==================== mult_div_unit
==> mult_div_unit/port_nets.png <==
Drawn at 1.5 px/um.
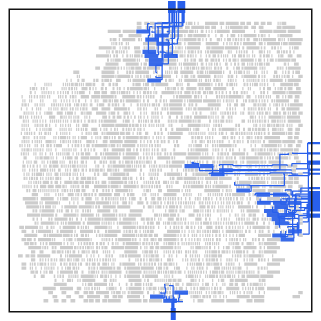

===== src/rtl/mult_div_unit.sv =====
// mult_div_unit: iterative signed multiply/divide producing the Hi/Lo
// registers of the multicycle MIPS datapath. Multiply uses radix-2 Booth
// and divide uses restoring division on magnitudes. Each takes WIDTH
// iterations plus one FINISH edge that writes hi/lo and pulses done.
module mult_div_unit #(
  parameter int WIDTH = 32,
  parameter int CNT_W = 6
) (
  input  logic             clk,
  input  logic             rst,
  input  logic             start,
  input  logic             op,
  input  logic [WIDTH-1:0] a,
  input  logic [WIDTH-1:0] b,
  output logic [WIDTH-1:0] hi,
  output logic [WIDTH-1:0] lo,
  output logic             busy,
  output logic             done,
  output logic             div_zero
);

  typedef enum logic [1:0] {IDLE, MULT, DIV, FINISH} state_t;

  state_t           state;
  logic [CNT_W-1:0] cnt;
  // Booth register {A, Q, Q-1}. A carries one guard bit so that
  // subtracting the most negative multiplicand cannot overflow.
  logic [2*WIDTH+1:0] prod;
  logic [WIDTH-1:0]   mcand;
  logic [WIDTH-1:0]   divisor;
  logic [WIDTH-1:0]   rem;
  logic [WIDTH-1:0]   quo;
  logic               op_q;
  logic               neg_q;
  logic               neg_r;

  logic [WIDTH:0]   acc;
  logic [WIDTH:0]   mcand_ext;
  logic [WIDTH:0]   booth_a;
  logic [WIDTH:0]   shifted;
  logic [WIDTH:0]   trial;
  logic [WIDTH-1:0] a_mag;
  logic [WIDTH-1:0] b_mag;

  // Next-iteration datapath values: Booth add/sub, restoring trial subtract,
  // and operand magnitudes for the divide setup.
  always_comb begin
    // NOTE: every output gets a default first so no path leaves it unassigned
    // and no latch is inferred.
    acc       = prod[2*WIDTH+1:WIDTH+1];
    mcand_ext = {mcand[WIDTH-1], mcand};
    booth_a   = acc;
    case (prod[1:0])
      2'b01:   booth_a = acc + mcand_ext;
      2'b10:   booth_a = acc - mcand_ext;
      default: booth_a = acc;
    endcase
    shifted = {rem, quo[WIDTH-1]};
    trial   = shifted - {1'b0, divisor};
    a_mag   = a[WIDTH-1] ? -a : a;
    b_mag   = b[WIDTH-1] ? -b : b;
  end

  // Controller and datapath registers: one iteration per edge, results and
  // done written together on the FINISH edge.
  always_ff @(posedge clk or negedge rst) begin
    if (!rst) begin
      // NOTE: state uses non-blocking assignments so every register samples
      // pre-edge values regardless of statement order.
      state    <= IDLE;
      cnt      <= '0;
      prod     <= '0;
      mcand    <= '0;
      divisor  <= '0;
      rem      <= '0;
      quo      <= '0;
      op_q     <= 1'b0;
      neg_q    <= 1'b0;
      neg_r    <= 1'b0;
      hi       <= '0;
      lo       <= '0;
      busy     <= 1'b0;
      done     <= 1'b0;
      div_zero <= 1'b0;
    end else begin
      done     <= 1'b0;
      div_zero <= 1'b0;
      case (state)
        IDLE: begin
          if (start) begin
            if (!op) begin
              state <= MULT;
              cnt   <= '0;
              op_q  <= 1'b0;
              prod  <= {{(WIDTH+1){1'b0}}, a, 1'b0};
              mcand <= b;
            end else if (b != '0) begin
              state   <= DIV;
              cnt     <= '0;
              op_q    <= 1'b1;
              rem     <= '0;
              quo     <= a_mag;
              divisor <= b_mag;
              neg_q   <= a[WIDTH-1] ^ b[WIDTH-1];
              neg_r   <= a[WIDTH-1];
            end else begin
              done     <= 1'b1;
              div_zero <= 1'b1;
            end
          end
        end
        MULT: begin
          busy <= 1'b1;
          cnt  <= cnt + 1'b1;
          prod <= {booth_a[WIDTH], booth_a, prod[WIDTH:1]};
          if (cnt == CNT_W'(WIDTH-1)) state <= FINISH;
        end
        DIV: begin
          busy <= 1'b1;
          cnt  <= cnt + 1'b1;
          if (trial[WIDTH]) begin
            rem <= shifted[WIDTH-1:0];
            quo <= {quo[WIDTH-2:0], 1'b0};
          end else begin
            rem <= trial[WIDTH-1:0];
            quo <= {quo[WIDTH-2:0], 1'b1};
          end
          if (cnt == CNT_W'(WIDTH-1)) state <= FINISH;
        end
        FINISH: begin
          busy  <= 1'b0;
          done  <= 1'b1;
          state <= IDLE;
          if (op_q) begin
            lo <= neg_q ? -quo : quo;
            hi <= neg_r ? -rem : rem;
          end else begin
            hi <= prod[2*WIDTH:WIDTH+1];
            lo <= prod[WIDTH:1];
          end
        end
        default: state <= IDLE;
      endcase
    end
  end

endmodule


===== config.mk =====
export PLATFORM = sky130hd
export DESIGN_NAME = mult_div_unit
export DESIGN_NICKNAME = d
export VERILOG_FILES = /design/src/rtl/mult_div_unit.sv
export SDC_FILE = /design/constraint.sdc
export NUM_CORES = 1
export LEC_CHECK = 0
export ABC_AREA = 1
export CORE_MARGIN = 5
export CORE_UTILIZATION = 60
export CTS_CLUSTER_SIZE = 20
export DETAILED_ROUTE_END_ITERATION = 10
export GPL_ROUTABILITY_DRIVEN = 0
export PLACE_DENSITY = 0.84
export SKIP_LAST_GASP = 1
export SLEW_MARGIN = 10
export SYNTH_ARGS = -nofsm -noshare
export SYNTH_HDL_FRONTEND = slang
export SYNTH_SLANG_ARGS = --single-unit

===== constraint.sdc =====
create_clock -name clk -period 4.8 [get_ports clk]
set_input_delay 0.48 -clock clk [delete_from_list [all_inputs] [get_ports clk]]
set_output_delay 0.48 -clock clk [all_outputs]
set_load 0.1 [all_outputs]

==================== nibble_serial_addsub_ctrl
<file path="config.mk">
export PLATFORM = sky130hd
export DESIGN_NAME = nibble_serial_addsub_ctrl
export DESIGN_NICKNAME = d
export VERILOG_FILES = /design/src/rtl/nibble_serial_addsub_ctrl.sv
export SDC_FILE = /design/constraint.sdc
export NUM_CORES = 1
export LEC_CHECK = 0
export ABC_AREA = 1
export CAP_MARGIN = 20
export CELL_PAD_IN_SITES_DETAIL_PLACEMENT = 0
export CELL_PAD_IN_SITES_GLOBAL_PLACEMENT = 1
export CORE_ASPECT_RATIO = 1.75
export CORE_UTILIZATION = 36
export CTS_BUF_LIST = sky130_fd_sc_hd__clkbuf_2
export CTS_CLUSTER_DIAMETER = 40
export DETAILED_ROUTE_END_ITERATION = 10
export PLACE_DENSITY = 0.9
export REMOVE_ABC_BUFFERS = 1
export SKIP_LAST_GASP = 1
export SYNTH_ARGS = -nofsm -noshare
export SYNTH_HDL_FRONTEND = slang
export SYNTH_SLANG_ARGS = --single-unit
</file>
<file path="constraint.sdc">
create_clock -name clk -period 2.1 [get_ports clk]
set_input_delay 0.315 -clock clk [delete_from_list [all_inputs] [get_ports clk]]
set_output_delay 0.315 -clock clk [all_outputs]
set_load 0.05 [all_outputs]
</file>
<file path="src/rtl/nibble_serial_addsub_ctrl.sv">
// Serial WIDTH-bit add/subtract built from one 4-bit add/sub slice.
// Nibbles are processed LSB first, with the carry held in a register between steps.

module nibble_addsub_slice (
  input  logic [3:0] a_i,
  input  logic [3:0] b_i,
  input  logic       k_i,
  input  logic       cin_i,
  output logic [3:0] s_o,
  output logic       cout_o
);
  logic [4:0] sum_c;

  // Subtract is A + ~B + 1; the +1 comes in through cin on the first nibble.
  assign sum_c  = 5'(a_i) + 5'(b_i ^ {4{k_i}}) + 5'(cin_i);
  assign s_o    = sum_c[3:0];
  assign cout_o = sum_c[4];
endmodule

module nibble_serial_addsub_ctrl #(
  parameter int unsigned WIDTH = 16
) (
  input  logic             clk,
  input  logic             rst_n,
  input  logic             in_valid,
  output logic             in_ready,
  input  logic [WIDTH-1:0] a,
  input  logic [WIDTH-1:0] b,
  input  logic             k,
  output logic             out_valid,
  input  logic             out_ready,
  output logic [WIDTH-1:0] s,
  output logic             cout,
  output logic             ovf
);
  localparam int unsigned NIB = WIDTH / 4;
  localparam int unsigned CW  = (NIB > 1) ? $clog2(NIB) : 1;

  if (((WIDTH % 4) != 0) || (WIDTH < 4)) begin : g_bad_width
    $error("nibble_serial_addsub_ctrl: WIDTH must be a multiple of 4 and at least 4");
  end

  typedef enum logic [1:0] {IDLE, RUN, DONE} state_t;

  state_t           state_q;
  logic [WIDTH-1:0] a_q, b_q, s_q;
  logic             k_q, carry_q, in_ready_q, out_valid_q, cout_q, ovf_q;
  logic [CW-1:0]    idx_q;

  logic [3:0]       a_nib_c, b_nib_c, sl_s_c;
  logic             sl_cout_c, last_c, ovf_c;

  assign a_nib_c = a_q[{idx_q, 2'b00} +: 4];
  assign b_nib_c = b_q[{idx_q, 2'b00} +: 4];
  assign last_c  = (idx_q == CW'(NIB - 1));

  nibble_addsub_slice u_slice (
    .a_i    (a_nib_c),
    .b_i    (b_nib_c),
    .k_i    (k_q),
    .cin_i  (carry_q),
    .s_o    (sl_s_c),
    .cout_o (sl_cout_c)
  );

  // Operand sign bits are registered; only the result sign comes from the final slice step.
  assign ovf_c = (a_q[WIDTH-1] == (b_q[WIDTH-1] ^ k_q)) && (sl_s_c[3] != a_q[WIDTH-1]);

  always_ff @(posedge clk or negedge rst_n) begin
    if (!rst_n) begin
      state_q     <= IDLE;
      a_q         <= '0;
      b_q         <= '0;
      s_q         <= '0;
      k_q         <= 1'b0;
      carry_q     <= 1'b0;
      idx_q       <= '0;
      in_ready_q  <= 1'b1;
      out_valid_q <= 1'b0;
      cout_q      <= 1'b0;
      ovf_q       <= 1'b0;
    end else begin
      case (state_q)
        IDLE: begin
          if (in_valid && in_ready_q) begin
            a_q        <= a;
            b_q        <= b;
            k_q        <= k;
            carry_q    <= k;
            idx_q      <= '0;
            in_ready_q <= 1'b0;
            state_q    <= RUN;
          end
        end
        RUN: begin
          s_q[{idx_q, 2'b00} +: 4] <= sl_s_c;
          carry_q                  <= sl_cout_c;
          idx_q                    <= idx_q + CW'(1);
          if (last_c) begin
            idx_q       <= '0;
            out_valid_q <= 1'b1;
            cout_q      <= sl_cout_c;
            ovf_q       <= ovf_c;
            state_q     <= DONE;
          end
        end
        DONE: begin
          if (out_ready) begin
            out_valid_q <= 1'b0;
            in_ready_q  <= 1'b1;
            state_q     <= IDLE;
          end
        end
        default: begin
          state_q     <= IDLE;
          in_ready_q  <= 1'b1;
          out_valid_q <= 1'b0;
        end
      endcase
    end
  end

  assign in_ready  = in_ready_q;
  assign out_valid = out_valid_q;
  assign s         = s_q;
  assign cout      = cout_q;
  assign ovf       = ovf_q;
endmodule

</file>

## Gallery

Wiring by layer.
image #1
Drawn at 2 px/um. Only two layers are drawn.
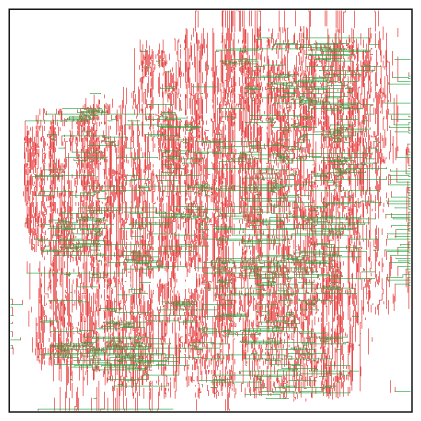
image #2
Drawn at 4 px/um. Only two layers are drawn.
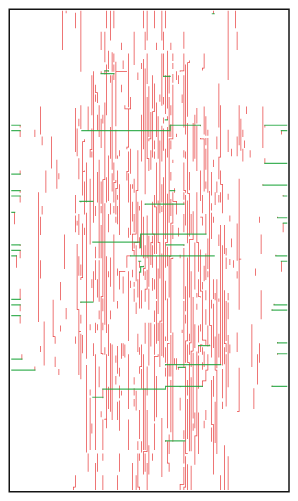
Of these, largest die: image #1
Of these, most wire: image #1
- nibble_serial_addsub_ctrl = image #2
- mult_div_unit = image #1

Key to image #2:
| colour | layer | wire length |
|---|---|---|
| red | met2 | 3720 um |
| green | met3 | 237 um |

==> mult_div_unit/final_placement.png <==
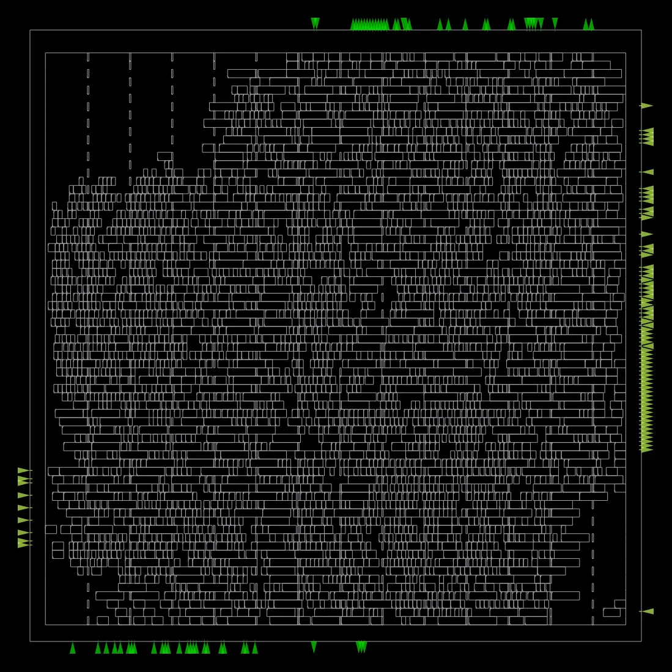
Layout Cells excl Fill: 3941
final core occ: 0.681
row count: 69

## Picture notes: mult_div_unit/port_nets.png
| colour | port | direction | end cells | buffers | wire |
|---|---|---|---|---|---|
| blue | hi | output | 32 | 32 | 1310 um |
Port-buffer cells: 134
I/O pin count: 135

==> summary.txt, mult_div_unit <==
yosys + openroad results -> nets@finish 3602, met3 usage 0.0640, Yosys Chip Area 0.0218 sq mm, Post-synth EDFFs 0, PwrDens 691 mW/mm^2, skew final 28.2 ps, min cycle time layout 3790 ps, Worst Path Required 5260 ps, dpl ws 1110 ps, status finished, final reports clean, Worst Setup End Kind register, tap cells 461, critical path launch point type register, fin worst setup slack 1010 ps, Simple Share, Synth 0.358, yosys cell count 3387, Pre-Place Util 0.610, crit path cell chain inv_1, ha_1, clkinv_1, a21oi_1, nand2_1, xor2_1, inv_1, ha_1, a21oi_1, o21ai_0, inv_1, nand2_1, a21oi_1, nand2_1, nand2_1, nand3_1, nand2_1, nand2_1, Worst-path clk slew 60 ps, Synth cell types 50, first-pass GRT wire length 114 mm, Post-CTS Setup Bufs 0, total global routing overflow 0, die height 201 um, WL met2 30.9 mm, vias in the first global route 21800, DR top layer met4, detailed placement HPWL 54.0 mm, XOR/XNOR share of the synthesized area 0.0430, met1 GRT Util 0.471, setup_tns 0 ps
[mult_div_unit: power breakdown]
part	internal [uW]	switching, uW	total [uW]
Sequential	3180	831	4010
Combinational	2900	7620	10500
Clock	1320	971	2290
Total	7400	9420	16800
[mult_div_unit: path summary, 6_finish.rpt]
kind                            end  cells after the start     from  slack, ps
max in group asynchronous    lo[10]                      3      rst       3150
setup reg to reg           prod[62]                     18  prod[0]       1010
hold reg to reg              lo[12]                      2   lo[12]        480
hold / removal               lo[12]                      2   lo[12]        480
min in group asynchronous  prod[33]                      2      rst        550
setup / recovery           prod[62]                     18  prod[0]       1010
==> nibble_serial_addsub_ctrl/drive_strength.png <==
Drawn at 4 px/um.
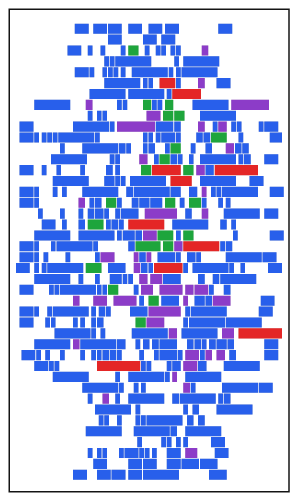
| colour | size | cells | share |
|---|---|---|---|
| red | drive 6 and up | 10 | 2.3% |
| blue | drive 1 or less | 353 | 82% |
| purple | drive 2 | 45 | 10% |
| green | drive 3 to 4 | 22 | 5.1% |
fin worst setup slack: -23.1 ps
Non-CTS buffers: 78
final instance area: 0.00399 sq mm
area grow syn2layout: 38.6%

==> summary.txt, nibble_serial_addsub_ctrl <==
yosys + openroad results -> Num CTS Buffers 9, combinational gates 254, status complete, but fails checks, RSZ-0062 raised after global routing true, number of non-clock inverters 24, Root Driver clkbuf_2, row count 42, Die X 69.6 um, Core ar. 0.00767 sq mm, vias in the first global route 2480, Psw 3730 uW, fin worst setup slack -23.1 ps, Post-CTS Setup Bufs 1, Routed Antenna Nets 0, failing checks negative setup slack, PwrDens 1960 mW/mm^2, hold_ws 306 ps, most frequent cells in the layout nand2_1, dfrtp_1, clkdlybuf4s50_1, clock network fraction of total power 0.120, worst vdd ir 0.768 mV, most frequent cell after synthesis nand2_1, Final Setup Violations 5, total global-route track usage 0.172, GP Congestion 0.823
[nibble_serial_addsub_ctrl: logic make-up after synthesis]
| logic type | count (synthesis) | share of synthesized area |
|---|---|---|
| compound gates | 47 | 0.0904 |
| xor+xnor | 5 | 0.0152 |
| fa+ha+maj | 11 | 0.0530 |
| buf+inv | 36 | 0.0635 |
| flops | 58 | 0.505 |
| simple gates | 191 | 0.273 |
[nibble_serial_addsub_ctrl: routing by layer]
metal	vias to the layer above	share of wire	global-route usage
met2	58	0.54	0.296
met1	1169	0.40	0.192
met4	0	0.030	0.0931
met5	-	0	0
li1	1266	-	-
met3	16	0.034	0.0458

==================== ace_snoop_sequencer
==> ace_snoop_sequencer/port_nets.png <==
Drawn at 1.5 px/um.
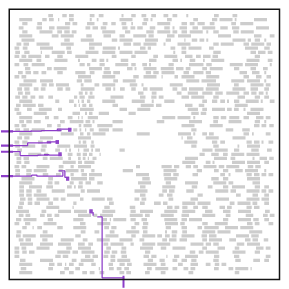

## src/rtl/ace_snoop_sequencer.sv

```systemverilog
// ACE snoop sequencer: AC request -> dcache lookup -> CR response -> optional CD line burst.
// Latency: AC accept to lk_req_o 1 cycle, lk_rvalid_i to cr_valid_o 1 cycle, CR to first CD beat 1 cycle.
// Backpressure: one snoop in flight, ac_ready_o low outside IDLE; CR/CD hold until ready. ACE_SNOOP_PERF_CNT_EN adds counters.
module ace_snoop_sequencer #(
    parameter int AddrWidth = 64,
    parameter int DataWidth = 64,
    parameter int LineBeats = 2
) (
    input  logic                           clk_i,
    input  logic                           rst_ni,
    input  logic                           ac_valid_i,
    output logic                           ac_ready_o,
    input  logic [AddrWidth-1:0]           ac_addr_i,
    input  logic [3:0]                     ac_snoop_i,
    output logic                           cr_valid_o,
    input  logic                           cr_ready_i,
    output logic [4:0]                     cr_resp_o,
    output logic                           cd_valid_o,
    input  logic                           cd_ready_i,
    output logic [DataWidth-1:0]           cd_data_o,
    output logic                           cd_last_o,
    output logic                           lk_req_o,
    input  logic                           lk_gnt_i,
    output logic [AddrWidth-1:0]           lk_addr_o,
    output logic                           lk_inval_o,
    output logic                           lk_share_o,
    input  logic                           lk_rvalid_i,
    input  logic                           lk_hit_i,
    input  logic                           lk_dirty_i,
    input  logic                           lk_shared_i,
    input  logic [LineBeats*DataWidth-1:0] lk_line_i
`ifdef ACE_SNOOP_PERF_CNT_EN
    ,
    output logic [31:0]                    snoop_cnt_o,
    output logic [31:0]                    snoop_hit_cnt_o
`endif
);
    localparam int LineBytes = LineBeats * DataWidth / 8;
    localparam int BeatW     = (LineBeats > 1) ? $clog2(LineBeats) : 1;

    typedef enum logic [2:0] {IDLE, LOOKUP, WAIT_RSP, SEND_CR, SEND_CD} state_t;

    state_t                              state, state_d;
    logic [AddrWidth-1:0]                addr_q;
    logic [3:0]                          snoop_q;
    logic                                inval_q, share_q, rdy_q;
    logic [4:0]                          resp_q, resp_new;
    logic [LineBeats-1:0][DataWidth-1:0] line_q;
    logic [BeatW-1:0]                    beat_q;
    logic                                ac_hs, last_beat;
    logic                                code_ok, code_inval, code_share;
    logic                                is_read, is_mkinv, is_ronce, is_rclean;
    logic                                dt, pd;

    always_comb begin
        code_ok    = 1'b1;
        code_inval = 1'b0;
        code_share = 1'b0;
        case (ac_snoop_i)
            4'b0000:                   ;
            4'b0111, 4'b1001, 4'b1101: code_inval = 1'b1;
            4'b0001, 4'b0010, 4'b0011,
            4'b1000:                   code_share = 1'b1;
            default:                   code_ok    = 1'b0;
        endcase
    end

    assign is_read   = (snoop_q inside {4'b0000, 4'b0001, 4'b0010, 4'b0011, 4'b0111});
    assign is_mkinv  = (snoop_q == 4'b1101);
    assign is_ronce  = (snoop_q == 4'b0000);
    assign is_rclean = (snoop_q == 4'b0010);

    // A miss forces every response bit to zero through the hit term.
    assign dt       = lk_hit_i & ~is_mkinv & (is_read | lk_dirty_i);
    assign pd       = dt & lk_dirty_i & ~is_ronce & ~is_rclean;
    assign resp_new = {lk_hit_i & ~lk_shared_i, lk_hit_i & ~inval_q, pd, 1'b0, dt};

    assign ac_hs     = ac_valid_i & rdy_q & (state == IDLE);
    assign last_beat = (beat_q == BeatW'(LineBeats - 1));

    always_ff @(posedge clk_i or negedge rst_ni) begin
        if (!rst_ni) state <= IDLE;
        else         state <= state_d;
    end

    always_comb begin
        state_d = state;
        case (state)
            IDLE:     if (ac_hs)       state_d = code_ok ? LOOKUP : SEND_CR;
            LOOKUP:   if (lk_gnt_i)    state_d = WAIT_RSP;
            WAIT_RSP: if (lk_rvalid_i) state_d = SEND_CR;
            SEND_CR:  if (cr_ready_i)  state_d = resp_q[0] ? SEND_CD : IDLE;
            SEND_CD:  if (cd_ready_i && last_beat) state_d = IDLE;
            default:                   state_d = IDLE;
        endcase
    end

    always_ff @(posedge clk_i or negedge rst_ni) begin
        if (!rst_ni) begin
            addr_q  <= '0;
            snoop_q <= '0;
            inval_q <= 1'b0;
            share_q <= 1'b0;
            resp_q  <= '0;
            line_q  <= '0;
            beat_q  <= '0;
            rdy_q   <= 1'b0;
        end else begin
            // Ready is registered so it stays low while reset is asserted.
            rdy_q <= (state_d == IDLE);
            if (ac_hs) begin
                addr_q  <= ac_addr_i & ~AddrWidth'(LineBytes - 1);
                snoop_q <= ac_snoop_i;
                inval_q <= code_inval;
                share_q <= code_share;
                resp_q  <= code_ok ? 5'b00000 : 5'b00010;
            end
            if (state == WAIT_RSP && lk_rvalid_i) begin
                resp_q <= resp_new;
                line_q <= lk_line_i;
            end
            if (state == SEND_CR && cr_ready_i)
                beat_q <= '0;
            else if (state == SEND_CD && cd_ready_i && !last_beat)
                beat_q <= beat_q + BeatW'(1);
        end
    end

    assign ac_ready_o = rdy_q;
    assign lk_req_o   = (state == LOOKUP);
    assign lk_addr_o  = addr_q;
    assign lk_inval_o = inval_q;
    assign lk_share_o = share_q;
    assign cr_valid_o = (state == SEND_CR);
    assign cr_resp_o  = cr_valid_o ? resp_q : 5'b00000;
    assign cd_valid_o = (state == SEND_CD);
    assign cd_data_o  = line_q[beat_q];
    assign cd_last_o  = cd_valid_o & last_beat;

`ifdef ACE_SNOOP_PERF_CNT_EN
    always_ff @(posedge clk_i or negedge rst_ni) begin
        if (!rst_ni) begin
            snoop_cnt_o     <= '0;
            snoop_hit_cnt_o <= '0;
        end else begin
            if (ac_hs && snoop_cnt_o != 32'hFFFF_FFFF)
                snoop_cnt_o <= snoop_cnt_o + 32'd1;
            if (state == WAIT_RSP && lk_rvalid_i && lk_hit_i && snoop_hit_cnt_o != 32'hFFFF_FFFF)
                snoop_hit_cnt_o <= snoop_hit_cnt_o + 32'd1;
        end
    end
`endif

endmodule

```

## config.mk

```make
export PLATFORM = sky130hd
export DESIGN_NAME = ace_snoop_sequencer
export DESIGN_NICKNAME = d
export VERILOG_FILES = /design/src/rtl/ace_snoop_sequencer.sv
export SDC_FILE = /design/constraint.sdc
export NUM_CORES = 1
export LEC_CHECK = 0
export ABC_AREA = 0
export ABC_CLOCK_PERIOD_IN_PS = 2600
export CELL_PAD_IN_SITES_DETAIL_PLACEMENT = 1
export CELL_PAD_IN_SITES_GLOBAL_PLACEMENT = 2
export CORE_MARGIN = 2
export CORE_UTILIZATION = 29
export DETAILED_ROUTE_END_ITERATION = 7
export PLACE_DENSITY_LB_ADDON = 0.1
export SLEW_MARGIN = 20
export SYNTH_ARGS = -nofsm -noshare
export SYNTH_HDL_FRONTEND = slang
export SYNTH_SLANG_ARGS = --single-unit
```

## constraint.sdc

```tcl
create_clock -name clk_i -period 2.6 [get_ports clk_i]
set_clock_uncertainty 0.15 [all_clocks]
set_input_delay 0.52 -clock clk_i [delete_from_list [all_inputs] [get_ports clk_i]]
set_output_delay 0.52 -clock clk_i [all_outputs]
set_load 0.01 [all_outputs]
```

==================== axis_tx_fifo
**src/rtl/axis_tx_pkg.sv**
```systemverilog
// ---------------------------------------------------------------------------
// axis_tx_pkg
//   Shared definitions for the AXI-Lite to AXI-Stream transmit FIFO:
//   register offsets and word indices, response codes, CONTROL/STATUS bit
//   positions, the default read value and the write/read FSM state types.
// ---------------------------------------------------------------------------
package axis_tx_pkg;

  // Byte offsets of the register map
  localparam logic [5:0] OFS_CTRL   = 6'h00;
  localparam logic [5:0] OFS_STAT   = 6'h04;
  localparam logic [5:0] OFS_TXDATA = 6'h08;
  localparam logic [5:0] OFS_TXLAST = 6'h0C;

  // The block decodes addr[5:2] only, so every offset reduces to a word index
  function automatic logic [3:0] regIndex(input logic [5:0] ofs);
    return ofs[5:2];
  endfunction

  localparam logic [3:0] IDX_CTRL   = regIndex(OFS_CTRL);
  localparam logic [3:0] IDX_STAT   = regIndex(OFS_STAT);
  localparam logic [3:0] IDX_TXDATA = regIndex(OFS_TXDATA);
  localparam logic [3:0] IDX_TXLAST = regIndex(OFS_TXLAST);

  // AXI response codes
  localparam logic [1:0] RESP_OKAY   = 2'b00;
  localparam logic [1:0] RESP_SLVERR = 2'b10;

  // CONTROL and STATUS bit positions
  localparam int BIT_FLUSH = 0;
  localparam int BIT_TX_EN = 1;
  localparam int BIT_FULL  = 16;
  localparam int BIT_EMPTY = 17;
  localparam int BIT_OVF   = 18;

  // Returned for write-only and unmapped addresses
  localparam logic [31:0] DEFAULT_RDATA = 32'hDEAD_BEEF;

  typedef enum logic {
    W_IDLE,
    W_RESP
  } writeState_t;

  typedef enum logic {
    R_IDLE,
    R_DATA
  } readState_t;

endpackage

```
**src/rtl/axis_tx_fifo_sync_fifo.sv**
```systemverilog
// ---------------------------------------------------------------------------
// sync_fifo
//   Single-clock FIFO with extra-bit wrapping pointers. A push into a full
//   FIFO or a pop from an empty one is ignored; fullness is judged on the
//   occupancy before any pop of the same cycle. Flush empties the FIFO and
//   wins over a push or pop in the same cycle.
//
// Ports:
//   i_clk, i_rst   clock, asynchronous active-high reset
//   i_push         write i_pushData at the tail
//   i_pushData     entry to write
//   i_pop          discard the head entry
//   i_flush        empty the FIFO
//   o_headData     current head entry (meaningful only while !o_empty)
//   o_full         occupancy == DEPTH
//   o_empty        occupancy == 0
//   o_count        occupancy, 0..DEPTH
// ---------------------------------------------------------------------------
module sync_fifo #(
  parameter int WIDTH = 33,
  parameter int DEPTH = 16
) (
  input  logic                       i_clk,
  input  logic                       i_rst,
  input  logic                       i_push,
  input  logic [WIDTH-1:0]           i_pushData,
  input  logic                       i_pop,
  input  logic                       i_flush,
  output logic [WIDTH-1:0]           o_headData,
  output logic                       o_full,
  output logic                       o_empty,
  output logic [$clog2(DEPTH):0]     o_count
);

  localparam int PTR_W = $clog2(DEPTH);
  localparam logic [PTR_W:0] PTR_ONE    = {{PTR_W{1'b0}}, 1'b1};
  localparam logic [PTR_W:0] FULL_COUNT = (PTR_W+1)'(DEPTH);

  logic [WIDTH-1:0] r_mem [DEPTH];
  logic [PTR_W:0]   r_wrPtr;
  logic [PTR_W:0]   r_rdPtr;
  logic             w_pushOk;
  logic             w_popOk;

  // The pointers carry one extra bit, so their difference is the occupancy
  // even after wrapping, and full/empty are never ambiguous.
  assign o_count    = r_wrPtr - r_rdPtr;
  assign o_full     = (o_count == FULL_COUNT);
  assign o_empty    = (o_count == '0);
  assign w_pushOk   = i_push && !o_full;
  assign w_popOk    = i_pop && !o_empty;
  assign o_headData = r_mem[r_rdPtr[PTR_W-1:0]];

  // Pointer update: flush has priority, otherwise push and pop move their
  // own pointer independently so a simultaneous push/pop keeps occupancy.
  always_ff @(posedge i_clk or posedge i_rst) begin
    if (i_rst) begin
      r_wrPtr <= '0;
      r_rdPtr <= '0;
    end else if (i_flush) begin
      r_wrPtr <= '0;
      r_rdPtr <= '0;
    end else begin
      if (w_pushOk) r_wrPtr <= r_wrPtr + PTR_ONE;
      if (w_popOk)  r_rdPtr <= r_rdPtr + PTR_ONE;
    end
  end

  // Storage needs no reset; only entries between the pointers are ever read.
  always_ff @(posedge i_clk) begin
    if (w_pushOk && !i_flush) r_mem[r_wrPtr[PTR_W-1:0]] <= i_pushData;
  end

endmodule

```
**src/rtl/axis_tx_fifo.sv**
```systemverilog
// ---------------------------------------------------------------------------
// axis_tx_fifo
//   AXI-Lite slave register block that lets software push words (optionally
//   tagged with tlast) into an internal FIFO, which drains in order onto an
//   AXI-Stream master port.
//
// Registers (decoded on addr[5:2]):
//   0x00 CONTROL  bit0 FLUSH (self-clearing), bit1 TX_EN
//   0x04 STATUS   [15:0] occupancy, bit16 full, bit17 empty, bit18 overflow
//   0x08 TXDATA   write pushes {tlast=0, wdata}
//   0x0C TXLAST   write pushes {tlast=1, wdata}
//
// Ports:
//   ACLK, ARESET        clock, asynchronous active-high reset
//   s_axi_aw* / w* / b* AXI-Lite write address, data and response channels
//   s_axi_ar* / r*      AXI-Lite read address and data channels
//   m_axis_*            AXI-Stream master (tdata, tlast, tvalid, tready)
// ---------------------------------------------------------------------------
module axis_tx_fifo
  import axis_tx_pkg::*;
#(
  parameter int ADDR_WIDTH = 32,
  parameter int DATA_WIDTH = 32,
  parameter int FIFO_DEPTH = 16
) (
  input  logic                    ACLK,
  input  logic                    ARESET,
  input  logic [ADDR_WIDTH-1:0]   s_axi_awaddr,
  input  logic                    s_axi_awvalid,
  output logic                    s_axi_awready,
  input  logic [DATA_WIDTH-1:0]   s_axi_wdata,
  input  logic [DATA_WIDTH/8-1:0] s_axi_wstrb,
  input  logic                    s_axi_wvalid,
  output logic                    s_axi_wready,
  output logic [1:0]              s_axi_bresp,
  output logic                    s_axi_bvalid,
  input  logic                    s_axi_bready,
  input  logic [ADDR_WIDTH-1:0]   s_axi_araddr,
  input  logic                    s_axi_arvalid,
  output logic                    s_axi_arready,
  output logic [DATA_WIDTH-1:0]   s_axi_rdata,
  output logic [1:0]              s_axi_rresp,
  output logic                    s_axi_rvalid,
  input  logic                    s_axi_rready,
  output logic [DATA_WIDTH-1:0]   m_axis_tdata,
  output logic                    m_axis_tlast,
  output logic                    m_axis_tvalid,
  input  logic                    m_axis_tready
);

  localparam int CNT_W  = $clog2(FIFO_DEPTH) + 1;
  localparam int STRB_W = DATA_WIDTH / 8;

  writeState_t           r_writeState;
  writeState_t           w_writeNext;
  readState_t            r_readState;
  readState_t            w_readNext;

  logic                  r_awHeld;
  logic [3:0]            r_awIdx;
  logic                  r_wHeld;
  logic [DATA_WIDTH-1:0] r_wData;
  logic                  r_wStrb0;
  logic [1:0]            r_bresp;
  logic [DATA_WIDTH-1:0] r_rdata;
  logic                  r_txEn;
  logic                  r_overflow;
  logic                  r_hold;

  logic                  w_awFire;
  logic                  w_wFire;
  logic                  w_arFire;
  logic                  w_doWrite;
  logic [3:0]            w_wrIdx;
  logic [DATA_WIDTH-1:0] w_wrData;
  logic                  w_wrStrb0;
  logic                  w_ctrlWrite;
  logic                  w_flush;
  logic                  w_push;
  logic                  w_pushLast;
  logic                  w_pushDrop;
  logic                  w_pop;
  logic                  w_tvalid;
  logic [DATA_WIDTH-1:0] w_readValue;

  logic [DATA_WIDTH:0]   w_fifoHead;
  logic                  w_fifoFull;
  logic                  w_fifoEmpty;
  logic [CNT_W-1:0]      w_fifoCount;

  logic                  w_unused;

  // Address bits outside [5:2] and the upper strobes take no part in decode.
  assign w_unused = ^{s_axi_awaddr[ADDR_WIDTH-1:6], s_axi_awaddr[1:0],
                      s_axi_araddr[ADDR_WIDTH-1:6], s_axi_araddr[1:0],
                      s_axi_wstrb[STRB_W-1:1]};

  // -------------------------------------------------------------------------
  // Write channel
  // -------------------------------------------------------------------------

  // Write FSM state register
  always_ff @(posedge ACLK or posedge ARESET) begin
    if (ARESET) r_writeState <= W_IDLE;
    else        r_writeState <= w_writeNext;
  end

  // Write FSM next state and handshake outputs. In idle, AW and W are taken
  // independently; the write fires in the cycle both are available, either
  // from the holding registers or straight from the bus.
  always_comb begin
    w_writeNext   = r_writeState;
    s_axi_awready = 1'b0;
    s_axi_wready  = 1'b0;
    s_axi_bvalid  = 1'b0;
    w_doWrite     = 1'b0;
    case (r_writeState)
      W_IDLE: begin
        s_axi_awready = !r_awHeld;
        s_axi_wready  = !r_wHeld;
        if ((r_awHeld || s_axi_awvalid) && (r_wHeld || s_axi_wvalid)) begin
          w_doWrite   = 1'b1;
          w_writeNext = W_RESP;
        end
      end
      W_RESP: begin
        s_axi_bvalid = 1'b1;
        if (s_axi_bready) w_writeNext = W_IDLE;
      end
      default: w_writeNext = W_IDLE;
    endcase
  end

  assign w_awFire  = s_axi_awvalid && s_axi_awready;
  assign w_wFire   = s_axi_wvalid && s_axi_wready;
  assign w_wrIdx   = r_awHeld ? r_awIdx  : s_axi_awaddr[5:2];
  assign w_wrData  = r_wHeld  ? r_wData  : s_axi_wdata;
  assign w_wrStrb0 = r_wHeld  ? r_wStrb0 : s_axi_wstrb[0];

  // Holding registers for whichever of AW/W arrives first, plus the write
  // response code, which is decided in the cycle the write executes.
  always_ff @(posedge ACLK or posedge ARESET) begin
    if (ARESET) begin
      r_awHeld <= 1'b0;
      r_awIdx  <= '0;
      r_wHeld  <= 1'b0;
      r_wData  <= '0;
      r_wStrb0 <= 1'b0;
      r_bresp  <= RESP_OKAY;
    end else if (w_doWrite) begin
      r_awHeld <= 1'b0;
      r_wHeld  <= 1'b0;
      r_bresp  <= w_pushDrop ? RESP_SLVERR : RESP_OKAY;
    end else begin
      if (w_awFire) begin
        r_awHeld <= 1'b1;
        r_awIdx  <= s_axi_awaddr[5:2];
      end
      if (w_wFire) begin
        r_wHeld  <= 1'b1;
        r_wData  <= s_axi_wdata;
        r_wStrb0 <= s_axi_wstrb[0];
      end
    end
  end

  assign s_axi_bresp = r_bresp;

  // Write decode. CONTROL honours byte 0's strobe; pushes ignore strobes.
  assign w_ctrlWrite = w_doWrite && (w_wrIdx == IDX_CTRL) && w_wrStrb0;
  assign w_flush     = w_ctrlWrite && w_wrData[BIT_FLUSH];
  assign w_push      = w_doWrite && ((w_wrIdx == IDX_TXDATA) || (w_wrIdx == IDX_TXLAST));
  assign w_pushLast  = (w_wrIdx == IDX_TXLAST);
  assign w_pushDrop  = w_push && w_fifoFull;

  // -------------------------------------------------------------------------
  // Control state and stream output
  // -------------------------------------------------------------------------

  // tvalid stays up while a beat is on offer even if TX_EN drops, so the
  // stream never sees a retracted beat; only a flush aborts it.
  assign w_tvalid = !w_fifoEmpty && (r_txEn || r_hold);
  assign w_pop    = w_tvalid && m_axis_tready;

  // TX_EN, sticky overflow and the offered-beat hold flag
  always_ff @(posedge ACLK or posedge ARESET) begin
    if (ARESET) begin
      r_txEn     <= 1'b0;
      r_overflow <= 1'b0;
      r_hold     <= 1'b0;
    end else begin
      if (w_ctrlWrite) r_txEn <= w_wrData[BIT_TX_EN];
      if (w_flush) begin
        r_overflow <= 1'b0;
        r_hold     <= 1'b0;
      end else begin
        if (w_pushDrop) r_overflow <= 1'b1;
        if (w_tvalid)   r_hold     <= !m_axis_tready;
      end
    end
  end

  sync_fifo #(
    .WIDTH (DATA_WIDTH + 1),
    .DEPTH (FIFO_DEPTH)
  ) u_fifo (
    .i_clk      (ACLK),
    .i_rst      (ARESET),
    .i_push     (w_push),
    .i_pushData ({w_pushLast, w_wrData}),
    .i_pop      (w_pop),
    .i_flush    (w_flush),
    .o_headData (w_fifoHead),
    .o_full     (w_fifoFull),
    .o_empty    (w_fifoEmpty),
    .o_count    (w_fifoCount)
  );

  assign m_axis_tvalid = w_tvalid;
  assign m_axis_tdata  = w_fifoHead[DATA_WIDTH-1:0];
  assign m_axis_tlast  = w_fifoHead[DATA_WIDTH];

  // -------------------------------------------------------------------------
  // Read channel
  // -------------------------------------------------------------------------

  // Read FSM state register
  always_ff @(posedge ACLK or posedge ARESET) begin
    if (ARESET) r_readState <= R_IDLE;
    else        r_readState <= w_readNext;
  end

  // Read FSM next state and handshake outputs
  always_comb begin
    w_readNext    = r_readState;
    s_axi_arready = 1'b0;
    s_axi_rvalid  = 1'b0;
    case (r_readState)
      R_IDLE: begin
        s_axi_arready = 1'b1;
        if (s_axi_arvalid) w_readNext = R_DATA;
      end
      R_DATA: begin
        s_axi_rvalid = 1'b1;
        if (s_axi_rready) w_readNext = R_IDLE;
      end
      default: w_readNext = R_IDLE;
    endcase
  end

  assign w_arFire = s_axi_arvalid && s_axi_arready;

  // Register read mux; FLUSH is never stored, so CONTROL bit0 reads 0.
  always_comb begin
    w_readValue = DATA_WIDTH'(DEFAULT_RDATA);
    case (s_axi_araddr[5:2])
      IDX_CTRL: begin
        w_readValue            = '0;
        w_readValue[BIT_TX_EN] = r_txEn;
      end
      IDX_STAT: begin
        w_readValue            = '0;
        w_readValue[15:0]      = 16'(w_fifoCount);
        w_readValue[BIT_FULL]  = w_fifoFull;
        w_readValue[BIT_EMPTY] = w_fifoEmpty;
        w_readValue[BIT_OVF]   = r_overflow;
      end
      default: ;
    endcase
  end

  // Read data is captured at the AR handshake and held until taken
  always_ff @(posedge ACLK or posedge ARESET) begin
    if (ARESET)        r_rdata <= '0;
    else if (w_arFire) r_rdata <= w_readValue;
  end

  assign s_axi_rdata = r_rdata;
  assign s_axi_rresp = RESP_OKAY;

endmodule
```
**config.mk**
```make
export PLATFORM = sky130hd
export DESIGN_NAME = axis_tx_fifo
export DESIGN_NICKNAME = d
export VERILOG_FILES = /design/src/rtl/axis_tx_pkg.sv /design/src/rtl/axis_tx_fifo_sync_fifo.sv /design/src/rtl/axis_tx_fifo.sv
export SDC_FILE = /design/constraint.sdc
export NUM_CORES = 1
export LEC_CHECK = 0
export CELL_PAD_IN_SITES_DETAIL_PLACEMENT = 1
export CELL_PAD_IN_SITES_GLOBAL_PLACEMENT = 1
export CORE_ASPECT_RATIO = 1.1
export CORE_MARGIN = 3
export CORE_UTILIZATION = 49
export DETAILED_ROUTE_END_ITERATION = 8
export DONT_BUFFER_PORTS = 1
export PLACE_DENSITY = 0.79
export SYNTH_ARGS = -nofsm -noshare
export SYNTH_HDL_FRONTEND = slang
export SYNTH_SLANG_ARGS = --single-unit
```
**constraint.sdc**
```tcl
create_clock -name ACLK -period 6.05 [get_ports ACLK]
set_input_delay 1.21 -clock ACLK [delete_from_list [all_inputs] [get_ports ACLK]]
set_output_delay 1.21 -clock ACLK [all_outputs]
set_load 0.005 [all_outputs]
```
==================== mem_stage_ctrl
[src/rtl/cpu_pkg.sv]
// Shared definitions for the memory stage: Mem-control bit map, sequencer states and stack-top helper.
package cpu_pkg;

  localparam int MEM_RD         = 0;
  localparam int MEM_WR         = 1;
  localparam int MEM_PUSH       = 2;
  localparam int MEM_POP        = 3;
  localparam int MEM_PUSH_PC    = 4;
  localparam int MEM_POP_PC     = 5;
  localparam int MEM_PUSH_FLAGS = 6;
  localparam int MEM_POP_FLAGS  = 7;

  localparam int DEF_ADDR_W = 11;

  typedef enum logic [1:0] {
    S_IDLE  = 2'd0,
    S_PC_LO = 2'd1,
    S_FLG   = 2'd2
  } seq_state_e;

  function automatic int sp_top(input int addr_w);
    return (1 << addr_w) - 1;
  endfunction

endpackage

[src/rtl/mem_stage_ctrl_sp_unit.sv]
// Stack pointer register with +1/-1 update and SP+1 peek.
// With STACK_CHECK_EN defined it also traps stack overflow/underflow into a sticky flag.
module sp_unit
  import cpu_pkg::*;
#(
  parameter int ADDR_W = DEF_ADDR_W
) (
  input  logic              clk,
  input  logic              rst,
  input  logic              inc,
  input  logic              dec,
  output logic [ADDR_W-1:0] sp,
  output logic [ADDR_W-1:0] sp_p1,
  output logic              fault
`ifdef STACK_CHECK_EN
  ,
  output logic              stack_exc
`endif
);

  localparam logic [ADDR_W-1:0] SpTop  = ADDR_W'(sp_top(ADDR_W));
  localparam logic [ADDR_W-1:0] SpOne  = ADDR_W'(1);
  localparam logic [ADDR_W-1:0] SpZero = ADDR_W'(0);

  logic [ADDR_W-1:0] sp_q;
  logic [ADDR_W-1:0] sp_d;
  logic [ADDR_W-1:0] sp_m1;

  assign sp    = sp_q;
  assign sp_p1 = sp_q + SpOne;
  assign sp_m1 = sp_q - SpOne;

`ifdef STACK_CHECK_EN
  logic exc_q;
  logic exc_d;

  // A push into word 0 or a pop from an empty stack would wrap the pointer.
  always_comb begin
    fault = (dec && (sp_q == SpZero)) || (inc && (sp_q == SpTop));
    exc_d = exc_q | fault;
  end

  // Sticky exception flag, cleared only by reset.
  always_ff @(posedge clk) begin
    if (rst) begin
      exc_q <= 1'b0;
    end else begin
      exc_q <= exc_d;
    end
  end

  assign stack_exc = exc_q;
`else
  assign fault = 1'b0;
`endif

  // Next SP: a trapped access leaves the pointer where it was.
  always_comb begin
    sp_d = sp_q;
    if (fault) begin
      sp_d = sp_q;
    end else if (inc) begin
      sp_d = sp_p1;
    end else if (dec) begin
      sp_d = sp_m1;
    end else begin
      sp_d = sp_q;
    end
  end

  // SP register.
  always_ff @(posedge clk) begin
    if (rst) begin
      sp_q <= SpTop;
    end else begin
      sp_q <= sp_d;
    end
  end

endmodule

[src/rtl/mem_stage_ctrl.sv]
// Memory-stage controller: data-memory access, stack ops and multi-word PC/flag push/pop sequencing.
// Optional macro STACK_CHECK_EN adds the o_stack_exc port and stack bounds trapping.
module mem_stage_ctrl
  import cpu_pkg::*;
#(
  parameter int WbSize   = 2,
  parameter int MemSize  = 8,
  parameter int flagSize = 4,
  parameter int ADDR_W   = DEF_ADDR_W
) (
  input  logic                clk,
  input  logic                rst,
  input  logic [MemSize-1:0]  i_Mem,
  input  logic [WbSize-1:0]   i_WB,
  input  logic [31:0]         i_pc,
  input  logic [2:0]          i_Rdst,
  input  logic [15:0]         i_alu,
  input  logic [15:0]         i_read_data1,
  input  logic [flagSize-1:0] i_flag,
  input  logic [15:0]         i_mem_rdata,
  output logic [ADDR_W-1:0]   o_mem_addr,
  output logic [15:0]         o_mem_wdata,
  output logic                o_mem_we,
  output logic                o_stall,
  output logic [WbSize-1:0]   o_WB,
  output logic [2:0]          o_Rdst,
  output logic [15:0]         o_result,
  output logic                o_pc_valid,
  output logic [31:0]         o_pc,
  output logic                o_flag_valid,
  output logic [flagSize-1:0] o_flag
`ifdef STACK_CHECK_EN
  ,
  output logic                o_stack_exc
`endif
);

  seq_state_e          state_q, state_d;
  logic [15:0]         pc_lo_q, pc_lo_d;
  logic [31:0]         pc_q, pc_d;
  logic [flagSize-1:0] flag_q, flag_d;

  logic seq_push_s, seq_pop_s, seq_flags_s, fl_push_s, fl_pop_s;
  logic push_s, pop_s, wr_s, grp_s, ldst_s;
  logic [ADDR_W-1:0] addr_s, sp_s, sp_p1_s;
  logic [15:0]       wdata_s, flag_word_s;
  logic we_req_s, sp_inc_s, sp_dec_s, fault_s, stall_s, pc_valid_s, flag_valid_s;
  logic stack_exc_s;

  assign flag_word_s = {{(16-flagSize){1'b0}}, i_flag};

  sp_unit #(.ADDR_W(ADDR_W)) u_sp (
    .clk   (clk),
    .rst   (rst),
    .inc   (sp_inc_s),
    .dec   (sp_dec_s),
    .sp    (sp_s),
    .sp_p1 (sp_p1_s),
    .fault (fault_s)
`ifdef STACK_CHECK_EN
    ,
    .stack_exc (stack_exc_s)
`endif
  );

`ifndef STACK_CHECK_EN
  assign stack_exc_s = 1'b0;
`endif

  // Op decode: pc/flag ops beat push/pop, which beat plain rd/wr.
  always_comb begin
    grp_s       = i_Mem[MEM_PUSH_PC] | i_Mem[MEM_POP_PC] | i_Mem[MEM_PUSH_FLAGS] | i_Mem[MEM_POP_FLAGS];
    seq_push_s  = i_Mem[MEM_PUSH_PC];
    seq_pop_s   = ~i_Mem[MEM_PUSH_PC] & i_Mem[MEM_POP_PC];
    seq_flags_s = seq_push_s ? i_Mem[MEM_PUSH_FLAGS] : i_Mem[MEM_POP_FLAGS];
    fl_push_s   = ~seq_push_s & ~seq_pop_s & i_Mem[MEM_PUSH_FLAGS];
    fl_pop_s    = ~seq_push_s & ~seq_pop_s & ~i_Mem[MEM_PUSH_FLAGS] & i_Mem[MEM_POP_FLAGS];
    push_s      = ~grp_s & i_Mem[MEM_PUSH];
    pop_s       = ~grp_s & ~i_Mem[MEM_PUSH] & i_Mem[MEM_POP];
    ldst_s      = ~grp_s & ~i_Mem[MEM_PUSH] & ~i_Mem[MEM_POP];
    wr_s        = ldst_s & i_Mem[MEM_WR];
  end

  // Sequencer registers.
  always_ff @(posedge clk) begin
    if (rst) begin
      state_q <= S_IDLE;
      pc_lo_q <= 16'h0000;
      pc_q    <= 32'h0000_0000;
      flag_q  <= {flagSize{1'b0}};
    end else begin
      state_q <= state_d;
      pc_lo_q <= pc_lo_d;
      pc_q    <= pc_d;
      flag_q  <= flag_d;
    end
  end

  // Next state: the state counts steps of a sequence (IDLE=1st word, PC_LO=2nd, FLG=3rd).
  always_comb begin
    state_d = S_IDLE;
    if (seq_push_s || seq_pop_s) begin
      case (state_q)
        S_IDLE:  state_d = S_PC_LO;
        S_PC_LO: state_d = seq_flags_s ? S_FLG : S_IDLE;
        S_FLG:   state_d = S_IDLE;
        default: state_d = S_IDLE;
      endcase
    end else begin
      state_d = S_IDLE;
    end
  end

  // Memory-side outputs. Push order is hi, lo, flags; pop reverses it.
  always_comb begin
    addr_s   = i_alu[ADDR_W-1:0];
    wdata_s  = i_read_data1;
    we_req_s = 1'b0;
    sp_inc_s = 1'b0;
    sp_dec_s = 1'b0;
    stall_s  = (state_d != S_IDLE);
    if (seq_push_s) begin
      addr_s   = sp_s;
      we_req_s = 1'b1;
      sp_dec_s = 1'b1;
      case (state_q)
        S_IDLE:  wdata_s = i_pc[31:16];
        S_PC_LO: wdata_s = i_pc[15:0];
        S_FLG:   wdata_s = flag_word_s;
        default: wdata_s = i_pc[31:16];
      endcase
    end else if (seq_pop_s || fl_pop_s || pop_s) begin
      addr_s   = sp_p1_s;
      sp_inc_s = 1'b1;
    end else if (fl_push_s) begin
      addr_s   = sp_s;
      wdata_s  = flag_word_s;
      we_req_s = 1'b1;
      sp_dec_s = 1'b1;
    end else if (push_s) begin
      addr_s   = sp_s;
      we_req_s = 1'b1;
      sp_dec_s = 1'b1;
    end else begin
      we_req_s = wr_s;
    end
  end

  // Pop capture. Kept apart from the address logic so read data never loops back into it.
  always_comb begin
    pc_lo_d      = pc_lo_q;
    pc_d         = pc_q;
    flag_d       = flag_q;
    pc_valid_s   = 1'b0;
    flag_valid_s = 1'b0;
    if (seq_pop_s) begin
      case (state_q)
        S_IDLE: begin
          if (seq_flags_s) begin
            flag_d = i_mem_rdata[flagSize-1:0];
          end else begin
            pc_lo_d = i_mem_rdata;
          end
        end
        S_PC_LO: begin
          if (seq_flags_s) begin
            pc_lo_d = i_mem_rdata;
          end else begin
            pc_d       = {i_mem_rdata, pc_lo_q};
            pc_valid_s = 1'b1;
          end
        end
        S_FLG: begin
          pc_d         = {i_mem_rdata, pc_lo_q};
          pc_valid_s   = 1'b1;
          flag_valid_s = 1'b1;
        end
        default: pc_lo_d = pc_lo_q;
      endcase
    end else if (fl_pop_s) begin
      flag_d       = i_mem_rdata[flagSize-1:0];
      flag_valid_s = 1'b1;
    end else begin
      pc_lo_d = pc_lo_q;
    end
  end

  assign o_mem_addr   = rst ? {ADDR_W{1'b0}} : addr_s;
  assign o_mem_wdata  = rst ? 16'h0000 : wdata_s;
  assign o_mem_we     = ~rst & we_req_s & ~fault_s;
  assign o_stall      = ~rst & stall_s;
  assign o_WB         = (rst || stall_s) ? {WbSize{1'b0}} : i_WB;
  assign o_Rdst       = rst ? 3'd0 : i_Rdst;
  assign o_result     = rst ? 16'h0000 :
                        ((i_Mem[MEM_RD] | i_Mem[MEM_POP]) ? i_mem_rdata : i_alu);
  assign o_pc_valid   = ~rst & pc_valid_s;
  assign o_pc         = rst ? 32'h0000_0000 : pc_d;
  assign o_flag_valid = ~rst & flag_valid_s;
  assign o_flag       = rst ? {flagSize{1'b0}} : flag_d;
`ifdef STACK_CHECK_EN
  assign o_stack_exc  = ~rst & stack_exc_s;
`endif

endmodule
[config.mk]
export PLATFORM = sky130hd
export DESIGN_NAME = mem_stage_ctrl
export DESIGN_NICKNAME = d
export VERILOG_FILES = /design/src/rtl/cpu_pkg.sv /design/src/rtl/mem_stage_ctrl_sp_unit.sv /design/src/rtl/mem_stage_ctrl.sv
export SDC_FILE = /design/constraint.sdc
export NUM_CORES = 1
export LEC_CHECK = 0
export ABC_AREA = 1
export CORE_ASPECT_RATIO = 1.1
export CORE_MARGIN = 5
export CORE_UTILIZATION = 35
export CTS_BUF_LIST = sky130_fd_sc_hd__clkbuf_8
export DETAILED_ROUTE_END_ITERATION = 12
export HOLD_SLACK_MARGIN = 0.15
export MAX_ROUTING_LAYER = met4
export PLACE_DENSITY = 0.79
export SLEW_MARGIN = 20
export SYNTH_ARGS = -nofsm -noshare
export SYNTH_HDL_FRONTEND = slang
export SYNTH_HIERARCHICAL = 1
export SYNTH_SLANG_ARGS = --single-unit
[constraint.sdc]
create_clock -name clk -period 4.1 [get_ports clk]
set_input_delay 0.82 -clock clk [delete_from_list [all_inputs] [get_ports clk]]
set_output_delay 0.82 -clock clk [all_outputs]
set_load 0.02 [all_outputs]

==> screenshots <==
Wiring by layer.
Plate I
Drawn at 2 px/um. Only two layers are drawn.
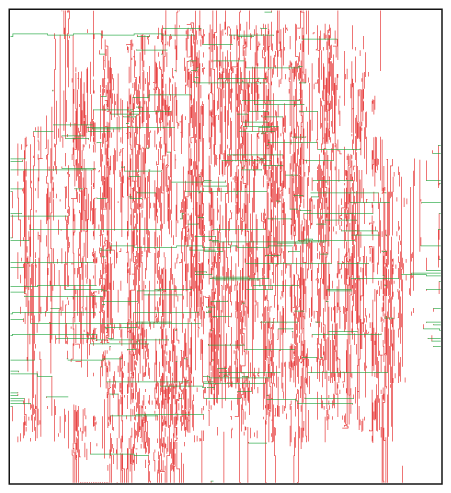
Plate II
Drawn at 3 px/um. Only two layers are drawn.
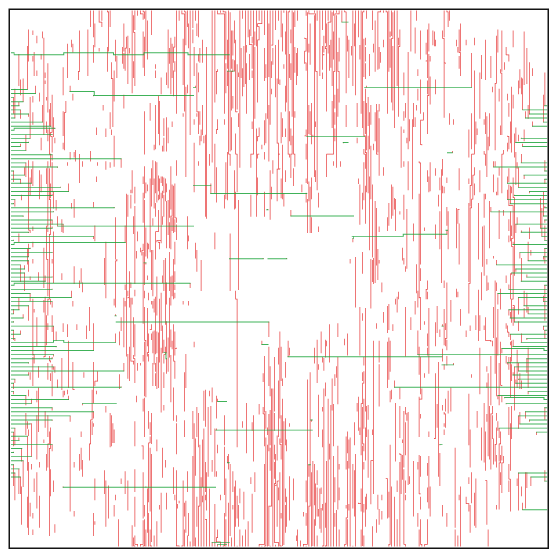
Plate III
Drawn at 4 px/um. Only two layers are drawn.
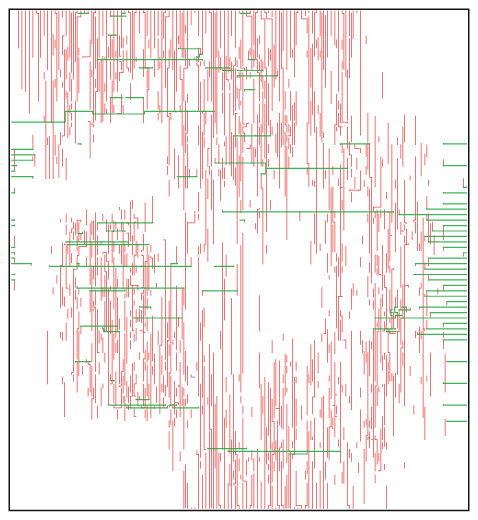
- Plate II = ace_snoop_sequencer
- Plate III = mem_stage_ctrl
- Plate I = axis_tx_fifo
Of these, largest die: Plate I

==> mem_stage_ctrl/port_nets.png <==
Drawn at 2 px/um.
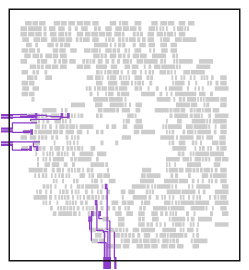
| colour | port | direction | end cells | buffers | wire |
|---|---|---|---|---|---|
| purple | o_mem_addr | output | 11 | 11 | 270 um |
Port-buffer cells: 186
I/O pin count: 187

==> summary.txt, mem_stage_ctrl <==
yosys + openroad results -> min cycle time layout 3930 ps, Routed Antenna Nets 0, and-or/or-and share of the synthesized area 0.173, final core occ 0.532, Non-CTS buffers 197, crit path cell chain clkdlybuf4s50_1, buf_12, nor2_8, nand4_4, nand2_4, nand2_1, nand3_1, nand2_1, nor2_1, clkdlybuf4s50_1, YS warnings 6, Hold Path End pc_q[14], status finished, final reports clean, Starting DRT DRC Count 405, Reg-to-Reg Start state_q[0], final instance area 0.00635 sq mm, max reg flops 32, Synth Instances 654, die area 0.0143 sq mm, seq_cells 65, # clk buffers 9, Synth Seq Share 0.310, Top FF cell, synth dfxtp_1, Final Slew Violations 0, part of the power in registers 0.371, Post-Synthesis Mean Instance Area 6.43 sq um, Max stage delay on crit path 630 ps, Hold Crit Class register to register, hold depth 2, Arr. time, crit path 3110 ps, Worst-path clk slew 80 ps, clk cell area share 0.0319, worst slew pin tran 692 ps, dpl ws 141 ps, FMAX 255 MHz, synthesized area 0.00420 sq mm
[mem_stage_ctrl: power groups by stage]
stage / Combinational (uW) / Clock, uW / Sequential (uW)
6_report: 603 / 566 / 690
5_1_grt: 659 / 609 / 694
4_1_cts: 603 / 587 / 689
3_5_place_dp: 600 / 0 / 704
3_3_place_gp: 597 / 0 / 704
2_1_floorplan: 353 / 0 / 695
[mem_stage_ctrl: metal layers]
metal / vias up / part of all wire / GRT usage
li1: 2488 / - / -
met1: 2213 / 0.43 / 0.255
met2: 157 / 0.50 / 0.341
met3: 18 / 0.057 / 0.0329
met4: 0 / 0.014 / 0.0461
met5: - / 0 / -
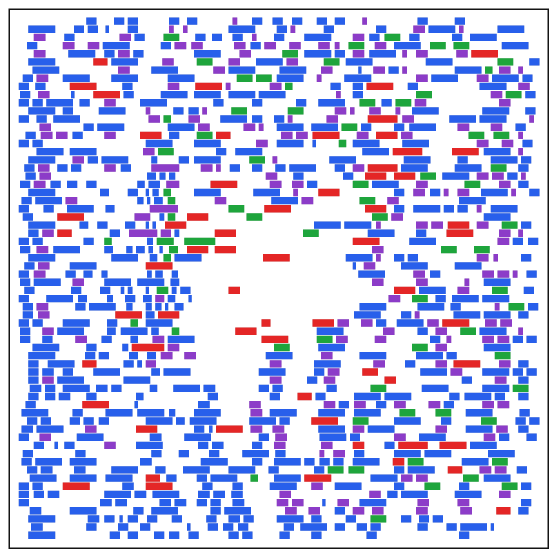
(ace_snoop_sequencer/drive_strength.png)
Drawn at 3 px/um.
| colour | size | cells | share |
|---|---|---|---|
| blue | drive 1 or less | 582 | 62% |
| purple | drive 2 | 222 | 24% |
| red | drive 6 and up | 61 | 6.5% |
| green | drive 3 to 4 | 73 | 7.8% |
Non-CTS buffers: 372
area grow syn2layout: 53.8%
final instance area: 0.0137 sq mm

==> ace_snoop_sequencer/pins.png <==
Drawn at 3 px/um. Pins as bars across the die edge, other pins in grey.
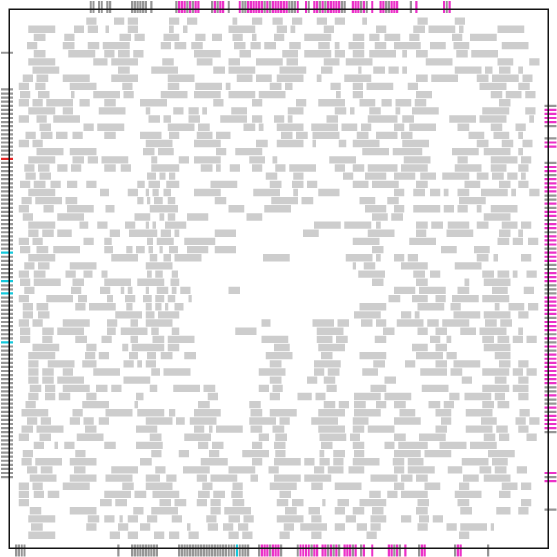
| colour | port | pins | direction | edge |
|---|---|---|---|---|
| cyan | cr_resp_o | 5 | output | 4 left, 1 bottom |
| magenta | lk_line_i | 128 | input | 52 right, 46 top, 30 bottom |
| red | cr_ready_i | 1 | input | left |
all pins by edge: 97 left, 86 bottom, 83 top, 80 right
Die X: 179 um
die height: 179 um
Port-buffer cells: 337

Notes on ace_snoop_sequencer/port_nets.png above:
| colour | port | direction | end cells | buffers | wire |
|---|---|---|---|---|---|
| purple | cr_resp_o | output | 5 | 5 | 232 um |
I/O pin count: 346

==> summary.txt, ace_snoop_sequencer <==
yosys + openroad results -> clk buf depth 3, part of the power in registers 0.339, flop2flop setup slack 680 ps, Arr. time, crit path 1870 ps, Final Setup Violations 0, dpl ws 200 ps, sequential cell area share 0.374, Synth area leaders dfrtp_1, mux2_2, mux2_4, Worst R2R Path Depth 4, area share, top type 0.574, status finished, final reports clean, Root Driver clkbuf_16, Setup Crit Path Kind register to output port, Synth area leader dfrtp_1, clk cell area share 0.0578, PwrDens 1230 mW/mm^2, Post-synth EDFFs 0, min cycle time layout 2540 ps, Seq cells post-synth 204, Routed Antenna Nets 0, Synth cell types 43, Core ar. 0.0304 sq mm, first-pass GRT wire length 40.2 mm, Filler cells 3057, Worst Path Required 1930 ps, MUX share of area 0.347, ant diodes 0, vias in the first global route 6937, wire per inst 19.9 um, Final Slew Violations 0, YS warnings 0, met1 GRT Util 0.199, detailed placement HPWL 18.5 mm, FMAX 394 MHz, worst slew pin tran 613 ps, CTS tree built
==> ace_snoop_sequencer: critical path, stage by stage (launching register included) <==
cell,delay (ps)
dfrtp_4,500
buf_12,150
buf_12,140
buf_8,130
mux2_4,290
buf_6,120
==> ace_snoop_sequencer: what timing repair did <==
action / 4_1_cts / 5_1_grt
hold buffers: 1 / 0
setup endpoints to repair: 73 / 33
hold endpoints to repair: 58 / 0
gates resized: 222 / 27
gates cloned: 4 / 0
buffers inserted: 9 / 1
==> axis_tx_fifo/port_nets.png <==
Drawn at 1 px/um.
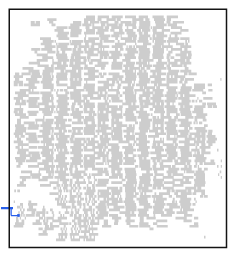
| colour | port | direction | end cells | buffers | wire |
|---|---|---|---|---|---|
| blue | s_axi_bready | input | 1 | 0 | 16.2 um |
I/O pin count: 183
Port-buffer cells: 0

==> axis_tx_fifo/pins.png <==
Drawn at 2 px/um. Pins as bars across the die edge, other pins in grey.
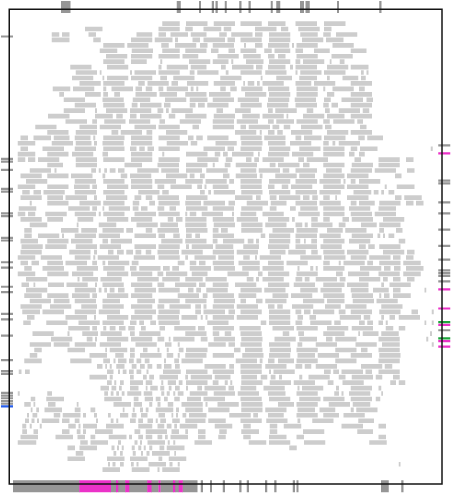
| colour | port | pins | direction | edge |
|---|---|---|---|---|
| green | s_axi_rresp | 2 | output | right |
| magenta | s_axi_rdata | 32 | output | 26 bottom, 6 right |
| blue | s_axi_bready | 1 | input | left |
all pins by edge: 114 bottom, 26 left, 22 top, 21 right
Die X: 216 um
die height: 237 um

==> summary.txt, axis_tx_fifo <==
yosys + openroad results -> Final Cycle Share 0.851, skew final 13.0 ps, Top cell excl fill/tap edfxtp_1, Num CTS Buffers 58, Non-CTS buffers 21, Synth area leaders edfxtp_1, dfrtp_1, mux4_2, CP Max Fanout 38, clk buf depth 3, die area 0.0510 sq mm, row count 83, max-cap violation count 0, cell total after placement 1853, Synth cell types 56, setup_tns 0 ps, Starting DRT DRC Count 1265, drt drc 0, CTS tree built, Post-Synthesis Mean Instance Area 18.5 sq um, hold wc startpoint r_wData[31], most frequent cell after synthesis edfxtp_1, Routed Antenna Nets 0, max reg flops 528, tap cells 637, vias in the first global route 13200, logic share of the area 0.222, hold_ws 500 ps, hold depth 1, Layout Cells excl Fill 1960, power in the clock group 3500 uW, met1 GRT Util 0.286, R2R Path End u_fifo.r_mem[11][2], pin count of the biggest net entering global routing 121, Post-CTS Setup Bufs 0, combinational gates 590, part of the power in registers 0.434, Slew HR 0.204, ys async rst share 0.108, status finished, final reports clean
[axis_tx_fifo: kinds of logic after synthesis]
| kind of cell | Yosys count | synth area share |
|---|---|---|
| fa+ha+maj | 10 | 0.00560 |
| other cells | 1 | 0.000158 |
| mux | 275 | 0.155 |
| simple gates | 114 | 0.0241 |
| compound gates | 179 | 0.0549 |
| flops | 592 | 0.737 |
| buf+inv | 106 | 0.0226 |
| xor+xnor | 3 | 0.00111 |


==> notes/layouts.md <==
Pictures saved along the way, in no particular order.

Cell outlines without signal wires.
panel A
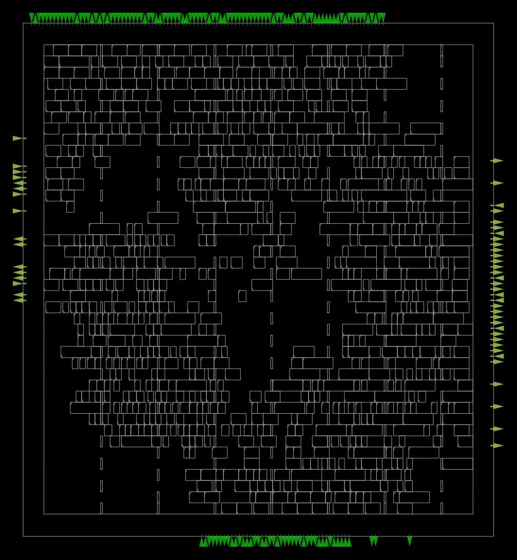
panel B
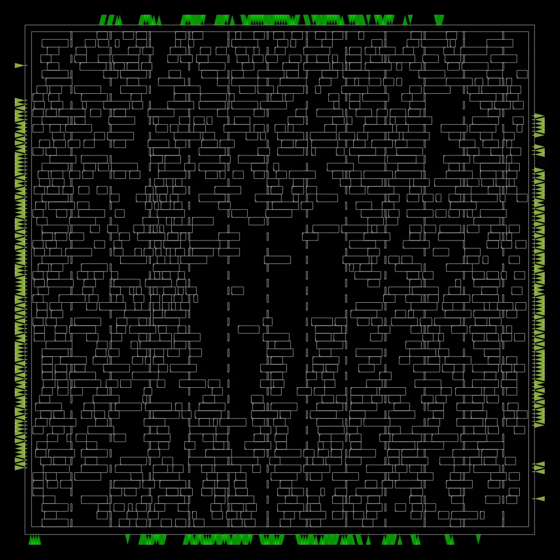
panel C
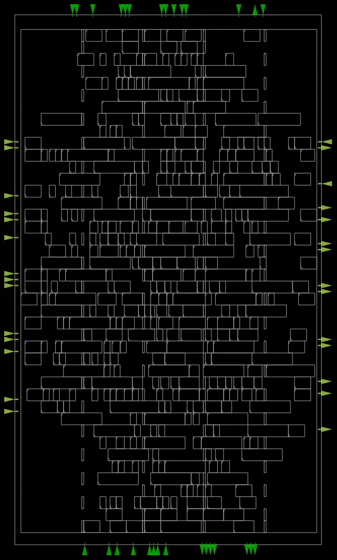
panel D
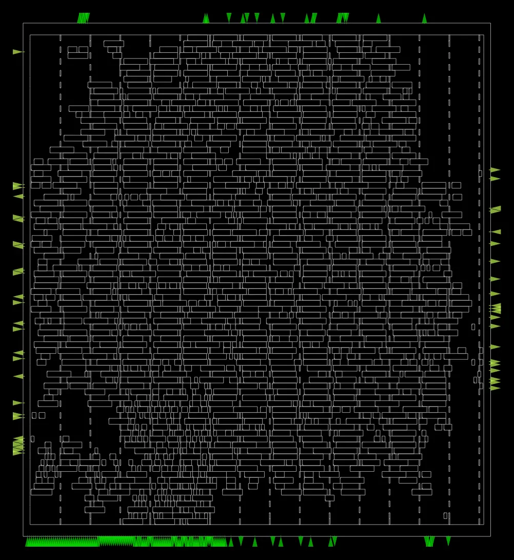
nibble_serial_addsub_ctrl is panel C.
ace_snoop_sequencer is panel B.
axis_tx_fifo is panel D.
mem_stage_ctrl is panel A.
The one with the fewest cells is panel C.


## Gallery

Cell sizes after repair.
shot_01.png
Drawn at 4 px/um.
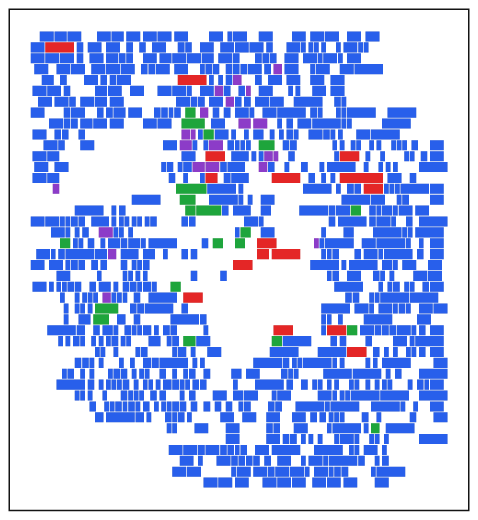
shot_02.png
Drawn at 2 px/um.
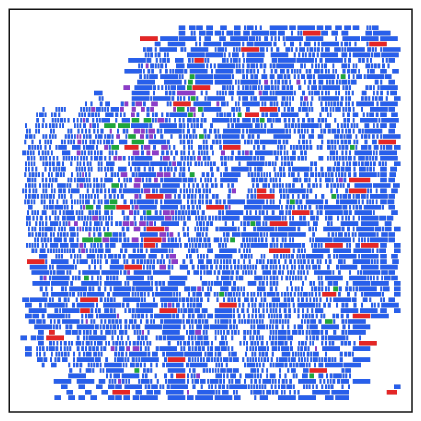
shot_03.png
Drawn at 2 px/um.
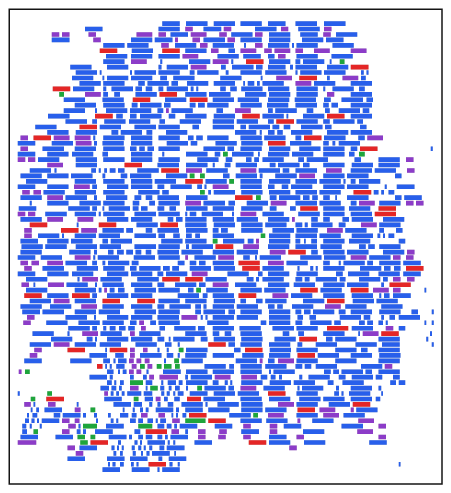
Of these, fewest cells: shot_01.png
Of these, most cells: shot_02.png
For mult_div_unit, see shot_02.png.
For axis_tx_fifo, see shot_03.png.
For mem_stage_ctrl, see shot_01.png.

Key to shot_03.png:
| colour | size | cells | share |
|---|---|---|---|
| blue | drive 1 or less | 1051 | 79% |
| red | drive 6 and up | 66 | 5.0% |
| green | drive 3 to 4 | 34 | 2.6% |
| purple | drive 2 | 172 | 13% |

Power figures rest on the tool's default switching activity, not on a simulated workload.
